# ---- block 1 ----
**Block 1: signal wires by layer**

Scale bar: 200 microns.
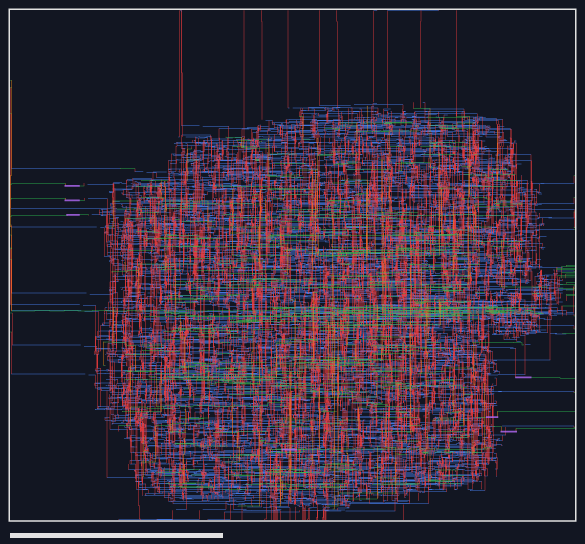
--- config.mk ---
export PLATFORM = sky130hd
export DESIGN_NAME = tx_ring
export DESIGN_NICKNAME = d
export VERILOG_FILES = /design/src/rtl/tx_ring_pkg.sv /design/src/rtl/tx_ring_mem.sv /design/src/rtl/tx_ring.sv
export SDC_FILE = /design/constraint.sdc
export NUM_CORES = 2
export LEC_CHECK = 0
export CORE_ASPECT_RATIO = 0.9
export CORE_MARGIN = 8
export CORE_UTILIZATION = 29
export CTS_CLUSTER_DIAMETER = 120
export DETAILED_ROUTE_END_ITERATION = 7
export HOLD_SLACK_MARGIN = 0.03
export PLACE_DENSITY = 0.53
export SLEW_MARGIN = 5
export SYNTH_ARGS = -nofsm -noshare
export SYNTH_HDL_FRONTEND = slang
export SYNTH_SLANG_ARGS = --single-unit
--- constraint.sdc ---
create_clock -name clk -period 13.75 [get_ports clk]
set_input_delay 2.0625 -clock clk [delete_from_list [all_inputs] [get_ports clk]]
set_output_delay 2.0625 -clock clk [all_outputs]
set_load 0.01 [all_outputs]
--- src/rtl/tx_ring_pkg.sv ---
// tx_ring_pkg: shared types and helpers for the transmit ring.
//   ENTRY_W        - stored entry width {last, nbytes[2:0], data[47:0]}
//   NB_W           - width of the per-entry byte count
//   state_e        - read-side FSM states
//   nbytes_from_be - valid byte count of a last word from its byte enables
package tx_ring_pkg;

   localparam int unsigned ENTRY_W = 52;
   localparam int unsigned NB_W    = 3;

   typedef enum logic [1:0] {IDLE, FETCH, SEND} state_e;

   // Count is set by the highest enabled byte; holes below it are still sent.
   // An all-zero mask is treated as a full word.
   function automatic logic [NB_W-1:0] nbytes_from_be(input logic [5:0] be);
      logic [NB_W-1:0] n;
      n = NB_W'(6);
      for (int i = 0; i < 6; i++) begin
         if (be[i]) n = NB_W'(i + 1);
      end
      return n;
   endfunction

endpackage

--- src/rtl/tx_ring_mem.sv ---
// tx_ring_mem: simple dual-port RAM, DEPTH x WIDTH, single clock.
//   clk     - clock
//   wr_data - write word, wr_addr - write address, wr_en - write strobe
//   rd_addr - read address, rd_data - word at rd_addr one cycle later
// Synchronous read with no output register; contents are not reset.
module tx_ring_mem
   import tx_ring_pkg::*;
#(
   parameter int unsigned ADDR_W = 5,
   parameter int unsigned WIDTH  = ENTRY_W
) (
   input  logic              clk,
   input  logic [WIDTH-1:0]  wr_data,
   input  logic [ADDR_W-1:0] wr_addr,
   input  logic              wr_en,
   input  logic [ADDR_W-1:0] rd_addr,
   output logic [WIDTH-1:0]  rd_data
);

   localparam int unsigned DEPTH = 2 ** ADDR_W;

   logic [WIDTH-1:0] mem [DEPTH];

   always_ff @(posedge clk) begin
      if (wr_en) mem[wr_addr] <= wr_data;
      rd_data <= mem[rd_addr];
   end

endmodule

--- src/rtl/tx_ring.sv ---
// tx_ring: 32-entry store-and-forward transmit ring. Words pushed with byte
// enables are held until their frame commits, then serialised as bytes.
//   clk, rst                  - clock, async active-high reset
//   wr_data/wr_be/wr_last     - pushed word, byte enables (last word), end of frame
//   wr_valid/wr_ready         - push handshake
//   wr_drop                   - discard the uncommitted frame in progress
//   tx_data/tx_valid/tx_last  - byte stream toward the MAC, tx_ready accepts
//   used_cnt                  - occupied entries, committed plus uncommitted
//   frame_cnt                 - committed frames not yet fully sent
//   err_oversize, err_be      - one-cycle error pulses
module tx_ring
   import tx_ring_pkg::*;
#(
   parameter int unsigned DATA_W = 48,
   parameter int unsigned BE_W   = 6,
   parameter int unsigned ADDR_W = 5
) (
   input  logic              clk,
   input  logic              rst,
   input  logic [DATA_W-1:0] wr_data,
   input  logic [BE_W-1:0]   wr_be,
   input  logic              wr_last,
   input  logic              wr_valid,
   output logic              wr_ready,
   input  logic              wr_drop,
   output logic [7:0]        tx_data,
   output logic              tx_valid,
   output logic              tx_last,
   input  logic              tx_ready,
   output logic [ADDR_W:0]   used_cnt,
   output logic [ADDR_W:0]   frame_cnt,
   output logic              err_oversize,
   output logic              err_be
);

   localparam int unsigned DEPTH = 2 ** ADDR_W;
   localparam int unsigned PW    = ADDR_W + 1;

   logic [PW-1:0]      wr_ptr_q, wr_ptr_d, cm_ptr_q, cm_ptr_d, rd_ptr_q, rd_ptr_d;
   logic [PW-1:0]      frame_cnt_q, frame_cnt_d;
   logic               discard_q, discard_d;
   logic               ovs_q, ovs_d, be_err_q, be_err_d;
   state_e             state_q, state_d;
   logic [DATA_W-1:0]  shift_q, shift_d;
   logic [NB_W-1:0]    nb_q, nb_d, idx_q, idx_d;
   logic               ent_last_q, ent_last_d;

   logic               full, accept, mem_we, commit, done;
   logic [NB_W-1:0]    wr_nb;
   logic [ENTRY_W-1:0] rd_data;

   assign used_cnt     = wr_ptr_q - rd_ptr_q;
   assign full         = (used_cnt == {1'b1, {ADDR_W{1'b0}}});
   // While discarding, words are swallowed even when the ring is full.
   assign wr_ready     = ~full | discard_q;
   assign accept       = wr_valid & wr_ready;
   assign frame_cnt    = frame_cnt_q;
   assign err_oversize = ovs_q;
   assign err_be       = be_err_q;
   assign wr_nb        = wr_last ? nbytes_from_be(wr_be) : NB_W'(6);

   // Write side: speculative pointer, commit, drop and oversize handling.
   always_comb begin
      wr_ptr_d  = wr_ptr_q;
      cm_ptr_d  = cm_ptr_q;
      discard_d = discard_q;
      ovs_d     = 1'b0;
      be_err_d  = 1'b0;
      mem_we    = 1'b0;
      commit    = 1'b0;
      if (discard_q && accept && wr_last) discard_d = 1'b0;
      if (wr_drop) begin
         wr_ptr_d = cm_ptr_q;
      end else if (discard_q) begin
         // swallow words until the frame's last word
      end else if (full && frame_cnt_q == '0 && state_q == IDLE) begin
         // Ring holds only one unfinished frame: it can never fit.
         wr_ptr_d  = cm_ptr_q;
         discard_d = 1'b1;
         ovs_d     = 1'b1;
      end else if (accept) begin
         mem_we   = 1'b1;
         wr_ptr_d = wr_ptr_q + PW'(1);
         if (wr_last) begin
            cm_ptr_d = wr_ptr_q + PW'(1);
            commit   = 1'b1;
            be_err_d = (wr_be == '0);
         end
      end
   end

   // Read side: IDLE -> FETCH (RAM latency) -> SEND bytes of one entry.
   always_comb begin
      state_d    = state_q;
      rd_ptr_d   = rd_ptr_q;
      shift_d    = shift_q;
      nb_d       = nb_q;
      idx_d      = idx_q;
      ent_last_d = ent_last_q;
      done       = 1'b0;
      tx_valid   = 1'b0;
      tx_last    = 1'b0;
      tx_data    = 8'h00;
      unique case (state_q)
         IDLE: begin
            if (frame_cnt_q != '0) state_d = FETCH;
         end
         FETCH: begin
            shift_d    = rd_data[DATA_W-1:0];
            nb_d       = rd_data[DATA_W+NB_W-1:DATA_W];
            ent_last_d = rd_data[ENTRY_W-1];
            idx_d      = '0;
            state_d    = SEND;
         end
         SEND: begin
            tx_valid = 1'b1;
            tx_data  = shift_q[7:0];
            tx_last  = ent_last_q && (idx_q == nb_q - NB_W'(1));
            if (tx_ready) begin
               if (idx_q == nb_q - NB_W'(1)) begin
                  rd_ptr_d = rd_ptr_q + PW'(1);
                  if (ent_last_q) begin
                     done    = 1'b1;
                     state_d = IDLE;
                  end else begin
                     state_d = FETCH;
                  end
               end else begin
                  shift_d = shift_q >> 8;
                  idx_d   = idx_q + NB_W'(1);
               end
            end
         end
         default: state_d = IDLE;
      endcase
   end

   always_comb begin
      frame_cnt_d = frame_cnt_q;
      if (commit && !done) frame_cnt_d = frame_cnt_q + PW'(1);
      if (!commit && done) frame_cnt_d = frame_cnt_q - PW'(1);
   end

   always_ff @(posedge clk or posedge rst) begin
      if (rst) begin
         wr_ptr_q    <= '0;
         cm_ptr_q    <= '0;
         rd_ptr_q    <= '0;
         frame_cnt_q <= '0;
         discard_q   <= 1'b0;
         ovs_q       <= 1'b0;
         be_err_q    <= 1'b0;
         state_q     <= IDLE;
         shift_q     <= '0;
         nb_q        <= '0;
         idx_q       <= '0;
         ent_last_q  <= 1'b0;
      end else begin
         wr_ptr_q    <= wr_ptr_d;
         cm_ptr_q    <= cm_ptr_d;
         rd_ptr_q    <= rd_ptr_d;
         frame_cnt_q <= frame_cnt_d;
         discard_q   <= discard_d;
         ovs_q       <= ovs_d;
         be_err_q    <= be_err_d;
         state_q     <= state_d;
         shift_q     <= shift_d;
         nb_q        <= nb_d;
         idx_q       <= idx_d;
         ent_last_q  <= ent_last_d;
      end
   end

   // Address the next word one cycle ahead so FETCH sees it.
   tx_ring_mem #(
      .ADDR_W (ADDR_W),
      .WIDTH  (ENTRY_W)
   ) u_mem (
      .clk     (clk),
      .wr_data ({wr_last, wr_nb, wr_data}),
      .wr_addr (wr_ptr_q[ADDR_W-1:0]),
      .wr_en   (mem_we),
      .rd_addr (rd_ptr_d[ADDR_W-1:0]),
      .rd_data (rd_data)
   );

endmodule

==> results.py <==
# Generated from Yosys and OpenROAD reports
metrics = {
    "critical_path": {
        "start_kind": "input port",
        "crit_cells": 11,
        "crit_fanout": 187,
        "cp_slowest_stage_delay_ns": 0.87,
        "r2r_setup_slack_ns": 7.80,
        "arrival_ns": 7.72,
        "r2r_cells": 12,
    },
    "clocking": {
        "cts_max_level": 4,
        "clockBufferDepth": 3,
        "cts_tree": "yes",
    },
    "finish": {
        "largest_reg_flops": 1664,
        "fin_area_sq_mm": 0.0799,
        "combGateArea_sq_mm": 0.0152,
        "syn2layout_area_growth_pct": 15.2,
        "layout_top_cell": "edfxtp_1",
    },
    "worst_hold_path": {
        "min_path_cells": 2,
        "hp-class": "reg -> reg",
    },
    "synthesis": {
        "area_leaders": "edfxtp_1 72%, nand2_1 7.0%, mux2i_1 3.6%",
        "netlist_instances": 4875,
        "synthMuxAreaShare_pct": 3.65,
        "simple_gate_share_pct": 11.8,
        "ys.flops": 1800,
        "ys_sh_aoi_pct": 5.35,
        "ys_cells": 4875,
    },
    "power_and_ir_drop": {
        "switching_share_pct": 32.1,
        "powerDensity_mw_per_mm2": 187,
        "power_leader": "sequential cells",
        "power.switching_w": 0.00479,
    },
    "job": {
        "max_cap_violations": 0,
    },
    "detailed_routing": {
        "drcViolationCount": 0,
        "via_per_inst": 5.05,
    },
    "final_timing": {
        "slew_violations": 0,
        "relSlewSlack_pct": 9.06,
    },
    "run_status": {
        "outcome": "complete, no violations",
    },
    "floorplanning": {
        "dieArea_sq_mm": 0.255,
    },
    "grt": {
        "grt_pass1_vias": 39692,
    },
}
Notes on 'signal wires by layer' of block 1 above:
| colour | layer | wire length |
|---|---|---|
| green | met3 | 16300 microns |
| purple | met5 | 87.4 microns |
| red | met2 | 90.6 mm |
| blue | met1 | 93.8 mm |
| orange | met4 | 4790 microns |
final WL: 206000 microns
GRT Resource Usage Total: 15.4%
wire length per cell: 24.9 microns

layer usage:
layer  part of all wire (%)  global-route usage [%]  routed length [microns]  up-vias
li1                       -                       -                        -    18375
met3                    7.9                    3.45                    16300      292
met1                     46                    22.4                    93800    21559
met5                  0.042                       0                       87        -
met4                    2.3                    4.14                     4790       14
met2                     44                    23.3                    90600     1546
worst reg2reg max path, stage by stage, from the launching register on:
cell and delay (ns):
dfrtp_1 0.38, inv_1 0.07, ha_1 0.31, xnor2_1 0.20, nor4_4 0.98, mux2i_4 0.50, buf_12 0.64, buf_12 0.73
buf_4 1.15, nand2_1 0.16, a32oi_1 0.25, a31oi_1 0.15, nor4_1 0.36
final cells by class:
type                    count  area share, %
flip-flops and latches   1800           66.5
multi-input cells        2753           19.1
clock buffers             260           6.34
well taps                3182           4.98
repair buffers            172           1.95
clock inverters            80           1.06
inverters                  21          0.111
diodes                      1        0.00313
stage by stage:
stage	hold slack, ns	instances
global placement	0.409	7928
CTS	0.424	8268
finish	0.425	8269
detailed placement	0.412	7928
global route	0.442	8269
floorplan	0.398	4875

# ---- block 2 ----
[src/rtl/vector_write_back_queue_pkg.sv]
// Shared VRF interface codes, write-back FSM states and the read-index hazard helper.
// Imported by the write-back queue, its storage sub-module and the testbench.
package vector_write_back_queue_pkg;

  localparam logic [1:0] RF_NOP          = 2'd0;
  localparam logic [1:0] VECTOR_RF_WRITE = 2'd2;
  localparam logic [1:0] RF_FINISHED     = 2'd3;

  localparam logic [2:0] ONE_BYTE   = 3'd0;
  localparam logic [2:0] TWO_BYTE   = 3'd1;
  localparam logic [2:0] FOUR_BYTE  = 3'd2;
  localparam logic [2:0] EIGHT_BYTE = 3'd3;

  typedef enum logic [1:0] {
    WBQ_IDLE  = 2'd0,
    WBQ_ISSUE = 2'd1,
    WBQ_WAIT  = 2'd2
  } wbq_state_e;

  // v0 only counts as a hit when decode is going to use it as the mask source.
  function automatic logic rd_hit(input logic [4:0] rd, input logic [4:0] rs1,
                                  input logic [4:0] rs2, input logic [4:0] rs3,
                                  input logic v0);
    return (rd == rs1) || (rd == rs2) || (rd == rs3) || (v0 && (rd == 5'd0));
  endfunction

endpackage

[src/rtl/vector_wb_fifo.sv]
// Circular storage for pending VRF writes: payload plus destination register per entry.
// Exposes the head, full/empty and per-entry rd/valid so the parent can check hazards.
module vector_wb_fifo
  import vector_write_back_queue_pkg::*;
#(
  parameter int WIDTH = 8,
  parameter int DEPTH = 4
) (
  input  logic                        clk,
  input  logic                        rst,
  input  logic                        en,
  input  logic                        push,
  input  logic                        pop,
  input  logic [4:0]                  push_rd,
  input  logic [WIDTH-1:0]            push_data,
  output logic [4:0]                  head_rd,
  output logic [WIDTH-1:0]            head_data,
  output logic                        full,
  output logic                        empty,
  output logic [DEPTH-1:0][4:0]       entry_rd,
  output logic [DEPTH-1:0]            entry_valid
);
  localparam int AW = $clog2(DEPTH);

  logic [DEPTH-1:0][WIDTH-1:0] data_q, data_d;
  logic [DEPTH-1:0][4:0]       rd_q, rd_d;
  logic [AW-1:0]               rptr_q, rptr_d, wptr_q, wptr_d;
  logic [AW:0]                 count_q, count_d;
  logic                        do_push, do_pop;

  assign full      = (count_q == (AW+1)'(DEPTH));
  assign empty     = (count_q == '0);
  assign do_push   = en & push & ~full;
  assign do_pop    = en & pop & ~empty;
  assign head_rd   = rd_q[rptr_q];
  assign head_data = data_q[rptr_q];
  assign entry_rd  = rd_q;

  always_comb begin
    data_d  = data_q;
    rd_d    = rd_q;
    rptr_d  = rptr_q;
    wptr_d  = wptr_q;
    count_d = count_q;
    if (do_push) begin
      data_d[wptr_q] = push_data;
      rd_d[wptr_q]   = push_rd;
      wptr_d         = wptr_q + AW'(1);
    end
    if (do_pop) rptr_d = rptr_q + AW'(1);
    if (do_push && !do_pop)      count_d = count_q + (AW+1)'(1);
    else if (do_pop && !do_push) count_d = count_q - (AW+1)'(1);
  end

  // Slot i is live when its distance from the read pointer is below the fill count.
  always_comb begin
    entry_valid = '0;
    for (int i = 0; i < DEPTH; i++) begin
      entry_valid[i] = ({1'b0, AW'(i) - rptr_q} < count_q);
    end
  end

  always_ff @(posedge clk or negedge rst) begin
    if (!rst) begin
      data_q  <= '0;
      rd_q    <= '0;
      rptr_q  <= '0;
      wptr_q  <= '0;
      count_q <= '0;
    end else begin
      data_q  <= data_d;
      rd_q    <= rd_d;
      rptr_q  <= rptr_d;
      wptr_q  <= wptr_d;
      count_q <= count_d;
    end
  end

endmodule

[src/rtl/vector_write_back_queue.sv]
// Queues vector results and drains them one at a time into the VRF write port,
// retiring each write on RF_FINISHED and flagging read-after-write hazards to decode.
//   state     | meaning
//   WBQ_IDLE  | nothing in flight; load the head as soon as the queue is non-empty
//   WBQ_ISSUE | write strobe and VECTOR_RF_WRITE asserted for this one cycle
//   WBQ_WAIT  | fields held, waiting for RF_FINISHED before the next issue
module vector_write_back_queue
  import vector_write_back_queue_pkg::*;
#(
  parameter int LEN              = 32,
  parameter int VECTOR_SIZE      = 8,
  parameter int ENTRY_INDEX_SIZE = 3,
  parameter int DEPTH            = 4
) (
  input  logic                          clk,
  input  logic                          rst,
  input  logic                          rdy_in,
  input  logic                          in_valid,
  output logic                          in_ready,
  input  logic [4:0]                    in_rd,
  input  logic                          in_vm,
  input  logic [VECTOR_SIZE*LEN-1:0]    in_mask,
  input  logic [VECTOR_SIZE*LEN-1:0]    in_data,
  input  logic [ENTRY_INDEX_SIZE:0]     in_length,
  input  logic [2:0]                    in_data_type,
  output logic [1:0]                    rf_signal,
  output logic [4:0]                    rf_rd,
  output logic                          rf_vm,
  output logic [VECTOR_SIZE*LEN-1:0]    rf_mask,
  output logic [VECTOR_SIZE*LEN-1:0]    rf_data,
  output logic [ENTRY_INDEX_SIZE:0]     rf_length,
  output logic [2:0]                    rf_data_type,
  output logic                          write_back_enabled,
  input  logic [1:0]                    rf_status,
  input  logic [4:0]                    q_rs1,
  input  logic [4:0]                    q_rs2,
  input  logic [4:0]                    q_rs3,
  input  logic                          q_v0,
  output logic                          hazard,
  output logic                          empty
);
  localparam int VW = VECTOR_SIZE * LEN;
  localparam int LW = ENTRY_INDEX_SIZE + 1;
  localparam int PW = 1 + VW + VW + LW + 3;

  wbq_state_e             state_q, state_d;
  logic [1:0]             sig_q, sig_d;
  logic                   wbe_q, wbe_d;
  logic [4:0]             rd_q, rd_d;
  logic                   vm_q, vm_d;
  logic [VW-1:0]          mask_q, mask_d, data_q, data_d;
  logic [LW-1:0]          len_q, len_d;
  logic [2:0]             dt_q, dt_d;

  logic                   load;
  logic                   fifo_full, fifo_empty;
  logic [4:0]             head_rd;
  logic [PW-1:0]          head_data;
  logic [DEPTH-1:0][4:0]  entry_rd;
  logic [DEPTH-1:0]       entry_valid;

  vector_wb_fifo #(.WIDTH(PW), .DEPTH(DEPTH)) u_fifo (
    .clk         (clk),
    .rst         (rst),
    .en          (rdy_in),
    .push        (in_valid),
    .pop         (load),
    .push_rd     (in_rd),
    .push_data   ({in_vm, in_mask, in_data, in_length, in_data_type}),
    .head_rd     (head_rd),
    .head_data   (head_data),
    .full        (fifo_full),
    .empty       (fifo_empty),
    .entry_rd    (entry_rd),
    .entry_valid (entry_valid)
  );

  assign in_ready = ~fifo_full;
  assign empty    = fifo_empty && (state_q == WBQ_IDLE);

  always_comb begin
    state_d = state_q;
    sig_d   = sig_q;
    wbe_d   = wbe_q;
    rd_d    = rd_q;
    vm_d    = vm_q;
    mask_d  = mask_q;
    data_d  = data_q;
    len_d   = len_q;
    dt_d    = dt_q;
    load    = 1'b0;
    if (rdy_in) begin
      wbe_d = 1'b0;
      sig_d = RF_NOP;
      unique case (state_q)
        WBQ_IDLE:  load = ~fifo_empty;
        WBQ_ISSUE: state_d = WBQ_WAIT;
        WBQ_WAIT: begin
          if (rf_status == RF_FINISHED) begin
            if (!fifo_empty) load = 1'b1;
            else             state_d = WBQ_IDLE;
          end
        end
        default:   state_d = WBQ_IDLE;
      endcase
      if (load) begin
        state_d = WBQ_ISSUE;
        wbe_d   = 1'b1;
        sig_d   = VECTOR_RF_WRITE;
        rd_d    = head_rd;
        {vm_d, mask_d, data_d, len_d, dt_d} = head_data;
      end
    end
  end

  // The in-flight write stays a hazard until it retires, even though it has left the queue.
  always_comb begin
    hazard = 1'b0;
    for (int i = 0; i < DEPTH; i++) begin
      if (entry_valid[i] && rd_hit(entry_rd[i], q_rs1, q_rs2, q_rs3, q_v0)) hazard = 1'b1;
    end
    if ((state_q != WBQ_IDLE) && rd_hit(rd_q, q_rs1, q_rs2, q_rs3, q_v0)) hazard = 1'b1;
  end

  always_ff @(posedge clk or negedge rst) begin
    if (!rst) begin
      state_q <= WBQ_IDLE;
      sig_q   <= RF_NOP;
      wbe_q   <= 1'b0;
      rd_q    <= '0;
      vm_q    <= 1'b0;
      mask_q  <= '0;
      data_q  <= '0;
      len_q   <= '0;
      dt_q    <= '0;
    end else begin
      state_q <= state_d;
      sig_q   <= sig_d;
      wbe_q   <= wbe_d;
      rd_q    <= rd_d;
      vm_q    <= vm_d;
      mask_q  <= mask_d;
      data_q  <= data_d;
      len_q   <= len_d;
      dt_q    <= dt_d;
    end
  end

  assign rf_signal          = sig_q;
  assign write_back_enabled = wbe_q;
  assign rf_rd              = rd_q;
  assign rf_vm              = vm_q;
  assign rf_mask            = mask_q;
  assign rf_data            = data_q;
  assign rf_length          = len_q;
  assign rf_data_type       = dt_q;

endmodule

[config.mk]
export PLATFORM = sky130hd
export DESIGN_NAME = vector_write_back_queue
export DESIGN_NICKNAME = d
export VERILOG_FILES = /design/src/rtl/vector_write_back_queue_pkg.sv /design/src/rtl/vector_wb_fifo.sv /design/src/rtl/vector_write_back_queue.sv
export SDC_FILE = /design/constraint.sdc
export NUM_CORES = 2
export LEC_CHECK = 0
export ABC_CLOCK_PERIOD_IN_PS = 3800
export CAP_MARGIN = 10
export CORE_ASPECT_RATIO = 0.8
export CORE_UTILIZATION = 44
export CTS_CLUSTER_DIAMETER = 50
export DETAILED_ROUTE_END_ITERATION = 16
export GPL_ROUTABILITY_DRIVEN = 1
export PLACE_DENSITY = 0.67
export SLEW_MARGIN = 5
export SYNTH_ARGS = -nofsm -noshare
export SYNTH_HDL_FRONTEND = slang
export SYNTH_SLANG_ARGS = --single-unit
[constraint.sdc]
create_clock -name clk -period 3.8 [get_ports clk]
set_clock_uncertainty 0.2 [all_clocks]
set_input_delay 0.95 -clock clk [delete_from_list [all_inputs] [get_ports clk]]
set_output_delay 0.95 -clock clk [all_outputs]
set_load 0.005 [all_outputs]
**Block 2: clock routing**

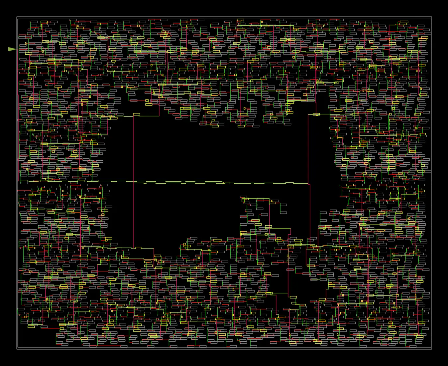
Clock net power: 0.0286 W
CTS sink cnt: 2635
Flops: 2635

## critical path, delay by kind of cell
kind / cells / cell delay, ns
buf+inv: 4 / 0.95
compound gates: 2 / 0.38
simple gates: 1 / 0.27
xor+xnor: 1 / 0.15
## worst paths after layout
| kind | startpoint | endpoint | slack, ns | cells past startpoint |
|---|---|---|---|---|
| worst max-delay path | q_rs1[2] | hazard | -0.07 | 8 |
| worst min-delay path | rf_mask[159] | rf_mask[159] | 0.27 | 2 |
| worst max register to register | u_fifo.rptr_q[1] | rf_data[118] | 0.88 | 5 |
| worst min register to register | rf_mask[159] | rf_mask[159] | 0.27 | 2 |
| max in group asynchronous | rst | u_fifo.data_q[1109] | 1.60 | 3 |
| min in group asynchronous | rst | u_fifo.data_q[858] | 0.55 | 2 |
## through the flow
stage               hold slack (ns)  power (W)
finish                        0.271      0.125
global route                  0.290      0.132
CTS                           0.276      0.126
detailed placement            0.261     0.0967
global placement              0.256     0.0950
floorplan                     0.270     0.0800
## routing by layer
layer | routed length (microns) | GRT usage, % | up-vias
li1 | - | - | 28709
met1 | 133000 | 32.1 | 35913
met2 | 142000 | 35.6 | 1785
met3 | 22800 | 6.65 | 589
met4 | 9690 | 7.99 | 132
met5 | 823 | 0 | -
==> results.py <==
# Generated from Yosys and OpenROAD reports
metrics = {
    "finish": {
        "seq_area_sq_mm": 0.0660,
        "layoutNonFillerInstCount": 12387,
        "largest_reg_flops": 2080,
        "syn2layout_area_growth_pct": 22.2,
    },
    "place": {
        "io_buffers": 1076,
        "dpl_worst_slack_ns": -0.489,
    },
    "final_timing": {
        "setup_slack_ns": -0.0656,
        "setup_viol": 1,
    },
    "floorplanning": {
        "die_h_microns": 460,
    },
    "detailed_routing": {
        "firstDrtPassIters": 10,
        "drcViolationCount": 0,
        "antenna_left": 0,
        "wl_microns": 309000,
    },
    "synthesis": {
        "netlist_instances": 7528,
        "syn_area_per_cell_sq_um": 15.3,
        "synthFlopType": "dfrtp_1",
        "simple_gate_share_pct": 5.38,
    },
    "power_and_ir_drop": {
        "leakagePower_nw": 62.3,
    },
    "grt": {
        "grt_pass1_vias": 72027,
        "overflow": 0,
    },
    "run_status": {
        "failed_checks": "negative setup slack",
        "outcome": "complete, but fails checks",
    },
}

# ---- block 3 ----
**src/rtl/booth_pkg.sv**
```systemverilog
// Shared definitions for the sequential radix-2 Booth multiplier:
// FSM state encoding and Booth recoding pair codes {Q[0], q_1}.
package booth_pkg;

  typedef enum logic [1:0] {
    IDLE = 2'd0,
    RUN  = 2'd1,
    DONE = 2'd2
  } state_e;

  localparam logic [1:0] BOOTH_NOP0 = 2'b00;
  localparam logic [1:0] BOOTH_ADD  = 2'b01;
  localparam logic [1:0] BOOTH_SUB  = 2'b10;
  localparam logic [1:0] BOOTH_NOP1 = 2'b11;

endpackage

```
**src/rtl/booth_multiplier_seq_if.sv**
```systemverilog
// Start/done request bus of the sequential Booth multiplier.
interface booth_multiplier_seq_if #(
  parameter int WIDTH = 8
);

  logic                   start;
  logic                   signed_mode;
  logic [WIDTH-1:0]       a;
  logic [WIDTH-1:0]       x;
  logic                   busy;
  logic                   done;
  logic [2*WIDTH-1:0]     p;

  modport master (
    output start, signed_mode, a, x,
    input  busy, done, p
  );

  modport slave (
    input  start, signed_mode, a, x,
    output busy, done, p
  );

endinterface

```
**src/rtl/booth_step.sv**
```systemverilog
// One radix-2 Booth step: conditional add/subtract of M into A, then an
// arithmetic right shift of {A,Q,q_1}. A carries one guard bit above M.
module booth_step
  import booth_pkg::*;
#(
  parameter int WIDTH = 8
) (
  input  logic [WIDTH+1:0] a_i,
  input  logic [WIDTH:0]   q_i,
  input  logic             q1_i,
  input  logic [WIDTH:0]   m_i,
  output logic [WIDTH+1:0] a_o,
  output logic [WIDTH:0]   q_o,
  output logic             q1_o
);

  logic [WIDTH+1:0] m_ext_s;
  logic [WIDTH+1:0] sum_s;

  assign m_ext_s = {m_i[WIDTH], m_i};

  // Booth recoding of the current multiplier pair
  always_comb begin
    sum_s = a_i;
    case ({q_i[0], q1_i})
      BOOTH_ADD:  sum_s = a_i + m_ext_s;
      BOOTH_SUB:  sum_s = a_i - m_ext_s;
      BOOTH_NOP0: sum_s = a_i;
      BOOTH_NOP1: sum_s = a_i;
      default:    sum_s = a_i;
    endcase
  end

  assign a_o  = {sum_s[WIDTH+1], sum_s[WIDTH+1:1]};
  assign q_o  = {sum_s[0], q_i[WIDTH:1]};
  assign q1_o = q_i[0];

endmodule

```
**src/rtl/booth_multiplier_seq.sv**
```systemverilog
// Sequential radix-2 Booth multiplier, one recoding step per clock.
// Operands are widened by one bit so signed and unsigned share one datapath.
module booth_multiplier_seq
  import booth_pkg::*;
#(
  parameter int WIDTH = 8
) (
  input  logic                  clk,
  input  logic                  rst,
  booth_multiplier_seq_if.slave bus
);

  localparam int CNT_W = $clog2(WIDTH + 1);

  state_e               state_q, state_d;
  logic [CNT_W-1:0]     cnt_q, cnt_d;
  logic [WIDTH+1:0]     acc_q, acc_d;
  logic [WIDTH:0]       q_q, q_d;
  logic                 q1_q, q1_d;
  logic [WIDTH:0]       m_q, m_d;
  logic [2*WIDTH-1:0]   p_q, p_d;
  logic                 busy_q, busy_d;
  logic                 done_q, done_d;

  logic                 load_s;
  logic [WIDTH:0]       a_ext_s;
  logic [WIDTH:0]       x_ext_s;
  logic [WIDTH+1:0]     acc_s;
  logic [WIDTH:0]       q_s;
  logic                 q1_s;

  assign a_ext_s = {bus.signed_mode & bus.a[WIDTH-1], bus.a};
  assign x_ext_s = {bus.signed_mode & bus.x[WIDTH-1], bus.x};

  booth_step #(.WIDTH(WIDTH)) u_step (
    .a_i  (acc_q),
    .q_i  (q_q),
    .q1_i (q1_q),
    .m_i  (m_q),
    .a_o  (acc_s),
    .q_o  (q_s),
    .q1_o (q1_s)
  );

  // Next-state, datapath update and registered-output decode
  always_comb begin
    state_d = state_q;
    cnt_d   = cnt_q;
    acc_d   = acc_q;
    q_d     = q_q;
    q1_d    = q1_q;
    m_d     = m_q;
    p_d     = p_q;
    load_s  = 1'b0;

    case (state_q)
      IDLE: begin
        if (bus.start) begin
          load_s  = 1'b1;
          state_d = RUN;
        end else begin
          state_d = IDLE;
        end
      end
      RUN: begin
        acc_d = acc_s;
        q_d   = q_s;
        q1_d  = q1_s;
        cnt_d = cnt_q + CNT_W'(1);
        if (cnt_q == CNT_W'(WIDTH)) begin
          p_d     = {acc_s[WIDTH-2:0], q_s};
          state_d = DONE;
        end else begin
          state_d = RUN;
        end
      end
      DONE: begin
        if (bus.start) begin
          load_s  = 1'b1;
          state_d = RUN;
        end else begin
          state_d = IDLE;
        end
      end
      default: begin
        state_d = IDLE;
      end
    endcase

    if (load_s) begin
      m_d   = a_ext_s;
      q_d   = x_ext_s;
      q1_d  = 1'b0;
      acc_d = '0;
      cnt_d = '0;
    end else begin
      m_d   = m_d;
    end

    busy_d = (state_d == RUN);
    done_d = (state_d == DONE);
  end

  // State and datapath registers; reset discards any operation in flight
  always_ff @(posedge clk or posedge rst) begin
    if (rst) begin
      state_q <= IDLE;
      cnt_q   <= '0;
      acc_q   <= '0;
      q_q     <= '0;
      q1_q    <= 1'b0;
      m_q     <= '0;
      p_q     <= '0;
      busy_q  <= 1'b0;
      done_q  <= 1'b0;
    end else begin
      state_q <= state_d;
      cnt_q   <= cnt_d;
      acc_q   <= acc_d;
      q_q     <= q_d;
      q1_q    <= q1_d;
      m_q     <= m_d;
      p_q     <= p_d;
      busy_q  <= busy_d;
      done_q  <= done_d;
    end
  end

  assign bus.busy = busy_q;
  assign bus.done = done_q;
  assign bus.p    = p_q;

endmodule

```
**src/flat_wrapper.sv**
```systemverilog
// flat-port wrapper written by rule: the top's interface ports become plain ports
module booth_multiplier_seq_flat import booth_pkg::*;
#(
  parameter int WIDTH = 8
)
  (clk, rst, bus_start, bus_signed_mode, bus_a, bus_x, bus_busy, bus_done, bus_p);
  booth_multiplier_seq_if #(.WIDTH(WIDTH)) bus_i ();
  input  logic clk;
  input  logic rst;
  input wire logic [$bits(bus_i.start)-1:0] bus_start;
  input wire logic [$bits(bus_i.signed_mode)-1:0] bus_signed_mode;
  input wire logic [$bits(bus_i.a)-1:0] bus_a;
  input wire logic [$bits(bus_i.x)-1:0] bus_x;
  output wire logic [$bits(bus_i.busy)-1:0] bus_busy;
  output wire logic [$bits(bus_i.done)-1:0] bus_done;
  output wire logic [$bits(bus_i.p)-1:0] bus_p;
  assign bus_i.start = bus_start;
  assign bus_i.signed_mode = bus_signed_mode;
  assign bus_i.a = bus_a;
  assign bus_i.x = bus_x;
  assign bus_busy = bus_i.busy;
  assign bus_done = bus_i.done;
  assign bus_p = bus_i.p;
  booth_multiplier_seq #(.WIDTH(WIDTH)) u_core (.clk(clk), .rst(rst), .bus(bus_i));
endmodule
```
**config.mk**
```make
export PLATFORM = sky130hd
export DESIGN_NAME = booth_multiplier_seq_flat
export DESIGN_NICKNAME = d
export VERILOG_FILES = /design/src/rtl/booth_pkg.sv /design/src/rtl/booth_multiplier_seq_if.sv /design/src/rtl/booth_step.sv /design/src/rtl/booth_multiplier_seq.sv /design/src/flat_wrapper.sv
export SDC_FILE = /design/constraint.sdc
export NUM_CORES = 1
export LEC_CHECK = 0
export CELL_PAD_IN_SITES_DETAIL_PLACEMENT = 0
export CELL_PAD_IN_SITES_GLOBAL_PLACEMENT = 1
export CORE_MARGIN = 2
export CORE_UTILIZATION = 40
export DETAILED_ROUTE_END_ITERATION = 16
export PLACE_DENSITY = 0.82
export SYNTH_ARGS = -nofsm -noshare
export SYNTH_HDL_FRONTEND = slang
export SYNTH_SLANG_ARGS = --single-unit
```
**constraint.sdc**
```tcl
create_clock -name clk -period 3 [get_ports clk]
set_clock_uncertainty 0.2 [all_clocks]
set_input_delay 0.6 -clock clk [delete_from_list [all_inputs] [get_ports clk]]
set_output_delay 0.6 -clock clk [all_outputs]
set_load 0.1 [all_outputs]
```
**Block 3: cells by drive strength**

Scale bar: 20 microns.
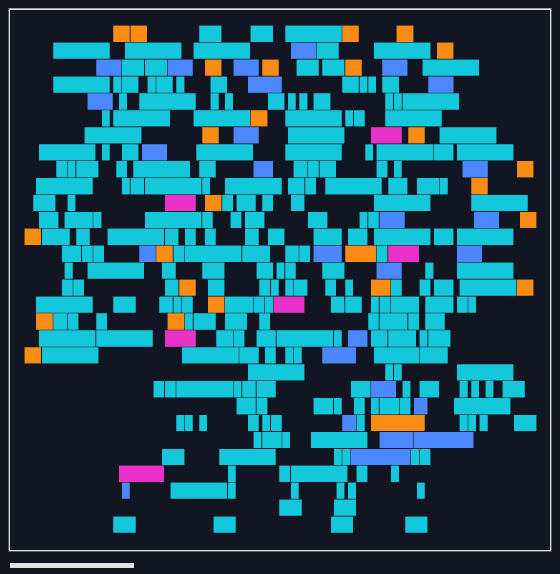
| colour | size | cells |
|---|---|---|
| cyan | drive 1 or less | 251 |
| blue | drive 2 | 27 |
| orange | drive 3 to 4 | 26 |
| magenta | drive 6 and up | 6 |
fin area: 0.00325 sq mm
Non-CTS buffers: 42

==> results.py <==
# Generated from Yosys and OpenROAD reports
metrics = {
    "final_timing": {
        "max_freq_ghz": 0.351,
        "min_period_ns": 2.85,
        "relSlewSlack_pct": 63.5,
    },
    "clocking": {
        "path_clk_slew_ns": 0.09,
        "insertion_delay_ns": 0.31,
    },
    "place": {
        "dpl_worst_slack_ns": 0.154,
        "dpl_cell_area_sq_mm": 0.00315,
        "dp_cells": 382,
    },
    "floorplanning": {
        "initCoreUtil_pct": 40.8,
        "fp.dieW_microns": 86.8,
        "io_pins": 38,
    },
    "detailed_routing": {
        "via_per_inst": 5.27,
        "antenna_left": 0,
        "drcViolationCount": 0,
    },
    "finish": {
        "comb_share_pct": 41.0,
        "flop-count": 52,
        "syn2layout_area_growth_pct": 18.6,
        "combGateArea_sq_mm": 0.00133,
        "largest_class": "combinational gates",
        "antenna_cells": 0,
        "layout_top_cell": "dfrtp_1",
    },
    "synthesis": {
        "simple_gate_share_pct": 16.2,
        "synth_warnings": 0,
        "yosysUniqueCellTypes": 44,
        "yosysSeqAreaShare_pct": 47.5,
        "syn-num-nets": 306,
        "edf_count": 0,
        "area_leaders": "dfrtp_1 47%, nand2_1 6.3%, ha_1 5.9%",
        "synthMuxAreaShare_pct": 7.58,
        "netlist_instances": 272,
    },
    "critical_path": {
        "cp-endpoint": "u_core.acc_q[8]",
    },
    "grt": {
        "grt_use_met3_pct": 3.05,
        "grt-busiest-layer": "met2",
        "grt_first_pass_wirelength_microns": 9740,
    },
    "job": {
        "warnings": 28,
    },
    "run_status": {
        "outcome": "complete, no violations",
    },
}
-- kinds of logic after synthesis --
kind of cell    count (synthesis)
flops                          52
xor+xnor                       12
simple gates                   90
mux                            19
fa+ha+maj                      14
compound gates                 60
buf+inv                        25
-- repair_timing --
| item | 4_1_cts | 5_1_grt |
|---|---|---|
| hold buffers | 0 | 0 |
| resized | 0 | 6 |
| hold endpoints to repair | 0 | 0 |
| setup endpoints to repair | 0 | 5 |
-- flip-flops by register name, indices dropped and copies added, names as in the netlist --
name and count:
u_core.bus.p 16, u_core.acc_q 9, u_core.m_q 9, u_core.q_q 9
u_core.cnt_q 4, u_core.state_q 2, u_core.bus.busy 1, u_core.bus.done 1
u_core.q1_q 1
-- worst max-delay path, stage by stage, from the launching register on --
cell and delay [ns]:
dfrtp_2 0.45, inv_1 0.08, ha_2 0.19, nand2_1 0.06, nor2_2 0.12, a21oi_1 0.10, xnor2_1 0.30, ha_2 0.37
o211ai_1 0.21, o21ai_0 0.10, a21oi_1 0.15, mux2i_1 0.23, mux2i_1 0.20

# ---- block 4 ----
**Block 4: port wiring**

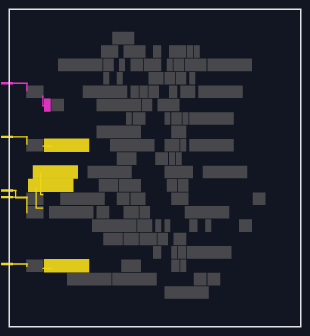
**Block 4: cells by drive strength**

Scale bar: 20 microns.
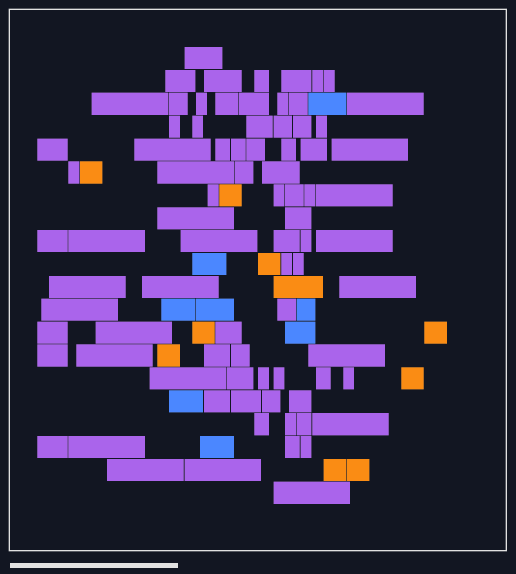
### src/rtl/key_pkg.sv
// Shared types and helpers for the key encoder: FSM state type and the
// 4-to-2 priority encode that inverts the 2-to-4 decoder.
package key_pkg;

  typedef enum logic [1:0] {
    ST_IDLE      = 2'd0,
    ST_DEB_PRESS = 2'd1,
    ST_HELD      = 2'd2,
    ST_DEB_REL   = 2'd3
  } key_state_e;

  // Highest set index wins: 0001->00, 001x->01, 01xx->10, 1xxx->11.
  function automatic logic [1:0] enc4(input logic [3:0] v);
    logic [1:0] r;
    if (v[3])      r = 2'd3;
    else if (v[2]) r = 2'd2;
    else if (v[1]) r = 2'd1;
    else           r = 2'd0;
    return r;
  endfunction

  function automatic logic multi4(input logic [3:0] v);
    return (v & (v - 4'd1)) != 4'd0;
  endfunction

endpackage

### src/rtl/key_encoder_sync2.sv
// Two-flop synchronizer for asynchronous inputs; both stages reset to zero.
module sync2 #(
  parameter int W = 4
) (
  input  logic         clk,
  input  logic         rst,
  input  logic [W-1:0] d,
  output logic [W-1:0] q
);

  logic [W-1:0] meta_q;
  logic [W-1:0] sync_q;

  always_ff @(posedge clk or posedge rst) begin
    if (rst) begin
      meta_q <= '0;
      sync_q <= '0;
    end else begin
      meta_q <= d;
      sync_q <= meta_q;
    end
  end

  assign q = sync_q;

endmodule

### src/rtl/key_encoder.sv
// Debounced 4-button encoder emitting a one-cycle valid strobe per accepted press.
// Optional auto-repeat while held is enabled by defining KEY_ENCODER_REPEAT_EN.
module key_encoder
  import key_pkg::*;
#(
  parameter int DEB_CNT = 16,
  parameter int REP_DLY = 64,
  parameter int REP_PER = 16
) (
  input  logic       clk,
  input  logic       rst,
  input  logic [3:0] key,
  output logic [1:0] code,
  output logic       valid,
  output logic       multi
);

`ifdef KEY_ENCODER_REPEAT_EN
  localparam int CNT_MAX = (DEB_CNT > REP_DLY) ? DEB_CNT : REP_DLY;
`else
  localparam int CNT_MAX = DEB_CNT;
`endif
  localparam int CW = $clog2(CNT_MAX + 1);
  localparam logic [CW-1:0] CNT_SAT  = CW'(CNT_MAX);
  localparam logic [CW-1:0] DEB_LAST = CW'(DEB_CNT - 1);

  logic [3:0]    ks;
  key_state_e    state_q, state_d;
  logic [3:0]    cand_q, cand_d;
  logic [CW-1:0] cnt_q, cnt_d, cnt_inc;
  logic [1:0]    code_q, code_d;
  logic          valid_q, valid_d;
  logic          multi_q, multi_d;

`ifdef KEY_ENCODER_REPEAT_EN
  localparam logic [CW-1:0] REP_DLY_LAST = CW'(REP_DLY - 1);
  localparam logic [CW-1:0] REP_PER_LAST = CW'(REP_PER - 1);
  // Set on every entry to HELD so the first repeat waits the longer delay.
  logic rep_first_q, rep_first_d;
`else
  logic unused_rep_cfg;
  assign unused_rep_cfg = ^{REP_DLY, REP_PER};
`endif

  sync2 #(.W(4)) u_sync (
    .clk (clk),
    .rst (rst),
    .d   (key),
    .q   (ks)
  );

  assign cnt_inc = (cnt_q == CNT_SAT) ? cnt_q : cnt_q + CW'(1);

  always_comb begin
    state_d = state_q;
    cand_d  = cand_q;
    cnt_d   = cnt_q;
    code_d  = code_q;
    multi_d = multi_q;
    valid_d = 1'b0;
`ifdef KEY_ENCODER_REPEAT_EN
    rep_first_d = rep_first_q;
`endif
    case (state_q)
      ST_IDLE: begin
        if (ks != 4'd0) begin
          cand_d  = ks;
          cnt_d   = '0;
          state_d = ST_DEB_PRESS;
        end
      end
      ST_DEB_PRESS: begin
        if (ks == 4'd0) begin
          cnt_d   = '0;
          state_d = ST_IDLE;
        end else if (ks != cand_q) begin
          cand_d = ks;
          cnt_d  = '0;
        end else if (cnt_q == DEB_LAST) begin
          cnt_d   = '0;
          state_d = ST_HELD;
          valid_d = 1'b1;
          code_d  = enc4(cand_q);
          multi_d = multi4(cand_q);
`ifdef KEY_ENCODER_REPEAT_EN
          rep_first_d = 1'b1;
`endif
        end else begin
          cnt_d = cnt_inc;
        end
      end
      ST_HELD: begin
        if (ks == 4'd0) begin
          cnt_d   = '0;
          state_d = ST_DEB_REL;
        end
`ifdef KEY_ENCODER_REPEAT_EN
        else if (cnt_q == (rep_first_q ? REP_DLY_LAST : REP_PER_LAST)) begin
          cnt_d       = '0;
          valid_d     = 1'b1;
          rep_first_d = 1'b0;
        end else begin
          cnt_d = cnt_inc;
        end
`endif
      end
      ST_DEB_REL: begin
        if (ks != 4'd0) begin
          cnt_d   = '0;
          state_d = ST_HELD;
`ifdef KEY_ENCODER_REPEAT_EN
          rep_first_d = 1'b1;
`endif
        end else if (cnt_q == DEB_LAST) begin
          cnt_d   = '0;
          state_d = ST_IDLE;
        end else begin
          cnt_d = cnt_inc;
        end
      end
      default: begin
        cnt_d   = '0;
        state_d = ST_IDLE;
      end
    endcase
  end

  always_ff @(posedge clk or posedge rst) begin
    if (rst) begin
      state_q <= ST_IDLE;
      cand_q  <= '0;
      cnt_q   <= '0;
      code_q  <= 2'b00;
      valid_q <= 1'b0;
      multi_q <= 1'b0;
    end else begin
      state_q <= state_d;
      cand_q  <= cand_d;
      cnt_q   <= cnt_d;
      code_q  <= code_d;
      valid_q <= valid_d;
      multi_q <= multi_d;
    end
  end

`ifdef KEY_ENCODER_REPEAT_EN
  always_ff @(posedge clk or posedge rst) begin
    if (rst) rep_first_q <= 1'b0;
    else     rep_first_q <= rep_first_d;
  end
`endif

  assign code  = code_q;
  assign valid = valid_q;
  assign multi = multi_q;

endmodule

### config.mk
export PLATFORM = sky130hd
export DESIGN_NAME = key_encoder
export DESIGN_NICKNAME = d
export VERILOG_FILES = /design/src/rtl/key_pkg.sv /design/src/rtl/key_encoder_sync2.sv /design/src/rtl/key_encoder.sv
export SDC_FILE = /design/constraint.sdc
export NUM_CORES = 1
export LEC_CHECK = 0
export CORE_ASPECT_RATIO = 1.1
export CORE_MARGIN = 3
export CORE_UTILIZATION = 33
export DETAILED_ROUTE_END_ITERATION = 8
export PLACE_DENSITY = 0.6
export SLEW_MARGIN = 20
export SYNTH_ARGS = -nofsm -noshare
export SYNTH_HDL_FRONTEND = slang
export SYNTH_SLANG_ARGS = --single-unit
### constraint.sdc
create_clock -name clk -period 2.2 [get_ports clk]
set_clock_uncertainty 0.05 [all_clocks]
set_input_delay 0.33 -clock clk [delete_from_list [all_inputs] [get_ports clk]]
set_output_delay 0.33 -clock clk [all_outputs]
set_load 0.1 [all_outputs]
==> results.py <==
# Generated from Yosys and OpenROAD reports
metrics = {
    "detailed_routing": {
        "drcViolationCount": 0,
        "routed.top_layer": "met4",
        "routedWlPerCell_microns": 11.6,
        "antenna_left": 0,
    },
    "critical_path": {
        "cp-endpoint": "cnt_q[3]",
        "crit_path_top_delay_cell": "or4b_1",
        "r2r_cells": 7,
        "cp_slowest_stage_delay_ns": 0.51,
        "path_cells": "ha_1 -> and3_1 -> ha_1 -> nand2b_1 -> nand2b_1 -> or4b_1 -> o211ai_2",
        "crit_fanout": 4,
        "crit_buf_inv": 0,
    },
    "synthesis": {
        "syn-cell-area_sq_mm": 0.00102,
        "logic_family": "simple AND/OR/NAND/NOR gates",
        "yosys.area.top_type": "dfrtp_1",
        "ys.flops": 23,
        "synthFlopType": "dfrtp_1",
        "simple_gate_share_pct": 15.0,
        "area_leaders": "dfrtp_1 57%, mux2_2 4.4%, xnor2_1 4.3%",
        "ys_cells": 86,
        "yosysChipArea_sq_mm": 0.00102,
        "yosysUniqueCellTypes": 31,
    },
    "clocking": {
        "path_clk_slew_ns": 0.12,
        "ctsResizeCount": 0,
        "clockBufferDepth": 2,
        "cts_tree": "yes",
    },
    "floorplanning": {
        "initCoreUtil_pct": 35.6,
        "rows": 20,
    },
    "power_and_ir_drop": {
        "total_power_w": 0.000688,
        "leakagePower_nw": 0.508,
        "powerDensity_mw_per_mm2": 586,
    },
    "run_status": {
        "outcome": "complete, no violations",
    },
    "grt": {
        "overflow": 0,
        "met2_usage_pct": 16.0,
        "grt_pass1_vias": 683,
    },
    "place": {
        "dpl_worst_slack_ns": 0.161,
    },
    "finish": {
        "antenna_cells": 0,
        "fin_util_pct": 41.1,
    },
    "final_timing": {
        "rsz0062_at_grt": "false",
        "setup_viol": 0,
    },
}
## Picture notes: 'port wiring' of block 4
| colour | port | bits | direction | end cells | wire |
|---|---|---|---|---|---|
| yellow | key | 4 | input | 4 | 32.8 microns |
| magenta | rst | 1 | input | 1 | 7.20 microns |
IO Pins: 10
count of buffers from port buffering: 9

## Picture notes: 'cells by drive strength' of block 4
| colour | size | cells |
|---|---|---|
| blue | drive 2 | 8 |
| purple | drive 1 or less | 82 |
| orange | drive 3 to 4 | 10 |
Layout Area Growth over Synthesis: 15.5%
final worst setup slack: 0.147 ns
Non-CTS buffers: 11
fin area: 0.00117 sq mm

## state kept, by name, summed over array words and instances (netlist names), named ones only
register / flops
u_sync.q: 4
cnt_q: 5
state_q: 1
code: 2
u_sync.meta_q: 4
valid: 1
cand_q: 4
multi: 1
## layout make-up
type,count,area (sq um)
Multi-Input combinational cell,55,409
Tap cell,33,41.3
Fill cell,291,1680
Inverter,7,26.3
Clock buffer,4,26.3
Sequential cell,23,576
Timing Repair Buffer,11,95.1
## where the power goes
part           switching, W  leakage (nW)  internal (W)
Combinational     0.0000225         0.205     0.0000262
Clock              0.000120        0.0150     0.0000707
Sequential        0.0000128         0.288      0.000436
Total              0.000155         0.508      0.000533
## layout by cell type, fill, tap and decap left out, drive strengths merged, types with 2 or more instances in the layout
| cell type | n |
|---|---|
| mux2 | 4 |
| o211ai | 2 |
| dfrtp | 23 |
| buf | 6 |
| clkdlybuf4s50 | 5 |
| inv | 7 |
| xnor2 | 5 |
| or4b | 2 |
| nand2b | 4 |
| a21oi | 5 |
| nand2 | 4 |
| nor2 | 8 |
| o21ai | 3 |
| a22o | 2 |
| clkbuf | 4 |
| ha | 3 |

# ---- block 5 ----
**Block 5: clock routing**

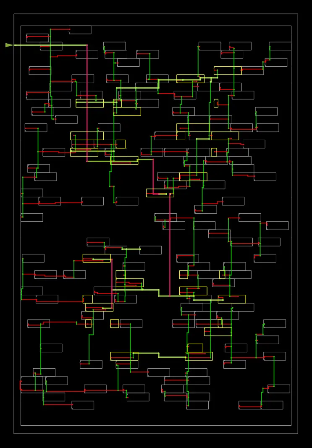
**Block 5: signal wires by layer**

Scale bar: 20 microns.
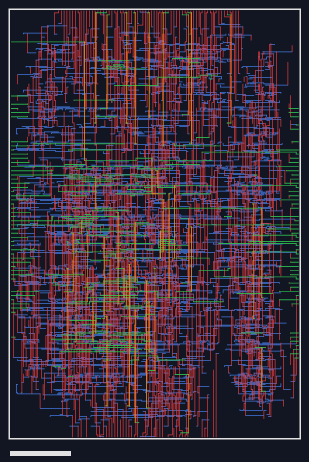
**Block 5: port wiring**

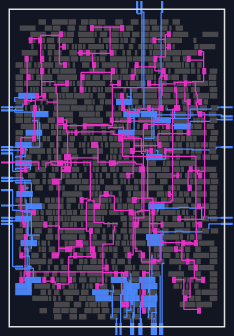
## src/rtl/riscy_pkg.sv

```systemverilog
// +----------------------------------------------------------------------------+
// | Module   : riscy_pkg                                                       |
// | Brief    : Shared types and constants for the fetch stage.                 |
// | Revision : 1.0                                                             |
// +----------------------------------------------------------------------------+
`default_nettype none

package riscy_pkg;

   typedef logic [31:0] addr_t;
   typedef logic [31:0] word_t;

   typedef enum logic [1:0] {
      IDLE = 2'd0,
      RUN  = 2'd1,
      HALT = 2'd2
   } fetch_state_t;

   localparam word_t C_HALT_WORD = 32'hFFFF_FFFF;

endpackage : riscy_pkg

`default_nettype wire

```

## src/rtl/fetch_unit_if.sv

```systemverilog
// +----------------------------------------------------------------------------+
// | Module   : fetch_unit_if                                                   |
// | Brief    : ROM bus plus valid/ready instruction channel toward decode.     |
// | Revision : 1.0                                                             |
// +----------------------------------------------------------------------------+
`default_nettype none

interface fetch_unit_if #(
   parameter int AWIDTH = 32,
   parameter int DWIDTH = 32
);

   logic [AWIDTH-1:0] rom_addr;
   logic              rom_cs;
   logic              rom_oe;
   logic [DWIDTH-1:0] rom_data;
   logic [DWIDTH-1:0] instr;
   logic [AWIDTH-1:0] instr_pc;
   logic              valid;
   logic              ready;

   modport master (
      output rom_addr, rom_cs, rom_oe, instr, instr_pc, valid,
      input  rom_data, ready
   );

   modport slave (
      input  rom_addr, rom_cs, rom_oe, instr, instr_pc, valid,
      output rom_data, ready
   );

endinterface : fetch_unit_if

`default_nettype wire

```

## src/rtl/fetch_unit.sv

```systemverilog
// +----------------------------------------------------------------------------+
// | Module   : fetch_unit                                                      |
// | Brief    : PC owner and ROM driver; registers words out to decode.         |
// | Revision : 1.0                                                             |
// +----------------------------------------------------------------------------+
`default_nettype none

module fetch_unit
   import riscy_pkg::*;
#(
   parameter int                 AWIDTH    = 32,
   parameter int                 DWIDTH    = 32,
   parameter logic [AWIDTH-1:0]  RESET_PC  = '0,
   parameter logic [AWIDTH-1:0]  PC_INC    = 1,
   parameter logic [DWIDTH-1:0]  HALT_WORD = DWIDTH'(C_HALT_WORD)
) (
   input  wire logic              clk,
   input  wire logic              rst,
   input  wire logic              en,
   input  wire logic              redirect,
   input  wire logic [AWIDTH-1:0] redirect_pc,
   fetch_unit_if.master           bus,
   output logic                   halted,
   output logic [31:0]            fetch_cnt
);

   fetch_state_t       r_state;
   fetch_state_t       w_state_nxt;
   logic [AWIDTH-1:0]  r_pc;
   logic [DWIDTH-1:0]  r_instr;
   logic [AWIDTH-1:0]  r_instr_pc;
   logic               r_valid;
   logic [31:0]        r_fetch_cnt;
   logic               w_fetch_go;
   logic               w_halt_hit;

   // A fetch only happens when the output slot is empty or being drained.
   assign w_fetch_go = (r_state == RUN) && en && !redirect && (!r_valid || bus.ready);
   assign w_halt_hit = w_fetch_go && (bus.rom_data == HALT_WORD);

   assign bus.rom_addr = r_pc;
   assign bus.rom_cs   = !w_fetch_go;
   assign bus.rom_oe   = w_fetch_go;
   assign bus.instr    = r_instr;
   assign bus.instr_pc = r_instr_pc;
   assign bus.valid    = r_valid;
   assign halted       = (r_state == HALT);
   assign fetch_cnt    = r_fetch_cnt;

   always_ff @(posedge clk) begin
      if (rst) begin
         r_state <= IDLE;
      end else begin
         r_state <= w_state_nxt;
      end
   end

   always_comb begin
      w_state_nxt = r_state;
      unique case (r_state)
         IDLE: begin
            if (en) begin
               w_state_nxt = RUN;
            end
         end
         RUN: begin
            if (!en) begin
               w_state_nxt = IDLE;
            end else if (w_halt_hit) begin
               w_state_nxt = HALT;
            end
         end
         HALT: begin
            if (redirect) begin
               w_state_nxt = en ? RUN : IDLE;
            end
         end
         default: begin
            w_state_nxt = IDLE;
         end
      endcase
   end

   // Redirect flushes the pending word even if decode takes it this cycle.
   always_ff @(posedge clk) begin
      if (rst) begin
         r_pc        <= RESET_PC;
         r_instr     <= '0;
         r_instr_pc  <= '0;
         r_valid     <= 1'b0;
         r_fetch_cnt <= '0;
      end else if (redirect) begin
         r_pc    <= redirect_pc;
         r_valid <= 1'b0;
      end else if (w_fetch_go) begin
         r_instr     <= bus.rom_data;
         r_instr_pc  <= r_pc;
         r_valid     <= 1'b1;
         r_fetch_cnt <= r_fetch_cnt + 32'd1;
         if (!w_halt_hit) begin
            r_pc <= r_pc + PC_INC;
         end
      end else if (r_valid && bus.ready) begin
         r_valid <= 1'b0;
      end
   end

endmodule : fetch_unit

`default_nettype wire

```

## src/flat_wrapper.sv

```systemverilog
// flat-port wrapper written by rule: the top's interface ports become plain ports
module fetch_unit_flat import riscy_pkg::*;
#(
   parameter int                 AWIDTH    = 32,
   parameter int                 DWIDTH    = 32,
   parameter logic [AWIDTH-1:0]  RESET_PC  = '0,
   parameter logic [AWIDTH-1:0]  PC_INC    = 1,
   parameter logic [DWIDTH-1:0]  HALT_WORD = DWIDTH'(C_HALT_WORD)
)
  (clk, rst, en, redirect, redirect_pc, halted, fetch_cnt, bus_rom_addr, bus_rom_cs, bus_rom_oe, bus_instr, bus_instr_pc, bus_valid, bus_rom_data, bus_ready);
  fetch_unit_if #(.AWIDTH(AWIDTH), .DWIDTH(DWIDTH)) bus_i ();
  input  wire logic clk;
  input  wire logic rst;
  input  wire logic en;
  input  wire logic redirect;
  input  wire logic [AWIDTH-1:0] redirect_pc;
  output logic halted;
  output logic [31:0] fetch_cnt;
  output wire logic [$bits(bus_i.rom_addr)-1:0] bus_rom_addr;
  output wire logic [$bits(bus_i.rom_cs)-1:0] bus_rom_cs;
  output wire logic [$bits(bus_i.rom_oe)-1:0] bus_rom_oe;
  output wire logic [$bits(bus_i.instr)-1:0] bus_instr;
  output wire logic [$bits(bus_i.instr_pc)-1:0] bus_instr_pc;
  output wire logic [$bits(bus_i.valid)-1:0] bus_valid;
  input wire logic [$bits(bus_i.rom_data)-1:0] bus_rom_data;
  input wire logic [$bits(bus_i.ready)-1:0] bus_ready;
  assign bus_rom_addr = bus_i.rom_addr;
  assign bus_rom_cs = bus_i.rom_cs;
  assign bus_rom_oe = bus_i.rom_oe;
  assign bus_instr = bus_i.instr;
  assign bus_instr_pc = bus_i.instr_pc;
  assign bus_valid = bus_i.valid;
  assign bus_i.rom_data = bus_rom_data;
  assign bus_i.ready = bus_ready;
  fetch_unit #(.AWIDTH(AWIDTH), .DWIDTH(DWIDTH), .RESET_PC(RESET_PC), .PC_INC(PC_INC), .HALT_WORD(HALT_WORD)) u_core (.clk(clk), .rst(rst), .en(en), .redirect(redirect), .redirect_pc(redirect_pc), .bus(bus_i), .halted(halted), .fetch_cnt(fetch_cnt));
endmodule
```

## config.mk

```make
export PLATFORM = sky130hd
export DESIGN_NAME = fetch_unit_flat
export DESIGN_NICKNAME = d
export VERILOG_FILES = /design/src/rtl/riscy_pkg.sv /design/src/rtl/fetch_unit_if.sv /design/src/rtl/fetch_unit.sv /design/src/flat_wrapper.sv
export SDC_FILE = /design/constraint.sdc
export NUM_CORES = 1
export LEC_CHECK = 0
export CORE_ASPECT_RATIO = 1.5
export CORE_MARGIN = 2
export CORE_UTILIZATION = 50
export CTS_CLUSTER_DIAMETER = 50
export CTS_CLUSTER_SIZE = 28
export DETAILED_ROUTE_END_ITERATION = 7
export GPL_ROUTABILITY_DRIVEN = 0
export GPL_TIMING_DRIVEN = 0
export PLACE_DENSITY_LB_ADDON = 0.3
export SYNTH_ARGS = -nofsm -noshare
export SYNTH_HDL_FRONTEND = slang
export SYNTH_SLANG_ARGS = --single-unit
export TNS_END_PERCENT = 30
```

## constraint.sdc

```tcl
create_clock -name clk -period 4.96 [get_ports clk]
set_input_delay 0.992 -clock clk [delete_from_list [all_inputs] [get_ports clk]]
set_output_delay 0.992 -clock clk [all_outputs]
set_load 0.03 [all_outputs]
```

==> results.py <==
# Generated from Yosys and OpenROAD reports
metrics = {
    "finish": {
        "layout_top_cell": "clkdlybuf4s50_1",
        "combGateArea_sq_mm": 0.00325,
        "drive_gt1_share_pct": 4.87,
        "comb_cells": 590,
    },
    "run_status": {
        "outcome": "complete, no violations",
    },
    "clocking": {
        "path_clk_slew_ns": 0.06,
        "ctsHoldBuffers": 0,
        "ctsResizeCount": 0,
    },
    "power_and_ir_drop": {
        "worst_ir_drop_vdd_mv": 0.241,
        "leakagePower_nw": 2.88,
    },
    "critical_path": {
        "r2r_setup_slack_ns": 2.22,
        "r2r_cells": 7,
        "cpMostUsedCell": "buf_2",
        "arrival_ns": 3.64,
        "cp_slowest_stage_delay_ns": 0.70,
        "regToRegEndpoint": "u_core.bus.instr_pc[7]",
    },
    "floorplanning": {
        "fp.dieW_microns": 94.6,
        "die_h_microns": 140,
    },
    "worst_hold_path": {
        "worstHoldEndpoint": "u_core.bus.instr[24]",
    },
    "grt": {
        "antenna_found_initial": 0,
    },
    "final_timing": {
        "hold_ws_ns": 0.453,
    },
    "synthesis": {
        "logic_family": "simple AND/OR/NAND/NOR gates",
        "yosysUniqueCellTypes": 58,
        "common_cells": "171 x nand2_1, 131 x dfxtp_1, 111 x a21oi_1",
        "simple_gate_share_pct": 28.6,
        "synthFlopType": "dfxtp_1",
    },
    "detailed_routing": {
        "drcViolationCount": 0,
    },
}
Notes on 'clock routing' of block 5 above:
Flops: 131
CTS sink cnt: 131
CTS Buf Count: 17

Notes on 'signal wires by layer' of block 5 above:
| colour | layer | wire length |
|---|---|---|
| orange | met4 | 1060 microns |
| red | met2 | 11000 microns |
| blue | met1 | 7830 microns |
| green | met3 | 1850 microns |
GRT Resource Usage Total: 32.5%
vias: 7177

Notes on 'port wiring' of block 5 above:
| colour | port | bits | direction | end cells | wire |
|---|---|---|---|---|---|
| magenta | rst | 1 | input | 130 | 1760 microns |
| blue | bus_instr_pc | 32 | output | 32 | 998 microns |
count of buffers from port buffering: 200
IO Pins: 201

## worst min-delay path: stages, from the launching register on
cell     delay (ns)
dfxtp_1        0.31
nand2_1        0.05
a21oi_1        0.05
## per-layer routing
metal	vias up	global-route usage, %	routed length (microns)
met5	-	0	0
met2	430	54.8	11000
met3	89	7.58	1850
met1	3296	37.0	7830
li1	3362	-	-
met4	0	18.5	1060
## where the power goes
group | internal [W] | total [W] | switching (W) | leakage (nW)
clock network | 0.000753 | 0.00123 | 0.000478 | 0.273
logic | 0.000123 | 0.000286 | 0.000162 | 1.54
registers | 0.00108 | 0.00111 | 0.0000334 | 1.06
## sequential cells by signal, summed over array words and instances, names as in the netlist
signal               cells
u_core.bus.valid         1
u_core.bus.instr_pc     32
u_core.bus.rom_addr     32
u_core.bus.instr        32
u_core.fetch_cnt        32
u_core.r_state           2
## logic make-up (layout without fill, tap and decap cells)
| family | Yosys count | in the layout |
|---|---|---|
| flops | 131 | 131 |
| compound gates | 224 | 224 |
| simple gates | 355 | 355 |
| xor+xnor | 8 | 8 |
| mux | 1 | 1 |
| buf+inv | 73 | 305 |
| fa+ha+maj | 2 | 2 |

# ---- block 6 ----
**Block 6: cells by drive strength**

Scale bar: 20 microns.
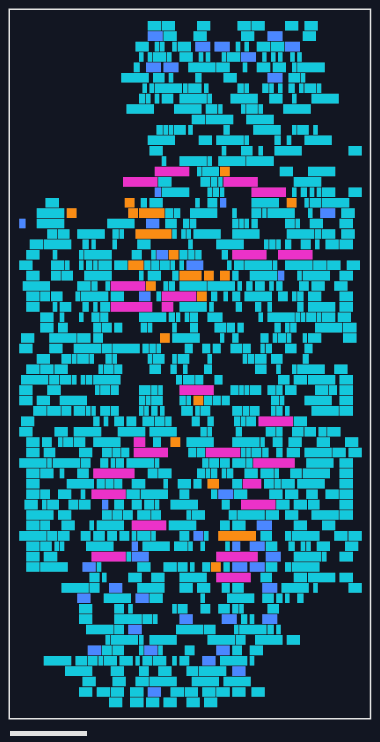
**Block 6: sequential cells grouped by signal name**

Scale bar: 20 microns. Other sequential cells in the stronger grey, the rest of the logic in the fainter grey.
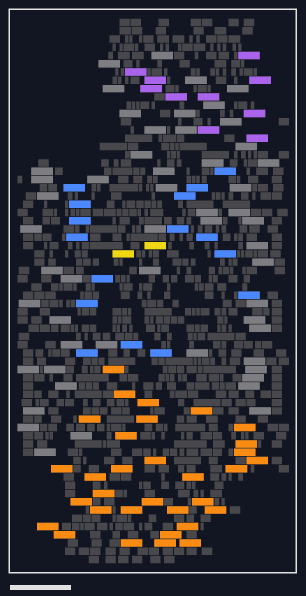
## config.mk

```make
export PLATFORM = sky130hd
export DESIGN_NAME = ram_rmw_ctrl
export DESIGN_NICKNAME = d
export VERILOG_FILES = /design/src/rtl/ram_rmw_ctrl.sv
export SDC_FILE = /design/constraint.sdc
export NUM_CORES = 1
export LEC_CHECK = 0
export CELL_PAD_IN_SITES_DETAIL_PLACEMENT = 0
export CELL_PAD_IN_SITES_GLOBAL_PLACEMENT = 1
export CORE_AREA = 2 2 92 183
export DETAILED_ROUTE_END_ITERATION = 7
export DIE_AREA = 0 0 94 185
export PLACE_DENSITY = 0.85
export SLEW_MARGIN = 20
export SYNTH_ARGS = -nofsm -noshare
export SYNTH_HDL_FRONTEND = slang
export SYNTH_SLANG_ARGS = --single-unit
```

## constraint.sdc

```tcl
create_clock -name clk -period 5.7 [get_ports clk]
set_clock_uncertainty 0.1 [all_clocks]
set_input_delay 1.71 -clock clk [delete_from_list [all_inputs] [get_ports clk]]
set_output_delay 1.71 -clock clk [all_outputs]
set_load 0.005 [all_outputs]
```

## src/rtl/ram_rmw_ctrl.sv

```systemverilog
// ram_rmw_ctrl
// Single-outstanding load/store responder in front of a dual-port data RAM
// that has no byte enables. Word stores write directly. Byte and half stores
// read the word, merge the new lane(s) and write the word back. Loads read
// the word and extract the lane, then zero- or sign-extend it. Addresses are
// little-endian and the data path is 32 bits wide.
//
// Ports
//   clk, rst          : single rising-edge clock, synchronous active-high reset
//   req_valid/ready   : request handshake, transfer when both are high (cycle T)
//   req_we            : 1 = store, 0 = load
//   req_addr          : byte address (ADDR_WIDTH+2 bits)
//   req_size          : 00 byte, 01 half, 10 word, 11 reserved
//   req_unsigned      : loads only, 1 = zero-extend, 0 = sign-extend
//   req_wdata         : store data, right-aligned
//   rsp_valid         : one-cycle completion pulse
//   rsp_err           : misaligned or reserved access (qualified by rsp_valid)
//   rsp_rdata         : extended load data, 0 for stores and errors
//   ram_raddr         : RAM read word address
//   ram_waddr/we/din  : RAM write port
//   ram_dout          : RAM read data, valid RAM_RD_LAT cycles after ram_raddr
module ram_rmw_ctrl #(
  parameter int ADDR_WIDTH = 10,
  parameter int RAM_RD_LAT = 1
) (
  input  logic                  clk,
  input  logic                  rst,
  input  logic                  req_valid,
  output logic                  req_ready,
  input  logic                  req_we,
  input  logic [ADDR_WIDTH+1:0] req_addr,
  input  logic [1:0]            req_size,
  input  logic                  req_unsigned,
  input  logic [31:0]           req_wdata,
  output logic                  rsp_valid,
  output logic                  rsp_err,
  output logic [31:0]           rsp_rdata,
  output logic [ADDR_WIDTH-1:0] ram_raddr,
  output logic [ADDR_WIDTH-1:0] ram_waddr,
  output logic                  ram_we,
  output logic [31:0]           ram_din,
  input  logic [31:0]           ram_dout
);

  typedef enum logic [1:0] {
    IDLE    = 2'd0,
    RD_WAIT = 2'd1,
    DONE    = 2'd2
  } state_t;

  // Count value of the cycle in which ram_dout holds the requested word.
  localparam logic [1:0] LAT_LAST = 2'(RAM_RD_LAT - 1);

  state_t                  state_r;
  logic [1:0]              lat_cnt_r;
  logic                    we_r;
  logic [ADDR_WIDTH-1:0]   word_r;
  logic [1:0]              off_r;
  logic [1:0]              size_r;
  logic                    uns_r;
  logic [31:0]             wdata_r;
  logic                    rsp_valid_r;
  logic                    rsp_err_r;
  logic [31:0]             rsp_rdata_r;
  logic                    ram_we_r;
  logic [ADDR_WIDTH-1:0]   ram_waddr_r;
  logic [31:0]             ram_din_r;
  logic                    req_err_s;

  // 1 when the access is misaligned for its size or uses the reserved size.
  function automatic logic access_err(input logic [1:0] size, input logic [1:0] off);
    logic e;
    e = 1'b0;
    case (size)
      2'b00:   e = 1'b0;
      2'b01:   e = off[0];
      2'b10:   e = (off != 2'b00);
      default: e = 1'b1;
    endcase
    return e;
  endfunction

  // Select the addressed lane of a RAM word and extend it to 32 bits.
  function automatic logic [31:0] load_extend(input logic [31:0] word, input logic [1:0] size,
                                              input logic [1:0] off, input logic uns);
    logic [7:0]  b;
    logic [15:0] h;
    logic [31:0] r;
    b = 8'd0;
    h = 16'd0;
    r = 32'd0;
    case (off)
      2'b00:   b = word[7:0];
      2'b01:   b = word[15:8];
      2'b10:   b = word[23:16];
      default: b = word[31:24];
    endcase
    if (off[1]) begin
      h = word[31:16];
    end else begin
      h = word[15:0];
    end
    case (size)
      2'b00:   r = {{24{~uns & b[7]}}, b};
      2'b01:   r = {{16{~uns & h[15]}}, h};
      2'b10:   r = word;
      default: r = 32'd0;
    endcase
    return r;
  endfunction

  // Replace the addressed lane(s) of the old word with right-aligned store data.
  function automatic logic [31:0] store_merge(input logic [31:0] word, input logic [31:0] wd,
                                              input logic [1:0] size, input logic [1:0] off);
    logic [31:0] r;
    r = word;
    case (size)
      2'b00: begin
        case (off)
          2'b00:   r = {word[31:8], wd[7:0]};
          2'b01:   r = {word[31:16], wd[7:0], word[7:0]};
          2'b10:   r = {word[31:24], wd[7:0], word[15:0]};
          default: r = {wd[7:0], word[23:0]};
        endcase
      end
      2'b01: begin
        if (off[1]) begin
          r = {wd[15:0], word[15:0]};
        end else begin
          r = {word[31:16], wd[15:0]};
        end
      end
      default: r = word;
    endcase
    return r;
  endfunction

  assign req_err_s = access_err(req_size, req_addr[1:0]);
  assign req_ready = (state_r == IDLE) && !rst;
  assign rsp_valid = rsp_valid_r;
  assign rsp_err   = rsp_err_r;
  assign rsp_rdata = rsp_rdata_r;
  assign ram_we    = ram_we_r;
  assign ram_waddr = ram_waddr_r;
  assign ram_din   = ram_din_r;

  // Read address: live request address while idle so the read starts in T.
  always_comb begin
    ram_raddr = word_r;
    if (state_r == IDLE) begin
      ram_raddr = req_addr[ADDR_WIDTH+1:2];
    end else begin
      ram_raddr = word_r;
    end
  end

  // Request sequencer: capture at T, wait for read data, write back, respond.
  always_ff @(posedge clk) begin
    if (rst) begin
      state_r     <= IDLE;
      lat_cnt_r   <= 2'd0;
      we_r        <= 1'b0;
      word_r      <= '0;
      off_r       <= 2'd0;
      size_r      <= 2'd0;
      uns_r       <= 1'b0;
      wdata_r     <= 32'd0;
      rsp_valid_r <= 1'b0;
      rsp_err_r   <= 1'b0;
      rsp_rdata_r <= 32'd0;
      ram_we_r    <= 1'b0;
      ram_waddr_r <= '0;
      ram_din_r   <= 32'd0;
    end else begin
      // Response and write strobes are single-cycle pulses.
      rsp_valid_r <= 1'b0;
      rsp_err_r   <= 1'b0;
      ram_we_r    <= 1'b0;
      case (state_r)
        IDLE: begin
          if (req_valid) begin
            we_r      <= req_we;
            word_r    <= req_addr[ADDR_WIDTH+1:2];
            off_r     <= req_addr[1:0];
            size_r    <= req_size;
            uns_r     <= req_unsigned;
            wdata_r   <= req_wdata;
            lat_cnt_r <= 2'd0;
            if (req_err_s) begin
              rsp_valid_r <= 1'b1;
              rsp_err_r   <= 1'b1;
              rsp_rdata_r <= 32'd0;
              state_r     <= DONE;
            end else if (req_we && (req_size == 2'b10)) begin
              // Full-word store needs no read.
              ram_we_r    <= 1'b1;
              ram_waddr_r <= req_addr[ADDR_WIDTH+1:2];
              ram_din_r   <= req_wdata;
              rsp_valid_r <= 1'b1;
              rsp_rdata_r <= 32'd0;
              state_r     <= DONE;
            end else begin
              state_r <= RD_WAIT;
            end
          end else begin
            state_r <= IDLE;
          end
        end
        RD_WAIT: begin
          if (lat_cnt_r == LAT_LAST) begin
            rsp_valid_r <= 1'b1;
            state_r     <= DONE;
            if (we_r) begin
              ram_we_r    <= 1'b1;
              ram_waddr_r <= word_r;
              ram_din_r   <= store_merge(ram_dout, wdata_r, size_r, off_r);
              rsp_rdata_r <= 32'd0;
            end else begin
              rsp_rdata_r <= load_extend(ram_dout, size_r, off_r, uns_r);
            end
          end else begin
            lat_cnt_r <= lat_cnt_r + 2'd1;
          end
        end
        DONE: begin
          state_r <= IDLE;
        end
        default: begin
          state_r <= IDLE;
        end
      endcase
    end
  end

endmodule

```

==> results.py <==
# Generated from Yosys and OpenROAD reports
metrics = {
    "worst_hold_path": {
        "min_path_cells": 2,
        "worstHoldStart": "rsp_rdata[10]",
        "worstHoldEndpoint": "rsp_rdata[10]",
    },
    "synthesis": {
        "common_cells": "136 x nand2_1, 113 x dfxtp_1, 60 x a21oi_1",
        "logic_family": "AND-OR/OR-AND gates",
        "ys.flops": 113,
        "yosys.cell_count.top_type": "nand2_1",
        "yosysUniqueCellTypes": 55,
        "syn_area_per_cell_sq_um": 8.27,
        "top_cell_area_share_pct": 38.6,
    },
    "final_timing": {
        "tightestPinTransition_ns": 1.07,
        "slew_violations": 0,
    },
    "place": {
        "hpwl_microns": 14000,
    },
    "run_status": {
        "outcome": "complete, no violations",
    },
    "clocking": {
        "clkSinkCount": 113,
        "cts_max_level": 4,
    },
    "floorplanning": {
        "dieArea_sq_mm": 0.0174,
        "fp.dieW_microns": 94,
    },
    "grt": {
        "grt_use_met1_pct": 29.6,
        "grt-busiest-layer": "met2",
        "grt_use_met3_pct": 5.25,
    },
    "power_and_ir_drop": {
        "comb_power_w": 0.000360,
        "switching_share_pct": 25.9,
        "pg_clk_w": 0.00113,
        "seq_power_share_pct": 36.3,
    },
    "finish": {
        "layoutNonFillerInstCount": 1064,
    },
}
## Picture notes: 'cells by drive strength' of block 6
| colour | size | cells |
|---|---|---|
| cyan | drive 1 or less | 772 |
| blue | drive 2 | 44 |
| orange | drive 3 to 4 | 20 |
| magenta | drive 6 and up | 24 |
final worst setup slack: 1.00 ns
Layout Area Growth over Synthesis: 40.7%

## Picture notes: 'sequential cells grouped by signal name' of block 6
| colour | netlist name | placed flops |
|---|---|---|
| purple | ram_waddr | 10 |
| yellow | size_r | 2 |
| orange | rsp_rdata | 32 |
| blue | wdata_r | 16 |
not coloured: 53
Core Util, Final: 51.2%
Seq area share: 27.5%
Sequential cell area: 0.00226 sq mm
Seq power: 0.000850 W

## placed cells by master (no fill, tap or decap), types with 5 or more instances in the layout
cell,synthesis,final
clkdlybuf4s50_1,0,169
nand2_1,136,136
dfxtp_1,113,113
a21oi_1,60,59
nor2_1,54,54
nand3b_1,37,37
a211oi_1,24,24
mux2_2,19,19
o21ai_0,17,17
clkbuf_16,0,17
and3_1,16,16
o41ai_1,16,16
nand2b_1,15,15
nor2b_1,14,13
a22o_2,12,12
buf_4,3,12
a311oi_1,10,10
o211ai_1,9,9
mux2i_1,9,9
a22o_1,9,9
o221ai_1,8,8
a221oi_1,8,8
a32oi_1,7,7
a221o_1,5,5
clkinv_2,0,5
## layout make-up
class,count,area (sq um)
Fill cell,1530,7860
Multi-Input combinational cell,529,3300
Sequential cell,113,2260
Timing Repair Buffer,182,1790
Clock buffer,18,439
Tap cell,204,255
Clock inverter,14,186
Inverter,4,15.0
## critical path, stage by stage
cell and delay (ns):
clkdlybuf4s50_1 0.45, mux2_2 0.28, clkdlybuf4s50_1 0.44

# ---- block 7 ----
**Block 7: sequential cells grouped by signal name**

Scale bar: 100 microns. Other sequential cells in the stronger grey, the rest of the logic in the fainter grey.
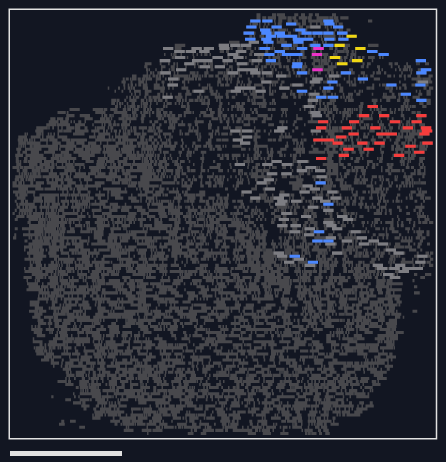
**Block 7: port wiring**

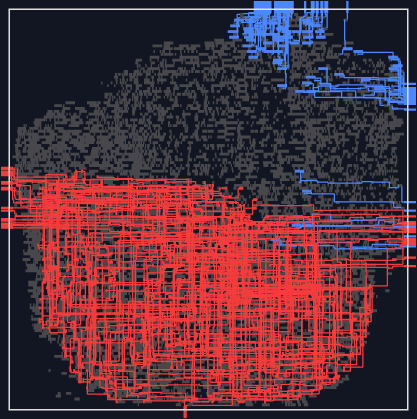
$ cat src/rtl/muldiv_pkg.sv
// Shared encodings and constants for the HI/LO multiply/divide sequencer.
// Optional build macro: MULDIV_EARLY_OUT_EN (divide early-out, used in muldiv_ctrl).
package muldiv_pkg;

  typedef enum logic [1:0] {
    OP_MULT  = 2'd0,
    OP_MULTU = 2'd1,
    OP_DIV   = 2'd2,
    OP_DIVU  = 2'd3
  } op_e;

  typedef enum logic [2:0] {
    ST_IDLE = 3'd0,
    ST_MUL  = 3'd1,
    ST_DIV  = 3'd2,
    ST_FIX  = 3'd3,
    ST_DONE = 3'd4
  } state_e;

  localparam int          DIV_ITERS_DEF = 32;
  localparam int          CNT_W         = 6;
  localparam logic [31:0] DIV0_LO       = 32'hFFFF_FFFF;

  // Two's-complement negate when en is set, pass-through otherwise.
  function automatic logic [31:0] neg32(input logic [31:0] v, input logic en);
    logic [31:0] r;
    if (en) begin
      r = ~v + 32'd1;
    end else begin
      r = v;
    end
    return r;
  endfunction

  function automatic logic [31:0] abs32(input logic [31:0] v, input logic is_signed);
    return neg32(v, is_signed & v[31]);
  endfunction

endpackage

$ cat src/rtl/muldiv_ctrl_div_step.sv
// One restoring-divide iteration: shift {rem,quo} left by one, trial-subtract
// the divisor and keep the difference, setting the quotient bit, if it stays non-negative.
module div_step (
  input  logic [31:0] rem,
  input  logic [31:0] quo,
  input  logic [31:0] divisor,
  output logic [31:0] rem_next,
  output logic [31:0] quo_next
);

  logic [32:0] part_s;
  logic [32:0] diff_s;

  assign part_s = {rem, quo[31]};
  assign diff_s = part_s - {1'b0, divisor};

  // A borrow out of the 33-bit subtract means the trial went negative.
  always_comb begin
    if (diff_s[32]) begin
      rem_next = part_s[31:0];
      quo_next = {quo[30:0], 1'b0};
    end else begin
      rem_next = diff_s[31:0];
      quo_next = {quo[30:0], 1'b1};
    end
  end

endmodule

$ cat src/rtl/muldiv_ctrl.sv
// HI/LO multiply/divide sequencer for the EX stage: fixed-latency multiply and
// 1-bit/cycle restoring divide. Define MULDIV_EARLY_OUT_EN to skip divides where |rt| > |rs|.
module muldiv_ctrl
  import muldiv_pkg::*;
#(
  parameter int MUL_LAT   = 2,
  parameter int DIV_ITERS = DIV_ITERS_DEF
) (
  input  logic        clk,
  input  logic        rst_n,
  input  logic        start_i,
  input  logic [1:0]  op_i,
  input  logic [31:0] rs_i,
  input  logic [31:0] rt_i,
  input  logic        hilo_read_i,
  input  logic        flush_i,
  output logic        busy_o,
  output logic        stall_o,
  output logic        done_o,
  output logic [63:0] result_o,
  output logic        hi_write_o,
  output logic        lo_write_o
);

  state_e            state_r, state_nxt_s, start_tgt_s;
  logic              busy_r, done_r, busy_nxt_s, done_nxt_s;
  logic [CNT_W-1:0]  cnt_r;
  logic [63:0]       prod_r, prod_s, result_r;
  logic [31:0]       rem_r, quo_r, divisor_r;
  logic [31:0]       rs_abs_s, rt_abs_s, step_rem_s, step_quo_s, fix_hi_s, fix_lo_s;
  logic              neg_quo_r, neg_rem_r, div0_r;
  logic              accept_s, is_div_s, is_sdiv_s, is_smul_s, early_s, last_mul_s, last_div_s;

  assign is_div_s   = op_i[1];
  assign is_sdiv_s  = (op_i == OP_DIV);
  assign is_smul_s  = (op_i == OP_MULT);
  assign accept_s   = start_i & ~flush_i & ((state_r == ST_IDLE) | (state_r == ST_DONE));
  assign rs_abs_s   = abs32(rs_i, is_sdiv_s);
  assign rt_abs_s   = abs32(rt_i, is_sdiv_s);
  assign prod_s     = {{32{is_smul_s & rs_i[31]}}, rs_i} * {{32{is_smul_s & rt_i[31]}}, rt_i};
  assign last_mul_s = (cnt_r == CNT_W'(MUL_LAT - 1));
  assign last_div_s = (cnt_r == CNT_W'(DIV_ITERS - 1));

`ifdef MULDIV_EARLY_OUT_EN
  assign early_s = is_div_s & (rt_abs_s > rs_abs_s) & (rt_i != 32'd0);
`else
  assign early_s = 1'b0;
`endif

  div_step u_div_step (
    .rem      (rem_r),
    .quo      (quo_r),
    .divisor  (divisor_r),
    .rem_next (step_rem_s),
    .quo_next (step_quo_s)
  );

  // Entry state for a newly accepted op.
  always_comb begin
    if (!is_div_s) begin
      start_tgt_s = ST_MUL;
    end else if (early_s) begin
      start_tgt_s = ST_FIX;
    end else begin
      start_tgt_s = ST_DIV;
    end
  end

  // Next-state logic; flush aborts any busy state, DONE can chain straight into a new op.
  always_comb begin
    state_nxt_s = state_r;
    case (state_r)
      ST_IDLE: state_nxt_s = accept_s ? start_tgt_s : ST_IDLE;
      ST_MUL:  state_nxt_s = flush_i ? ST_IDLE : (last_mul_s ? ST_DONE : ST_MUL);
      ST_DIV:  state_nxt_s = flush_i ? ST_IDLE : (last_div_s ? ST_FIX : ST_DIV);
      ST_FIX:  state_nxt_s = flush_i ? ST_IDLE : ST_DONE;
      ST_DONE: state_nxt_s = accept_s ? start_tgt_s : ST_IDLE;
      default: state_nxt_s = ST_IDLE;
    endcase
  end

  // Output decode from the next state so busy/done come straight off flops.
  always_comb begin
    busy_nxt_s = 1'b0;
    done_nxt_s = 1'b0;
    case (state_nxt_s)
      ST_MUL, ST_DIV, ST_FIX: busy_nxt_s = 1'b1;
      ST_DONE:                done_nxt_s = 1'b1;
      default: begin
        busy_nxt_s = 1'b0;
        done_nxt_s = 1'b0;
      end
    endcase
  end

  // State register with registered status flags.
  always_ff @(posedge clk or negedge rst_n) begin
    if (!rst_n) begin
      state_r <= ST_IDLE;
      busy_r  <= 1'b0;
      done_r  <= 1'b0;
    end else begin
      state_r <= state_nxt_s;
      busy_r  <= busy_nxt_s;
      done_r  <= done_nxt_s;
    end
  end

  // Sign fix-up; a signed divide by zero still reports all-ones in LO.
  always_comb begin
    fix_hi_s = neg32(rem_r, neg_rem_r);
    if (div0_r) begin
      fix_lo_s = DIV0_LO;
    end else begin
      fix_lo_s = neg32(quo_r, neg_quo_r);
    end
  end

  // Operand capture at accept and per-cycle divide iteration / latency count.
  always_ff @(posedge clk or negedge rst_n) begin
    if (!rst_n) begin
      cnt_r     <= {CNT_W{1'b0}};
      prod_r    <= 64'd0;
      rem_r     <= 32'd0;
      quo_r     <= 32'd0;
      divisor_r <= 32'd0;
      neg_quo_r <= 1'b0;
      neg_rem_r <= 1'b0;
      div0_r    <= 1'b0;
    end else if (accept_s) begin
      cnt_r     <= {CNT_W{1'b0}};
      prod_r    <= prod_s;
      rem_r     <= early_s ? rs_abs_s : 32'd0;
      quo_r     <= early_s ? 32'd0 : rs_abs_s;
      divisor_r <= rt_abs_s;
      neg_quo_r <= is_sdiv_s & (rs_i[31] ^ rt_i[31]);
      neg_rem_r <= is_sdiv_s & rs_i[31];
      div0_r    <= (rt_i == 32'd0);
    end else if (state_r == ST_DIV) begin
      rem_r <= step_rem_s;
      quo_r <= step_quo_s;
      cnt_r <= cnt_r + CNT_W'(1);
    end else if (state_r == ST_MUL) begin
      cnt_r <= cnt_r + CNT_W'(1);
    end
  end

  // Result register loads only on entry to DONE, so it holds across flushes.
  always_ff @(posedge clk or negedge rst_n) begin
    if (!rst_n) begin
      result_r <= 64'd0;
    end else if ((state_r == ST_MUL) && (state_nxt_s == ST_DONE)) begin
      result_r <= prod_r;
    end else if ((state_r == ST_FIX) && (state_nxt_s == ST_DONE)) begin
      result_r <= {fix_hi_s, fix_lo_s};
    end
  end

  assign busy_o     = busy_r;
  assign done_o     = done_r;
  assign hi_write_o = done_r;
  assign lo_write_o = done_r;
  assign result_o   = result_r;
  assign stall_o    = (start_i | hilo_read_i) & busy_r & ~flush_i;

endmodule
$ cat config.mk
export PLATFORM = sky130hd
export DESIGN_NAME = muldiv_ctrl
export DESIGN_NICKNAME = d
export VERILOG_FILES = /design/src/rtl/muldiv_pkg.sv /design/src/rtl/muldiv_ctrl_div_step.sv /design/src/rtl/muldiv_ctrl.sv
export SDC_FILE = /design/constraint.sdc
export NUM_CORES = 2
export LEC_CHECK = 0
export ABC_AREA = 1
export CAP_MARGIN = 10
export CORE_AREA = 2 2 377 379
export CTS_CLUSTER_DIAMETER = 60
export CTS_CLUSTER_SIZE = 24
export DETAILED_ROUTE_END_ITERATION = 16
export DIE_AREA = 0 0 379 381
export GPL_TIMING_DRIVEN = 0
export PLACE_DENSITY = 0.65
export SYNTH_ARGS = -nofsm -noshare
export SYNTH_HDL_FRONTEND = slang
export SYNTH_SLANG_ARGS = --single-unit
export TNS_END_PERCENT = 1
$ cat constraint.sdc
create_clock -name clk -period 4.2 [get_ports clk]
set_input_delay 0.84 -clock clk [delete_from_list [all_inputs] [get_ports clk]]
set_output_delay 0.84 -clock clk [all_outputs]
set_load 0.02 [all_outputs]
==> results.py <==
# Generated from Yosys and OpenROAD reports
metrics = {
    "run_status": {
        "outcome": "complete, but fails checks",
        "failed_checks": "negative setup slack",
    },
    "clocking": {
        "clockBufferDepth": 3,
    },
    "synthesis": {
        "area_leaders": "fa_1 40%, nand2_1 14%, inv_1 13%",
        "ys_cells": 7412,
        "yosysSeqAreaShare_pct": 10.7,
    },
    "floorplanning": {
        "die_h_microns": 381,
    },
    "final_timing": {
        "hold_viol": 0,
        "setup_slack_ns": -3.29,
        "period_used_pct": 178,
        "setup_viol": 58,
        "finClkSkew_ns": 0.0189,
    },
    "worst_hold_path": {
        "hp-class": "in -> async",
    },
    "detailed_routing": {
        "routed.top_layer": "met5",
    },
    "grt": {
        "grt-busiest-layer": "met2",
        "overflow": 0,
    },
    "critical_path": {
        "criticalPathCategory": "in -> reg",
        "regToRegEndpoint": "rem_r[4]",
    },
}
About 'sequential cells grouped by signal name' of block 7:
| colour | netlist name | placed flops |
|---|---|---|
| yellow | cnt_r | 6 |
| blue | result_o | 64 |
| red | rem_r | 32 |
| magenta | state_r | 3 |
not coloured: 133
Core Util, Final: 45.2%

About 'port wiring' of block 7:
| colour | port | bits | direction | end cells | wire |
|---|---|---|---|---|---|
| red | rs_i | 32 | input | 1127 | 41.4 mm |
| blue | result_o | 64 | output | 64 | 3490 microns |
IO Pins: 140
count of buffers from port buffering: 85

worst register-to-register path, cell delays in order, from the launching register on:
cell and delay (ns):
dfrtp_1 0.44, inv_1 0.18, ha_1 0.18, inv_1 0.11, fa_1 0.46, nand3_1 0.11
nand2_2 0.09, nand2_1 0.08, nand2_2 0.10, nand2_1 0.09, nand2_2 0.07, nand2_2 0.09
nand3_1 0.21, nand2_2 0.16, buf_4 0.20, nand2_1 0.07, nand3_1 0.07, nand2_1 0.06
final cells by class:
type                    instances  area share (%)
flip-flops and latches        238            9.37
plain buffers                 343            4.05
clock buffers                  28            1.07
repair buffers                139            2.20
clock inverters                20           0.400
well taps                    1890            3.72
multi-input cells            4942            67.9
inverters                    1885            11.2
diodes                         13          0.0512
metrics by stage:
stage	instance area, sq um	hold WS [ns]
2_1_floorplan	55900	0.444
3_3_place_gp	59100	0.465
3_5_place_dp	59300	0.467
4_1_cts	62700	0.0374
5_1_grt	63500	0.0440
6_report	63500	0.0473

# ---- block 8 ----
**Block 8: signal wires by layer**

Scale bar: 20 microns.
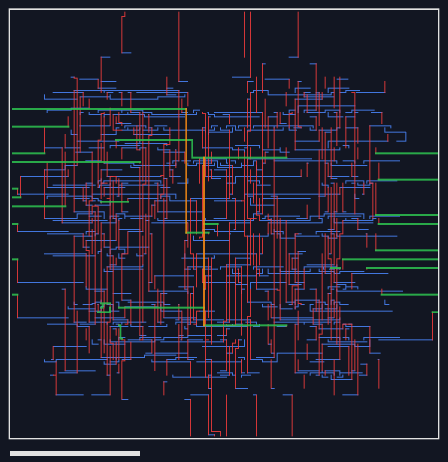
File: src/rtl/serial_subtractor.sv
// Bit-serial WIDTH-bit subtractor (a - b, LSB first) with a start/busy/done handshake.
// Optional signed-overflow output ovf is enabled by defining SERIAL_SUB_OVERFLOW_EN.
module serial_subtractor #(
    parameter int WIDTH = 8
) (
    input  logic             clk,
    input  logic             rst,
    input  logic             start,
    input  logic [WIDTH-1:0] a,
    input  logic [WIDTH-1:0] b,
    output logic             busy,
    output logic             done,
    output logic [WIDTH-1:0] diff,
    output logic             borrow
`ifdef SERIAL_SUB_OVERFLOW_EN
    ,
    output logic             ovf
`endif
);

    localparam int            CW   = (WIDTH > 1) ? $clog2(WIDTH) : 1;
    localparam logic [CW-1:0] LAST = CW'(WIDTH - 1);

    typedef enum logic [1:0] {
        IDLE,
        RUN,
        DONE
    } state_t;

    state_t           state_q;
    state_t           state_d;
    logic [WIDTH-1:0] sa;
    logic [WIDTH-1:0] sb;
    logic [WIDTH-1:0] sd;
    logic [WIDTH-1:0] sd_next;
    logic             br;
    logic             br_next;
    logic             bit_d;
    logic             last_bit;
    logic [CW-1:0]    cnt;

`ifdef SERIAL_SUB_OVERFLOW_EN
    logic             a_msb;
    logic             b_msb;
`endif

    // Full-subtractor cell on the current LSBs; the borrow flop carries between cycles.
    assign bit_d    = sa[0] ^ sb[0] ^ br;
    assign br_next  = (~sa[0] & sb[0]) | (~(sa[0] ^ sb[0]) & br);
    assign sd_next  = {bit_d, sd[WIDTH-1:1]};
    assign last_bit = (cnt == LAST);

    // NOTE: sequential state uses <= so every flop samples pre-edge values; blocking here would chain them.
    always_ff @(posedge clk) begin
        if (rst) begin
            state_q <= IDLE;
        end else begin
            state_q <= state_d;
        end
    end

    // NOTE: every output of this block is defaulted first so no path can infer a latch.
    always_comb begin
        state_d = state_q;
        busy    = 1'b0;
        done    = 1'b0;
        case (state_q)
            IDLE: begin
                if (start) begin
                    state_d = RUN;
                end
            end
            RUN: begin
                busy = 1'b1;
                if (last_bit) begin
                    state_d = DONE;
                end
            end
            DONE: begin
                done    = 1'b1;
                state_d = IDLE;
            end
            default: state_d = IDLE;
        endcase
    end

    // Datapath: diff/borrow only move on the completing edge, so partial results never leak out.
    always_ff @(posedge clk) begin
        if (rst) begin
            sa     <= '0;
            sb     <= '0;
            sd     <= '0;
            br     <= 1'b0;
            cnt    <= '0;
            diff   <= '0;
            borrow <= 1'b0;
`ifdef SERIAL_SUB_OVERFLOW_EN
            a_msb  <= 1'b0;
            b_msb  <= 1'b0;
            ovf    <= 1'b0;
`endif
        end else begin
            case (state_q)
                IDLE: begin
                    if (start) begin
                        sa  <= a;
                        sb  <= b;
                        br  <= 1'b0;
                        cnt <= '0;
`ifdef SERIAL_SUB_OVERFLOW_EN
                        a_msb <= a[WIDTH-1];
                        b_msb <= b[WIDTH-1];
`endif
                    end
                end
                RUN: begin
                    sa  <= sa >> 1;
                    sb  <= sb >> 1;
                    sd  <= sd_next;
                    br  <= br_next;
                    cnt <= cnt + 1'b1;
                    if (last_bit) begin
                        diff   <= sd_next;
                        borrow <= br_next;
`ifdef SERIAL_SUB_OVERFLOW_EN
                        // The final serial bit is the result sign bit.
                        ovf    <= (a_msb ^ b_msb) & (a_msb ^ bit_d);
`endif
                    end
                end
                default: ;
            endcase
        end
    end

endmodule

File: config.mk
export PLATFORM = sky130hd
export DESIGN_NAME = serial_subtractor
export DESIGN_NICKNAME = d
export VERILOG_FILES = /design/src/rtl/serial_subtractor.sv
export SDC_FILE = /design/constraint.sdc
export NUM_CORES = 1
export LEC_CHECK = 0
export ABC_AREA = 1
export CAP_MARGIN = 20
export CORE_MARGIN = 5
export CORE_UTILIZATION = 56
export DETAILED_ROUTE_END_ITERATION = 8
export HOLD_SLACK_MARGIN = 0.15
export PLACE_DENSITY = 0.84
export REMOVE_ABC_BUFFERS = 1
export SLEW_MARGIN = 20
export SYNTH_ARGS = -nofsm -noshare
export SYNTH_HDL_FRONTEND = slang
export SYNTH_SLANG_ARGS = --single-unit
File: constraint.sdc
create_clock -name clk -period 2.1 [get_ports clk]
set_input_delay 0.525 -clock clk [delete_from_list [all_inputs] [get_ports clk]]
set_output_delay 0.525 -clock clk [all_outputs]
set_load 0.01 [all_outputs]
==> results.py <==
# Generated from Yosys and OpenROAD reports
metrics = {
    "run_status": {
        "outcome": "complete, no violations",
    },
    "detailed_routing": {
        "via_per_inst": 4.71,
        "drcViolationCount": 0,
    },
    "final_timing": {
        "rsz0062_at_grt": "false",
        "setup_viol": 0,
        "tightestPinTransition_ns": 0.360,
    },
    "synthesis": {
        "ys_sh_xor_pct": 0,
        "netlist_instances": 250,
        "logic_family": "simple AND/OR/NAND/NOR gates",
        "simple_gate_share_pct": 37.9,
        "yosys.area.top_type": "dfxtp_1",
    },
    "grt": {
        "grt_first_pass_wirelength_microns": 5930,
        "met2_usage_pct": 30.9,
    },
    "power_and_ir_drop": {
        "worst_ir_drop_vdd_mv": 0.465,
        "pwr-share-comb_pct": 15.7,
    },
    "job": {
        "max_cap_violations": 0,
    },
    "place": {
        "hpwl_microns": 2310,
    },
    "critical_path": {
        "regToRegEndpoint": "sb[2]",
    },
    "finish": {
        "reg.largest.list": "diff x8, sa x8, sb x8",
    },
    "clocking": {
        "insertion_delay_ns": 0.34,
        "cts_max_level": 2,
        "ctsHoldBuffers": 0,
        "clockBufferDepth": 2,
    },
}
Notes on 'signal wires by layer' of block 8 above:
| colour | layer | wire length |
|---|---|---|
| red | met2 | 1650 microns |
| orange | met4 | 44.9 microns |
| green | met3 | 225 microns |
| blue | met1 | 1560 microns |
wire length per cell: 10.7 microns
vias: 1531
GRT Resource Usage Total: 17.6%
final WL: 3490 microns

-- repair_timing --
item,4_1_cts,5_1_grt
gates resized,0,2
setup endpoints to repair,0,2
hold endpoints to repair,0,0
buffers inserted,0,0
-- final cells by class --
cell class / count / area, sq um
clock buffer: 7 / 55.1
clock inverter: 1 / 5.00
fill: 264 / 893
inverter: 23 / 86.3
multi-input combinational: 178 / 828
sequential: 38 / 762
tap: 44 / 55.1
timing repair buffer: 34 / 343
-- layout by cell type (no fill, tap or decap) --
cell type and count:
fa_1 1, nand3_1 2, clkbuf_8 1, dfxtp_1 37
nor2_1 47, clkbuf_1 1, clkinv_2 1, clkdlybuf4s50_1 28
buf_4 4, a21oi_1 13, nand2_4 2, clkbuf_4 5
o21ai_2 1, nand2_2 11, o21ai_0 9, inv_1 21
ha_1 2, buf_12 1, dfxtp_2 1, nor3_1 1
nor2_2 16, dlymetal6s2s_1 1, inv_2 2, nor2_4 1
nand2_1 72
-- worst register-to-register path: cells and delay by family, from the launching register on --
kind          cells  cell delay, ns
flops             1            0.39
buf+inv           2            0.42
simple gates      5            0.52

# ---- block 9 ----
### config.mk
export PLATFORM = sky130hd
export DESIGN_NAME = dla_platform_hw_timer_csr
export DESIGN_NICKNAME = d
export VERILOG_FILES = /design/src/rtl/dla_platform_hw_timer_csr.sv
export SDC_FILE = /design/constraint.sdc
export NUM_CORES = 1
export LEC_CHECK = 0
export CORE_ASPECT_RATIO = 0.9
export CORE_UTILIZATION = 27
export CTS_CLUSTER_DIAMETER = 200
export DETAILED_ROUTE_END_ITERATION = 6
export PLACE_DENSITY = 0.54
export SYNTH_ARGS = -nofsm -noshare
export SYNTH_HDL_FRONTEND = slang
export SYNTH_SLANG_ARGS = --single-unit
### constraint.sdc
create_clock -name clk -period 5.49 [get_ports clk]
set_input_delay 1.098 -clock clk [delete_from_list [all_inputs] [get_ports clk]]
set_output_delay 1.098 -clock clk [all_outputs]
set_load 0.02 [all_outputs]
### src/rtl/dla_platform_hw_timer_csr.sv
// dla_platform_hw_timer_csr
//   Host-facing CSR front end for the platform hardware timer. It decodes Avalon-MM
//   accesses and issues one-cycle start/stop pulses to the timer. It snapshots the
//   timer count for coherent 32-bit reads. An optional auto-stop window lets the host
//   measure exactly N cycles.
//
// Ports:
//   clk                  timer clock
//   i_resetn_async       async active-low reset (synchronized internally)
//   i_csr_address        CSR word address
//   i_csr_read/_write    access strobes (never stalled)
//   i_csr_writedata      write data
//   o_csr_readdata       read data, valid with o_csr_readdatavalid (1-cycle latency)
//   o_csr_readdatavalid  read response strobe
//   o_csr_waitrequest    tied 0
//   o_start / o_stop     one-cycle control pulses to the timer
//   i_counter            timer count value
//
// Register map (word address):
//   0 CONTROL   W: bit0 start, bit1 stop (stop wins)    R: {31'b0, running}
//   1 STATUS    R: {auto_done, snap_valid, running}     W: bit2 clears auto_done
//   2 COUNT_LO  R: capture i_counter, return snapshot[31:0]
//   3 COUNT_HI  R: snapshot[63:32] (no recapture)
//   4 AUTO_STOP R/W: N, 0 disables
module dla_platform_hw_timer_csr #(
    parameter int unsigned COUNTER_WIDTH = 32,
    parameter int unsigned ADDR_WIDTH    = 4
) (
    input  logic                     clk,
    input  logic                     i_resetn_async,
    input  logic [ADDR_WIDTH-1:0]    i_csr_address,
    input  logic                     i_csr_read,
    input  logic                     i_csr_write,
    input  logic [31:0]              i_csr_writedata,
    output logic [31:0]              o_csr_readdata,
    output logic                     o_csr_readdatavalid,
    output logic                     o_csr_waitrequest,
    output logic                     o_start,
    output logic                     o_stop,
    input  logic [COUNTER_WIDTH-1:0] i_counter
);

    localparam logic [ADDR_WIDTH-1:0] AddrControl  = ADDR_WIDTH'(0);
    localparam logic [ADDR_WIDTH-1:0] AddrStatus   = ADDR_WIDTH'(1);
    localparam logic [ADDR_WIDTH-1:0] AddrCountLo  = ADDR_WIDTH'(2);
    localparam logic [ADDR_WIDTH-1:0] AddrCountHi  = ADDR_WIDTH'(3);
    localparam logic [ADDR_WIDTH-1:0] AddrAutoStop = ADDR_WIDTH'(4);

    // Reset synchronizer: asserts asynchronously, releases on the second clock edge.
    logic [1:0] rst_sync_q;
    logic       rst_n;

    always_ff @(posedge clk or negedge i_resetn_async) begin
        if (!i_resetn_async) begin
            rst_sync_q <= 2'b00;
        end else begin
            rst_sync_q <= {rst_sync_q[0], 1'b1};
        end
    end

    assign rst_n = rst_sync_q[1];

    logic        start_q, start_d;
    logic        stop_q, stop_d;
    logic        running_q, running_d;
    logic        snap_valid_q, snap_valid_d;
    logic        auto_done_q, auto_done_d;
    logic [63:0] snap_q, snap_d;
    logic [31:0] auto_n_q, auto_n_d;
    logic        armed_q, armed_d;
    logic [31:0] cnt_q, cnt_d;
    logic [31:0] rdata_q, rdata_d;
    logic        rvalid_q;

    logic        wr_ctrl, wr_status, wr_auto, rd_lo;
    logic        host_start, host_stop;
    logic        eff_armed, auto_fire;
    logic [31:0] eff_cnt;
    logic [63:0] counter_ext;

    assign counter_ext = 64'(i_counter);

    assign wr_ctrl    = i_csr_write && (i_csr_address == AddrControl);
    assign wr_status  = i_csr_write && (i_csr_address == AddrStatus);
    assign wr_auto    = i_csr_write && (i_csr_address == AddrAutoStop);
    assign rd_lo      = i_csr_read && (i_csr_address == AddrCountLo);
    assign host_start = wr_ctrl && i_csr_writedata[0] && !i_csr_writedata[1];
    assign host_stop  = wr_ctrl && i_csr_writedata[1];

    // The cycle carrying o_start acts as countdown step 0 loaded with N, so the stop
    // pulse (registered) lands exactly N cycles after the start pulse; N=1 fires at once.
    assign eff_armed = start_q ? (auto_n_q != 32'd0) : armed_q;
    assign eff_cnt   = start_q ? auto_n_q : cnt_q;
    // A host start/stop accepted this cycle takes over: stop cancels, start re-arms.
    assign auto_fire = eff_armed && (eff_cnt == 32'd1) && !host_start && !host_stop;

    always_comb begin
        start_d      = host_start;
        stop_d       = host_stop || auto_fire;
        running_d    = running_q;
        snap_valid_d = snap_valid_q;
        snap_d       = snap_q;
        auto_done_d  = auto_done_q;
        auto_n_d     = auto_n_q;
        armed_d      = eff_armed;
        cnt_d        = eff_cnt - 32'd1;
        rdata_d      = 32'd0;

        if (start_q) begin
            running_d = 1'b1;
        end else if (stop_q) begin
            running_d = 1'b0;
        end

        if (host_stop || host_start || auto_fire) begin
            armed_d = 1'b0;
        end

        if (auto_fire) begin
            auto_done_d = 1'b1;
        end else if (wr_status && i_csr_writedata[2]) begin
            auto_done_d = 1'b0;
        end

        if (rd_lo) begin
            snap_d       = counter_ext;
            snap_valid_d = 1'b1;
        end else if (start_q) begin
            snap_valid_d = 1'b0;
        end

        if (wr_auto) begin
            auto_n_d = i_csr_writedata;
        end

        // Read mux uses pre-write state, except COUNT_LO which returns the fresh capture.
        if (i_csr_read) begin
            case (i_csr_address)
                AddrControl:  rdata_d = {31'd0, running_q};
                AddrStatus:   rdata_d = {29'd0, auto_done_q, snap_valid_q, running_q};
                AddrCountLo:  rdata_d = counter_ext[31:0];
                AddrCountHi:  rdata_d = snap_q[63:32];
                AddrAutoStop: rdata_d = auto_n_q;
                default:      rdata_d = 32'd0;
            endcase
        end
    end

    always_ff @(posedge clk or negedge rst_n) begin
        if (!rst_n) begin
            start_q      <= 1'b0;
            stop_q       <= 1'b0;
            running_q    <= 1'b0;
            snap_valid_q <= 1'b0;
            auto_done_q  <= 1'b0;
            snap_q       <= 64'd0;
            auto_n_q     <= 32'd0;
            armed_q      <= 1'b0;
            cnt_q        <= 32'd0;
            rdata_q      <= 32'd0;
            rvalid_q     <= 1'b0;
        end else begin
            start_q      <= start_d;
            stop_q       <= stop_d;
            running_q    <= running_d;
            snap_valid_q <= snap_valid_d;
            auto_done_q  <= auto_done_d;
            snap_q       <= snap_d;
            auto_n_q     <= auto_n_d;
            armed_q      <= armed_d;
            cnt_q        <= cnt_d;
            rdata_q      <= rdata_d;
            rvalid_q     <= i_csr_read;
        end
    end

    assign o_csr_readdata      = rdata_q;
    assign o_csr_readdatavalid = rvalid_q;
    assign o_csr_waitrequest   = 1'b0;
    assign o_start             = start_q;
    assign o_stop              = stop_q;

endmodule

==> results.py <==
# Generated from Yosys and OpenROAD reports
metrics = {
    "run_status": {
        "outcome": "complete, no violations",
    },
    "floorplanning": {
        "dieArea_sq_mm": 0.0192,
        "rows": 46,
        "die_h_microns": 131,
        "taps": 240,
    },
    "detailed_routing": {
        "wl_met1_microns": 5630,
        "firstDrtPassIters": 4,
        "routed.top_layer": "met4",
        "drcViolationCount": 0,
    },
    "clocking": {
        "cts_setup_buffers": 0,
        "cts_tree": "yes",
    },
    "power_and_ir_drop": {
        "power.switching_w": 0.000624,
        "power_frac_clock_pct": 32.0,
    },
    "grt": {
        "grt_pass1_vias": 3939,
        "track_usage_pct": 13.9,
    },
    "critical_path": {
        "r2r_setup_slack_ns": 2.33,
        "path_cells": "buf_4 -> nor3b_1 -> o221ai_2 -> nor4_4 -> nand3_2 -> nor3b_2 -> xnor2_1",
        "regToRegEndpoint": "cnt_q[29]",
    },
    "finish": {
        "layout_top_cell": "clkdlybuf4s50_1",
        "antenna_cells": 0,
    },
    "worst_hold_path": {
        "hp-class": "reg -> reg",
    },
    "place": {
        "gp_congestion": 0.790,
    },
    "synthesis": {
        "ys.flops": 105,
    },
    "final_timing": {
        "rsz0062_at_grt": "false",
        "max_freq_ghz": 0.316,
        "finClkSkew_ns": 0.0110,
    },
}
## kinds of logic (layout without fill, tap and decap cells)
logic type      after synthesis  after routing  share of synthesized area [%]
compound gates               63             63                           8.64
xor+xnor                     31             31                           5.40
fa+ha+maj                     3              3                          0.697
buf+inv                      26            132                           2.41
flops                       105            105                           52.3
mux                          64             64                           13.5
other cells                   2              2                          0.149
simple gates                142            142                           16.9
## flip-flops by register name (all words and copies together) (netlist names)
signal and count:
auto_done_q 1, o_start 1, o_csr_readdata 32, rst_sync_q 2, o_stop 1, o_csr_readdatavalid 1, snap_valid_q 1, cnt_q 32
armed_q 1, auto_n_q 32, running_q 1
## stage by stage
step	total power, W	util [%]	hold slack (ns)	cell area (sq um)	setup slack (ns)
floorplan	0.00128	-	0.331	5030	2.35
global placement	0.00143	35.4	0.338	6340	2.29
detailed placement	0.00145	35.4	0.336	6340	2.23
CTS	0.00215	37.2	0.351	6650	2.29
global route	0.00223	37.2	0.354	6650	2.05
finish	0.00211	37.2	0.348	6650	2.33
**Block 9: cells by drive strength**

Scale bar: 50 microns.
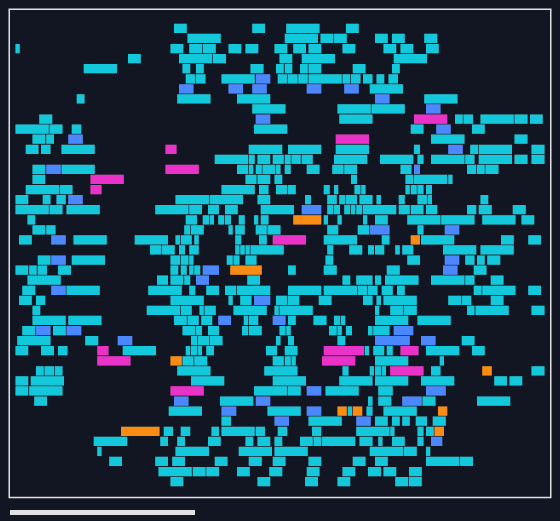
| colour | size | cells |
|---|---|---|
| blue | drive 2 | 44 |
| magenta | drive 6 and up | 14 |
| cyan | drive 1 or less | 474 |
| orange | drive 3 to 4 | 10 |
Layout Area Growth over Synthesis: 32.4%
Non-CTS buffers: 112

**Block 9: sequential cells grouped by signal name**

Scale bar: 50 microns. Other sequential cells in the stronger grey, the rest of the logic in the fainter grey.
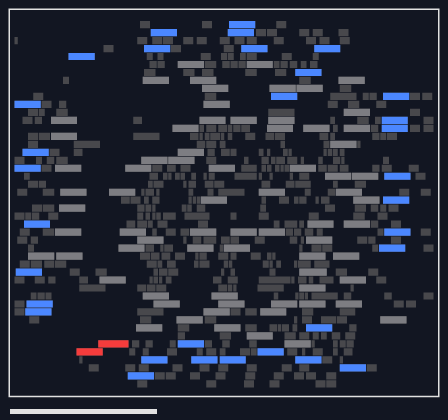
| colour | netlist name | placed flops |
|---|---|---|
| red | rst_sync_q | 2 |
| blue | o_csr_readdata | 32 |
not coloured: 71
Seq area share: 39.6%
Core Util, Final: 37.2%
Seq power: 0.00106 W
Sequential cell area: 0.00263 sq mm

**Block 9: port wiring**

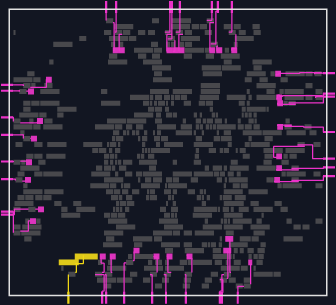
| colour | port | bits | direction | end cells | wire |
|---|---|---|---|---|---|
| yellow | i_resetn_async | 1 | input | 2 | 21.0 microns |
| magenta | i_counter | 32 | input | 32 | 642 microns |
count of buffers from port buffering: 106
IO Pins: 108


# ---- block 10 ----
--- src/rtl/stopwatch_ctrl_pkg.sv ---
// Shared definitions for the stopwatch run/pause/lap/clear sequencer:
// FSM encoding, field widths, default wrap limits and a state helper.
package stopwatch_ctrl_pkg;

  typedef enum logic [1:0] {
    ST_IDLE  = 2'd0,
    ST_RUN   = 2'd1,
    ST_LAP   = 2'd2,
    ST_PAUSE = 2'd3
  } state_t;

  localparam int SUBSEC_W = 14;
  localparam int SEC_W    = 6;
  localparam int MIN_W    = 6;

  localparam int SUBSEC_MAX_DEF = 9999;
  localparam int SEC_MAX_DEF    = 59;
  localparam int MIN_MAX_DEF    = 59;

  typedef struct packed {
    logic [SUBSEC_W-1:0] subsec;
    logic [SEC_W-1:0]    sec;
    logic [MIN_W-1:0]    min;
  } time_t;

  // The external counter advances in both RUN and LAP; LAP only freezes the display.
  function automatic logic is_counting(input state_t s);
    return (s == ST_RUN) || (s == ST_LAP);
  endfunction

endpackage

--- src/rtl/stopwatch_ctrl_edge.sv ---
// Rising-edge detector for a debounced button level: one pulse per press,
// combinational from the level and its previous registered sample.
module btn_edge_detect (
  input  logic clk,
  input  logic rst,
  input  logic btn,
  output logic rise
);

  logic prev;

  always_ff @(posedge clk or posedge rst) begin
    if (rst) begin
      prev <= 1'b0;
    end else begin
      prev <= btn;
    end
  end

  assign rise = btn & ~prev;

endmodule

--- src/rtl/stopwatch_ctrl.sv ---
// Stopwatch sequencer: button commands drive a RUN/LAP/PAUSE/IDLE FSM, the
// sub-second wrap cascades into seconds/minutes, and the display is live or frozen.
module stopwatch_ctrl
  import stopwatch_ctrl_pkg::*;
#(
  parameter int SUBSEC_MAX = SUBSEC_MAX_DEF,
  parameter int SEC_MAX    = SEC_MAX_DEF,
  parameter int MIN_MAX    = MIN_MAX_DEF
) (
  input  logic                clk_10000Hz,
  input  logic                reset,
  input  logic                btn_start_stop,
  input  logic                btn_lap_reset,
  input  logic [SUBSEC_W-1:0] small_sec_in,
  output logic                count_enable,
  output logic                cnt_clear,
  output logic [SUBSEC_W-1:0] disp_subsec,
  output logic [SEC_W-1:0]    disp_sec,
  output logic [MIN_W-1:0]    disp_min,
  output logic                lap_active,
  output logic                overflow,
  output state_t              fsm_state
);

  localparam logic [SUBSEC_W-1:0] SUB_LAST = SUBSEC_W'(SUBSEC_MAX);
  localparam logic [SEC_W-1:0]    SEC_LAST = SEC_W'(SEC_MAX);
  localparam logic [MIN_W-1:0]    MIN_LAST = MIN_W'(MIN_MAX);

  logic ss_cmd;
  logic lr_raw;
  logic lr_cmd;

  btn_edge_detect u_edge_ss (
    .clk  (clk_10000Hz),
    .rst  (reset),
    .btn  (btn_start_stop),
    .rise (ss_cmd)
  );

  btn_edge_detect u_edge_lr (
    .clk  (clk_10000Hz),
    .rst  (reset),
    .btn  (btn_lap_reset),
    .rise (lr_raw)
  );

  // Simultaneous presses: start/stop takes the edge, lap/reset is discarded.
  assign lr_cmd = lr_raw & ~ss_cmd;

  state_t state;
  state_t state_next;
  logic   clear_req;

  always_ff @(posedge clk_10000Hz or posedge reset) begin
    if (reset) begin
      state <= ST_IDLE;
    end else begin
      state <= state_next;
    end
  end

  always_comb begin
    state_next = state;
    clear_req  = 1'b0;
    case (state)
      ST_IDLE: begin
        if (ss_cmd) begin
          state_next = ST_RUN;
        end else if (lr_cmd) begin
          clear_req = 1'b1;
        end
      end
      ST_RUN: begin
        if (ss_cmd) begin
          state_next = ST_PAUSE;
        end else if (lr_cmd) begin
          state_next = ST_LAP;
        end
      end
      ST_LAP: begin
        if (ss_cmd) begin
          state_next = ST_PAUSE;
        end else if (lr_cmd) begin
          state_next = ST_RUN;
        end
      end
      ST_PAUSE: begin
        if (ss_cmd) begin
          state_next = ST_RUN;
        end else if (lr_cmd) begin
          state_next = ST_IDLE;
          clear_req  = 1'b1;
        end
      end
      default: state_next = ST_IDLE;
    endcase
  end

  assign fsm_state = state;

  // Carry fires once per arrival at SUBSEC_MAX; a value held across a pause
  // is not a new arrival because prev_subsec keeps tracking it.
  logic [SUBSEC_W-1:0] prev_subsec;
  logic                carry;
  logic [SEC_W-1:0]    sec;
  logic [MIN_W-1:0]    min;

  assign carry = count_enable && (small_sec_in == SUB_LAST) && (prev_subsec != SUB_LAST);

  always_ff @(posedge clk_10000Hz or posedge reset) begin
    if (reset) begin
      prev_subsec <= '0;
    end else begin
      prev_subsec <= small_sec_in;
    end
  end

  always_ff @(posedge clk_10000Hz or posedge reset) begin
    if (reset) begin
      sec      <= '0;
      min      <= '0;
      overflow <= 1'b0;
    end else if (clear_req) begin
      sec      <= '0;
      min      <= '0;
      overflow <= 1'b0;
    end else if (carry) begin
      if (sec == SEC_LAST) begin
        sec <= '0;
        if (min == MIN_LAST) begin
          min      <= '0;
          overflow <= 1'b1;
        end else begin
          min <= min + 1'b1;
        end
      end else begin
        sec <= sec + 1'b1;
      end
    end
  end

  // Entering LAP loads the pre-carry live time like any other cycle; only
  // staying in LAP holds it.
  logic  hold_disp;
  time_t live_time;

  assign hold_disp = (state == ST_LAP) && (state_next == ST_LAP);
  assign live_time = '{subsec: small_sec_in, sec: sec, min: min};

  always_ff @(posedge clk_10000Hz or posedge reset) begin
    if (reset) begin
      count_enable <= 1'b0;
      cnt_clear    <= 1'b0;
      lap_active   <= 1'b0;
      disp_subsec  <= '0;
      disp_sec     <= '0;
      disp_min     <= '0;
    end else begin
      count_enable <= is_counting(state);
      cnt_clear    <= clear_req;
      lap_active   <= (state_next == ST_LAP);
      if (!hold_disp) begin
        disp_subsec <= live_time.subsec;
        disp_sec    <= live_time.sec;
        disp_min    <= live_time.min;
      end
    end
  end

endmodule

--- config.mk ---
export PLATFORM = sky130hd
export DESIGN_NAME = stopwatch_ctrl
export DESIGN_NICKNAME = d
export VERILOG_FILES = /design/src/rtl/stopwatch_ctrl_pkg.sv /design/src/rtl/stopwatch_ctrl_edge.sv /design/src/rtl/stopwatch_ctrl.sv
export SDC_FILE = /design/constraint.sdc
export NUM_CORES = 1
export LEC_CHECK = 0
export ABC_AREA = 1
export CAP_MARGIN = 10
export CORE_ASPECT_RATIO = 0.8
export CORE_MARGIN = 3
export CORE_UTILIZATION = 50
export DETAILED_ROUTE_END_ITERATION = 6
export PLACE_DENSITY = 0.77
export SLEW_MARGIN = 20
export SYNTH_ARGS = -nofsm -noshare
export SYNTH_HDL_FRONTEND = slang
export SYNTH_SLANG_ARGS = --single-unit
--- constraint.sdc ---
create_clock -name clk_10000Hz -period 2.3 [get_ports clk_10000Hz]
set_input_delay 0.575 -clock clk_10000Hz [delete_from_list [all_inputs] [get_ports clk_10000Hz]]
set_output_delay 0.575 -clock clk_10000Hz [all_outputs]
set_load 0.1 [all_outputs]
**Block 10: port wiring**

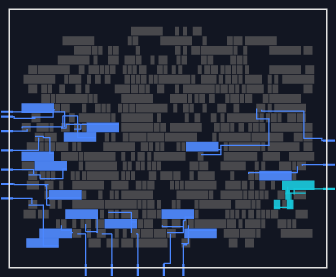
| colour | port | bits | direction | end cells | wire |
|---|---|---|---|---|---|
| blue | disp_subsec | 14 | output | 14 | 384 microns |
| cyan | btn_lap_reset | 1 | input | 4 | 26.6 microns |
count of buffers from port buffering: 49
IO Pins: 50

==> results.py <==
# Generated from Yosys and OpenROAD reports
metrics = {
    "synthesis": {
        "netlist_instances": 328,
        "synthFlopType": "dfrtp_1",
        "synthAdderAreaFrac_pct": 2.71,
        "yosysUniqueCellTypes": 26,
        "yosysSeqAreaShare_pct": 54.2,
    },
    "critical_path": {
        "arrival_ns": 2.30,
    },
    "detailed_routing": {
        "wl_met1_microns": 2950,
    },
    "final_timing": {
        "period_used_pct": 88.3,
        "min_period_ns": 2.03,
        "setup_viol": 0,
    },
    "floorplanning": {
        "initCoreUtil_pct": 53.5,
        "taps": 62,
        "fp.dieW_microns": 89.3,
    },
    "power_and_ir_drop": {
        "pg_clk_w": 0.000833,
        "worst_ir_drop_vdd_mv": 0.579,
        "power_frac_clock_pct": 22.6,
        "leakagePower_nw": 1.85,
        "powerDensity_mw_per_mm2": 1060,
    },
    "finish": {
        "clk_share_pct": 5.00,
        "syn2layout_area_growth_pct": 24.6,
    },
    "clocking": {
        "ctsRootBufferMaster": "clkbuf_8",
    },
    "run_status": {
        "outcome": "complete, no violations",
    },
    "worst_hold_path": {
        "hp-class": "reg -> reg",
    },
    "grt": {
        "grt_first_pass_wirelength_microns": 10800,
        "grt_start_max_net_pins": 61,
        "grt_pass1_vias": 2337,
        "grt_use_met1_pct": 29.4,
    },
}
cells in the final DEF (no fill, tap or decap), drive strengths merged, types with 4 or more instances in the layout:
| cell | synthesis | final |
|---|---|---|
| buf | 6 | 41 |
| clkbuf | 3 | 14 |
| clkdlybuf4s50 | 0 | 17 |
| dfrtp | 60 | 60 |
| ha | 6 | 6 |
| inv | 33 | 33 |
| nand2 | 109 | 109 |
| nand3 | 59 | 59 |
| nand4 | 9 | 9 |
| nor2 | 25 | 25 |
| nor3 | 4 | 4 |
worst paths after layout:
| check | slack (ns) | start | endpoint |
|---|---|---|---|
| hold reg to reg | 0.47 | overflow | overflow |
| min in group asynchronous | 0.62 | reset | disp_subsec[10] |
| setup / recovery | 0.27 | fsm_state[0] | disp_min[1] |
| setup reg to reg | 0.27 | fsm_state[0] | disp_min[1] |
| hold / removal | 0.47 | overflow | overflow |
| max in group asynchronous | 1.42 | reset | disp_sec[1] |
worst max-delay path: stages, from the launching register on:
cell and delay, ns:
dfrtp_2 0.43, inv_1 0.11, ha_1 0.38, nor2_1 0.12
nand2_1 0.07, nand2_1 0.06, nand2_2 0.10, nand3_4 0.11
nor2_8 0.33, nand3_1 0.15, nand2_1 0.10

# ---- block 11 ----
**Block 11: clock routing**

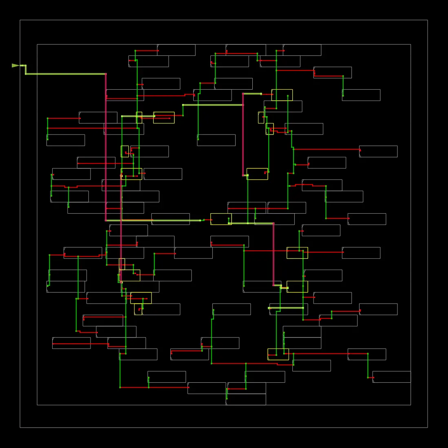
**Block 11: sequential cells grouped by signal name**

Scale bar: 20 microns. Other sequential cells in the stronger grey, the rest of the logic in the fainter grey.
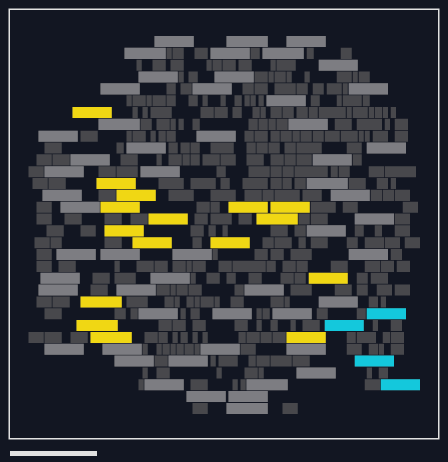
**src/rtl/uart_baud_gen.sv**
```systemverilog
// Dual-channel UART baud generator: shared runtime divisor, independent Tx/Rx
// prescalers with xOVERSAMPLE tick counters, Tx bit strobe/clock and Rx mid-bit sampling.
module uart_baud_gen #(
    parameter int unsigned DIV_W       = 16,
    parameter int unsigned OVERSAMPLE  = 16,
    parameter int unsigned DEFAULT_DIV = 1
) (
    input  logic             clk,
    input  logic             reset,
    input  logic             div_load,
    input  logic [DIV_W-1:0] div_in,
    input  logic             tx_en,
    input  logic             rx_en,
    input  logic             rx_restart,
    output logic             div_pending,
    output logic             tx_tick,
    output logic             tx_bclk,
    output logic             rx_os_tick,
    output logic             rx_sample,
    output logic             rx_bit_end
);

    localparam int unsigned      OS_W    = (OVERSAMPLE > 1) ? $clog2(OVERSAMPLE) : 1;
    localparam logic [OS_W-1:0]  OS_LAST = OS_W'(OVERSAMPLE - 1);
    localparam logic [OS_W-1:0]  OS_MID  = OS_W'(OVERSAMPLE / 2 - 1);
    localparam logic [DIV_W-1:0] DIV_RST = DIV_W'(DEFAULT_DIV);

    logic [DIV_W-1:0] r_div_active;
    logic [DIV_W-1:0] r_div_shadow;
    logic             r_div_pending;

    logic [DIV_W-1:0] r_pc_tx;
    logic [OS_W-1:0]  r_os_tx;
    logic             r_tx_bclk;

    logic [DIV_W-1:0] r_pc_rx;
    logic [OS_W-1:0]  r_os_rx;

    logic w_tx_os;
    logic w_rx_os;
    logic w_rx_restart;
    logic w_div_apply;

    assign w_tx_os      = tx_en & (r_pc_tx == r_div_active);
    assign w_rx_restart = rx_en & rx_restart;
    // A restart cycle never produces an Rx tick, even if the prescaler matches.
    assign w_rx_os      = rx_en & ~rx_restart & (r_pc_rx == r_div_active);
    // Divisor only swaps while both channels idle, so no bit is ever stretched.
    assign w_div_apply  = r_div_pending & ~tx_en & ~rx_en;

    assign div_pending = r_div_pending;
    assign tx_tick     = w_tx_os & (r_os_tx == OS_LAST);
    assign tx_bclk     = r_tx_bclk;
    assign rx_os_tick  = w_rx_os;
    assign rx_sample   = w_rx_os & (r_os_rx == OS_MID);
    assign rx_bit_end  = w_rx_os & (r_os_rx == OS_LAST);

    always_ff @(posedge clk or posedge reset) begin
        if (reset) begin
            r_div_active  <= DIV_RST;
            r_div_shadow  <= DIV_RST;
            r_div_pending <= 1'b0;
        end else begin
            if (w_div_apply) begin
                r_div_active <= r_div_shadow;
            end
            if (div_load) begin
                r_div_shadow  <= div_in;
                r_div_pending <= 1'b1;
            end else if (w_div_apply) begin
                r_div_pending <= 1'b0;
            end
        end
    end

    always_ff @(posedge clk or posedge reset) begin
        if (reset) begin
            r_pc_tx <= '0;
            r_os_tx <= '0;
        end else if (!tx_en) begin
            r_pc_tx <= '0;
            r_os_tx <= '0;
        end else if (w_tx_os) begin
            r_pc_tx <= '0;
            r_os_tx <= (r_os_tx == OS_LAST) ? '0 : r_os_tx + OS_W'(1);
        end else begin
            r_pc_tx <= r_pc_tx + DIV_W'(1);
        end
    end

    always_ff @(posedge clk or posedge reset) begin
        if (reset) begin
            r_tx_bclk <= 1'b0;
        end else if (tx_tick) begin
            r_tx_bclk <= ~r_tx_bclk;
        end
    end

    always_ff @(posedge clk or posedge reset) begin
        if (reset) begin
            r_pc_rx <= '0;
            r_os_rx <= '0;
        end else if (!rx_en || w_rx_restart) begin
            r_pc_rx <= '0;
            r_os_rx <= '0;
        end else if (w_rx_os) begin
            r_pc_rx <= '0;
            r_os_rx <= (r_os_rx == OS_LAST) ? '0 : r_os_rx + OS_W'(1);
        end else begin
            r_pc_rx <= r_pc_rx + DIV_W'(1);
        end
    end

endmodule
```
**config.mk**
```make
export PLATFORM = sky130hd
export DESIGN_NAME = uart_baud_gen
export DESIGN_NICKNAME = d
export VERILOG_FILES = /design/src/rtl/uart_baud_gen.sv
export SDC_FILE = /design/constraint.sdc
export NUM_CORES = 1
export LEC_CHECK = 0
export CAP_MARGIN = 25
export CORE_MARGIN = 4
export CORE_UTILIZATION = 45
export DETAILED_ROUTE_END_ITERATION = 6
export PLACE_DENSITY = 0.63
export SYNTH_ARGS = -nofsm -noshare
export SYNTH_HDL_FRONTEND = slang
export SYNTH_SLANG_ARGS = --single-unit
```
**constraint.sdc**
```tcl
create_clock -name clk -period 2.4 [get_ports clk]
set_input_delay 0.24 -clock clk [delete_from_list [all_inputs] [get_ports clk]]
set_output_delay 0.24 -clock clk [all_outputs]
set_load 0.005 [all_outputs]
```
==> results.py <==
# Generated from Yosys and OpenROAD reports
metrics = {
    "floorplanning": {
        "io_pins": 28,
        "core_area_sq_mm": 0.00785,
        "rows": 32,
    },
    "critical_path": {
        "regToRegStartpoint": "r_div_active[11]",
        "crit_fanout": 7,
    },
    "final_timing": {
        "setup_viol": 17,
        "slew_violations": 0,
        "setup_slack_ns": -0.121,
    },
    "detailed_routing": {
        "routed.top_layer": "met4",
        "antenna_left": 0,
        "routedWlPerCell_microns": 16.1,
        "wl_met1_microns": 3610,
    },
    "finish": {
        "fillers": 666,
        "flop-count": 74,
    },
    "power_and_ir_drop": {
        "comb_power_w": 0.000582,
        "powerDensity_mw_per_mm2": 630,
        "worst_ir_drop_vdd_mv": 0.369,
    },
    "run_status": {
        "failed_checks": "negative setup slack",
        "outcome": "complete, but fails checks",
    },
    "synthesis": {
        "common_cells": "72 x dfrtp_1, 39 x nor2_1, 39 x xnor2_1",
        "async_flop_share_pct": 100,
        "yosys.cell_count.top_type": "dfrtp_1",
        "yosysSeqAreaShare_pct": 50.5,
        "ys.flops": 74,
        "ys_sh_aoi_pct": 2.93,
        "syn-cell-area_sq_mm": 0.00367,
    },
    "grt": {
        "grt_use_met1_pct": 22.6,
    },
    "place": {
        "dpl_worst_slack_ns": -0.0391,
    },
    "clocking": {
        "numCtsBuffers": 9,
    },
}
About 'clock routing' of block 11:
Layout clock buffers: 13
clk_skew: 0.00904 ns

About 'sequential cells grouped by signal name' of block 11:
| colour | netlist name | placed flops |
|---|---|---|
| yellow | r_div_active | 16 |
| cyan | r_os_tx | 4 |
Seq area share: 40.6%
Sequential cell area: 0.00187 sq mm

worst max-delay path by stage:
| stage | startpoint | endpoint | slack [ns] |
|---|---|---|---|
| 2_1_floorplan | reset | div_pending | 0.28 |
| 4_1_cts | r_div_active[11] | r_os_rx[3] | -0.005 |
| 6_report | r_div_active[11] | r_pc_rx[10] | -0.12 |
| 5_1_grt | r_div_active[11] | r_pc_rx[3] | -0.17 |
| 3_5_place_dp | rx_restart | rx_sample | -0.04 |
| 3_3_place_gp | rx_restart | rx_os_tick | 0.01 |
repair_timing:
| item | CTS | global route |
|---|---|---|
| pin swaps | 11 | 9 |
| gates resized | 26 | 6 |
| cloned | 0 | 1 |
| setup endpoints to repair | 4 | 20 |
| buffers inserted | 26 | 5 |
critical path, cell delays in order (launching register included):
cell	delay (ns)
dfrtp_2	0.44
xnor2_2	0.16
buf_4	0.13
buf_4	0.12
buf_4	0.13
buf_4	0.12
buf_4	0.12
buf_4	0.13
buf_4	0.12
buf_4	0.12
buf_4	0.13
nand3_2	0.08
nor4_4	0.04
buf_4	0.17
a31o_2	0.31
nor2_1	0.12


## Gallery

Cells by drive strength.
Plate I
Scale bar: 20 microns.
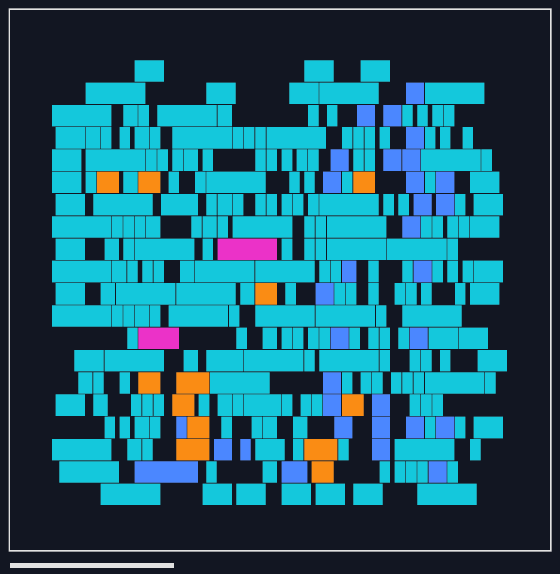
Plate II
Scale bar: 100 microns.
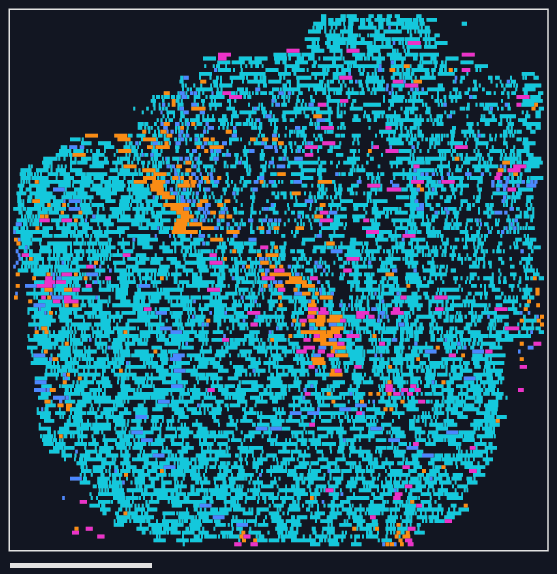
Plate III
Scale bar: 20 microns.
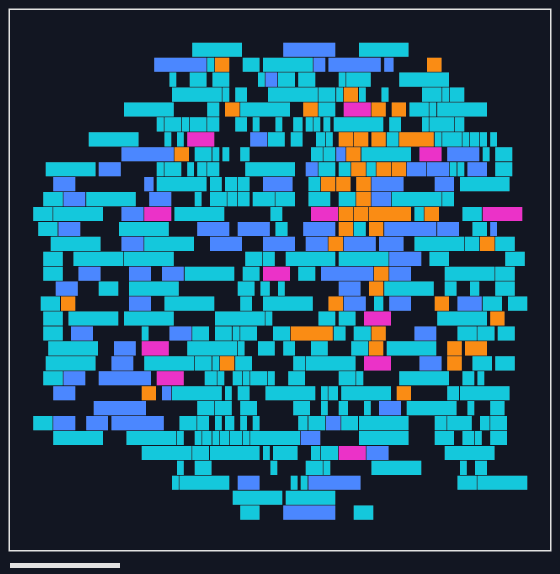
Plate IV
Scale bar: 20 microns.
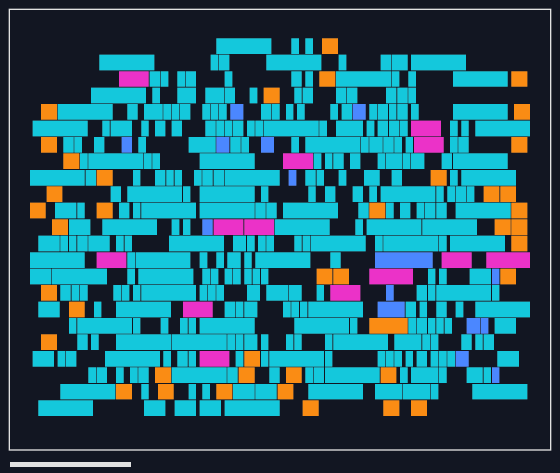
Plate V
Scale bar: 20 microns.
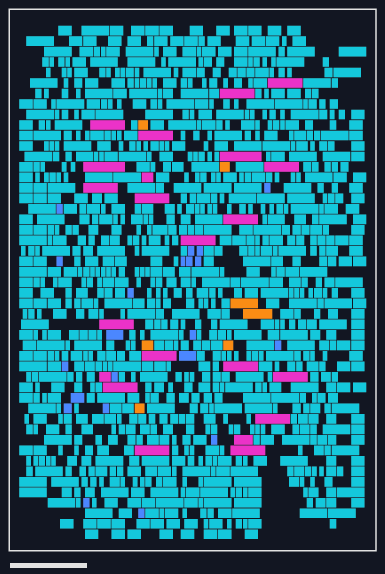
Of these, fewest cells: Plate I
Plate III is block 11.
Plate IV is block 10.
Plate II is block 7.
Plate I is block 8.
Plate V is block 5.


==> gallery <==
Signal wires by layer.
panel A
Scale bar: 20 microns.
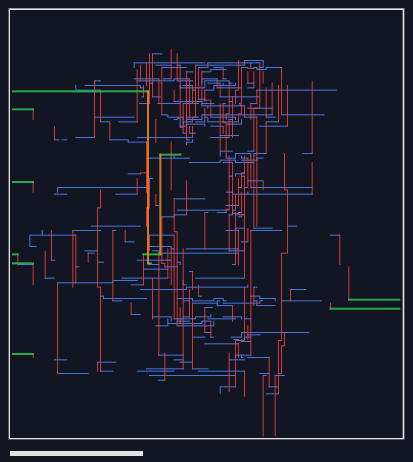
panel B
Scale bar: 200 microns.
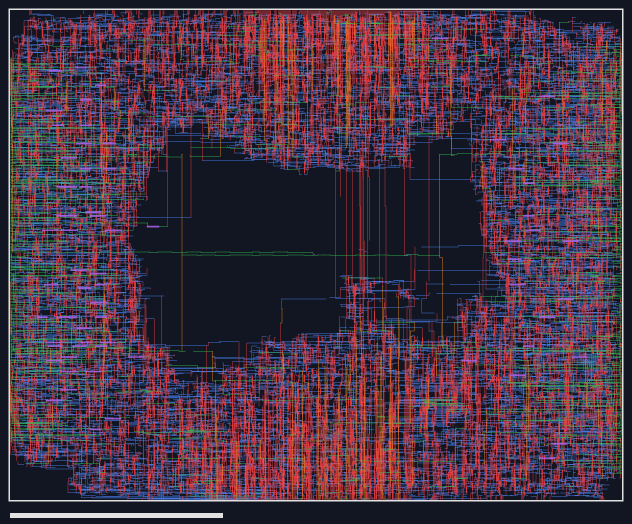
panel C
Scale bar: 20 microns.
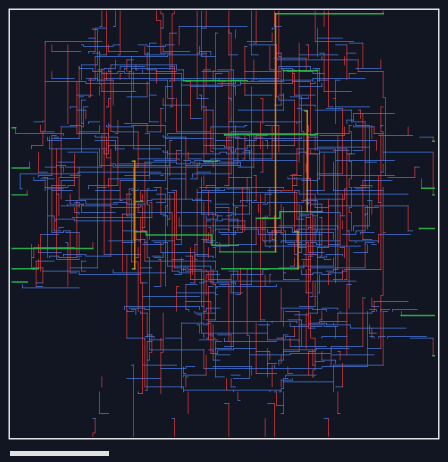
panel D
Scale bar: 50 microns.
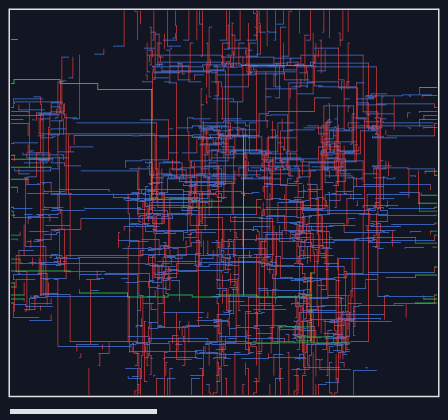
panel E
Scale bar: 100 microns.
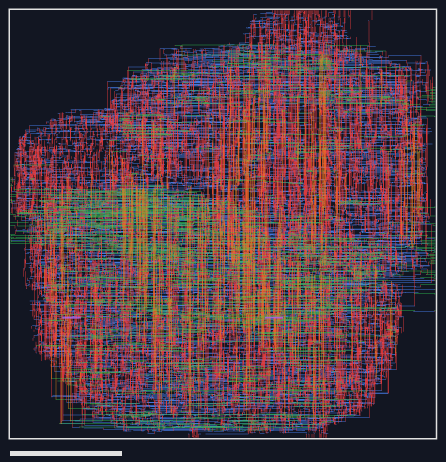
block 2 -> panel B
block 7 -> panel E
block 3 -> panel C
block 4 -> panel A
block 9 -> panel D

No activity file was given, so power comes from the tool's default toggle rates.
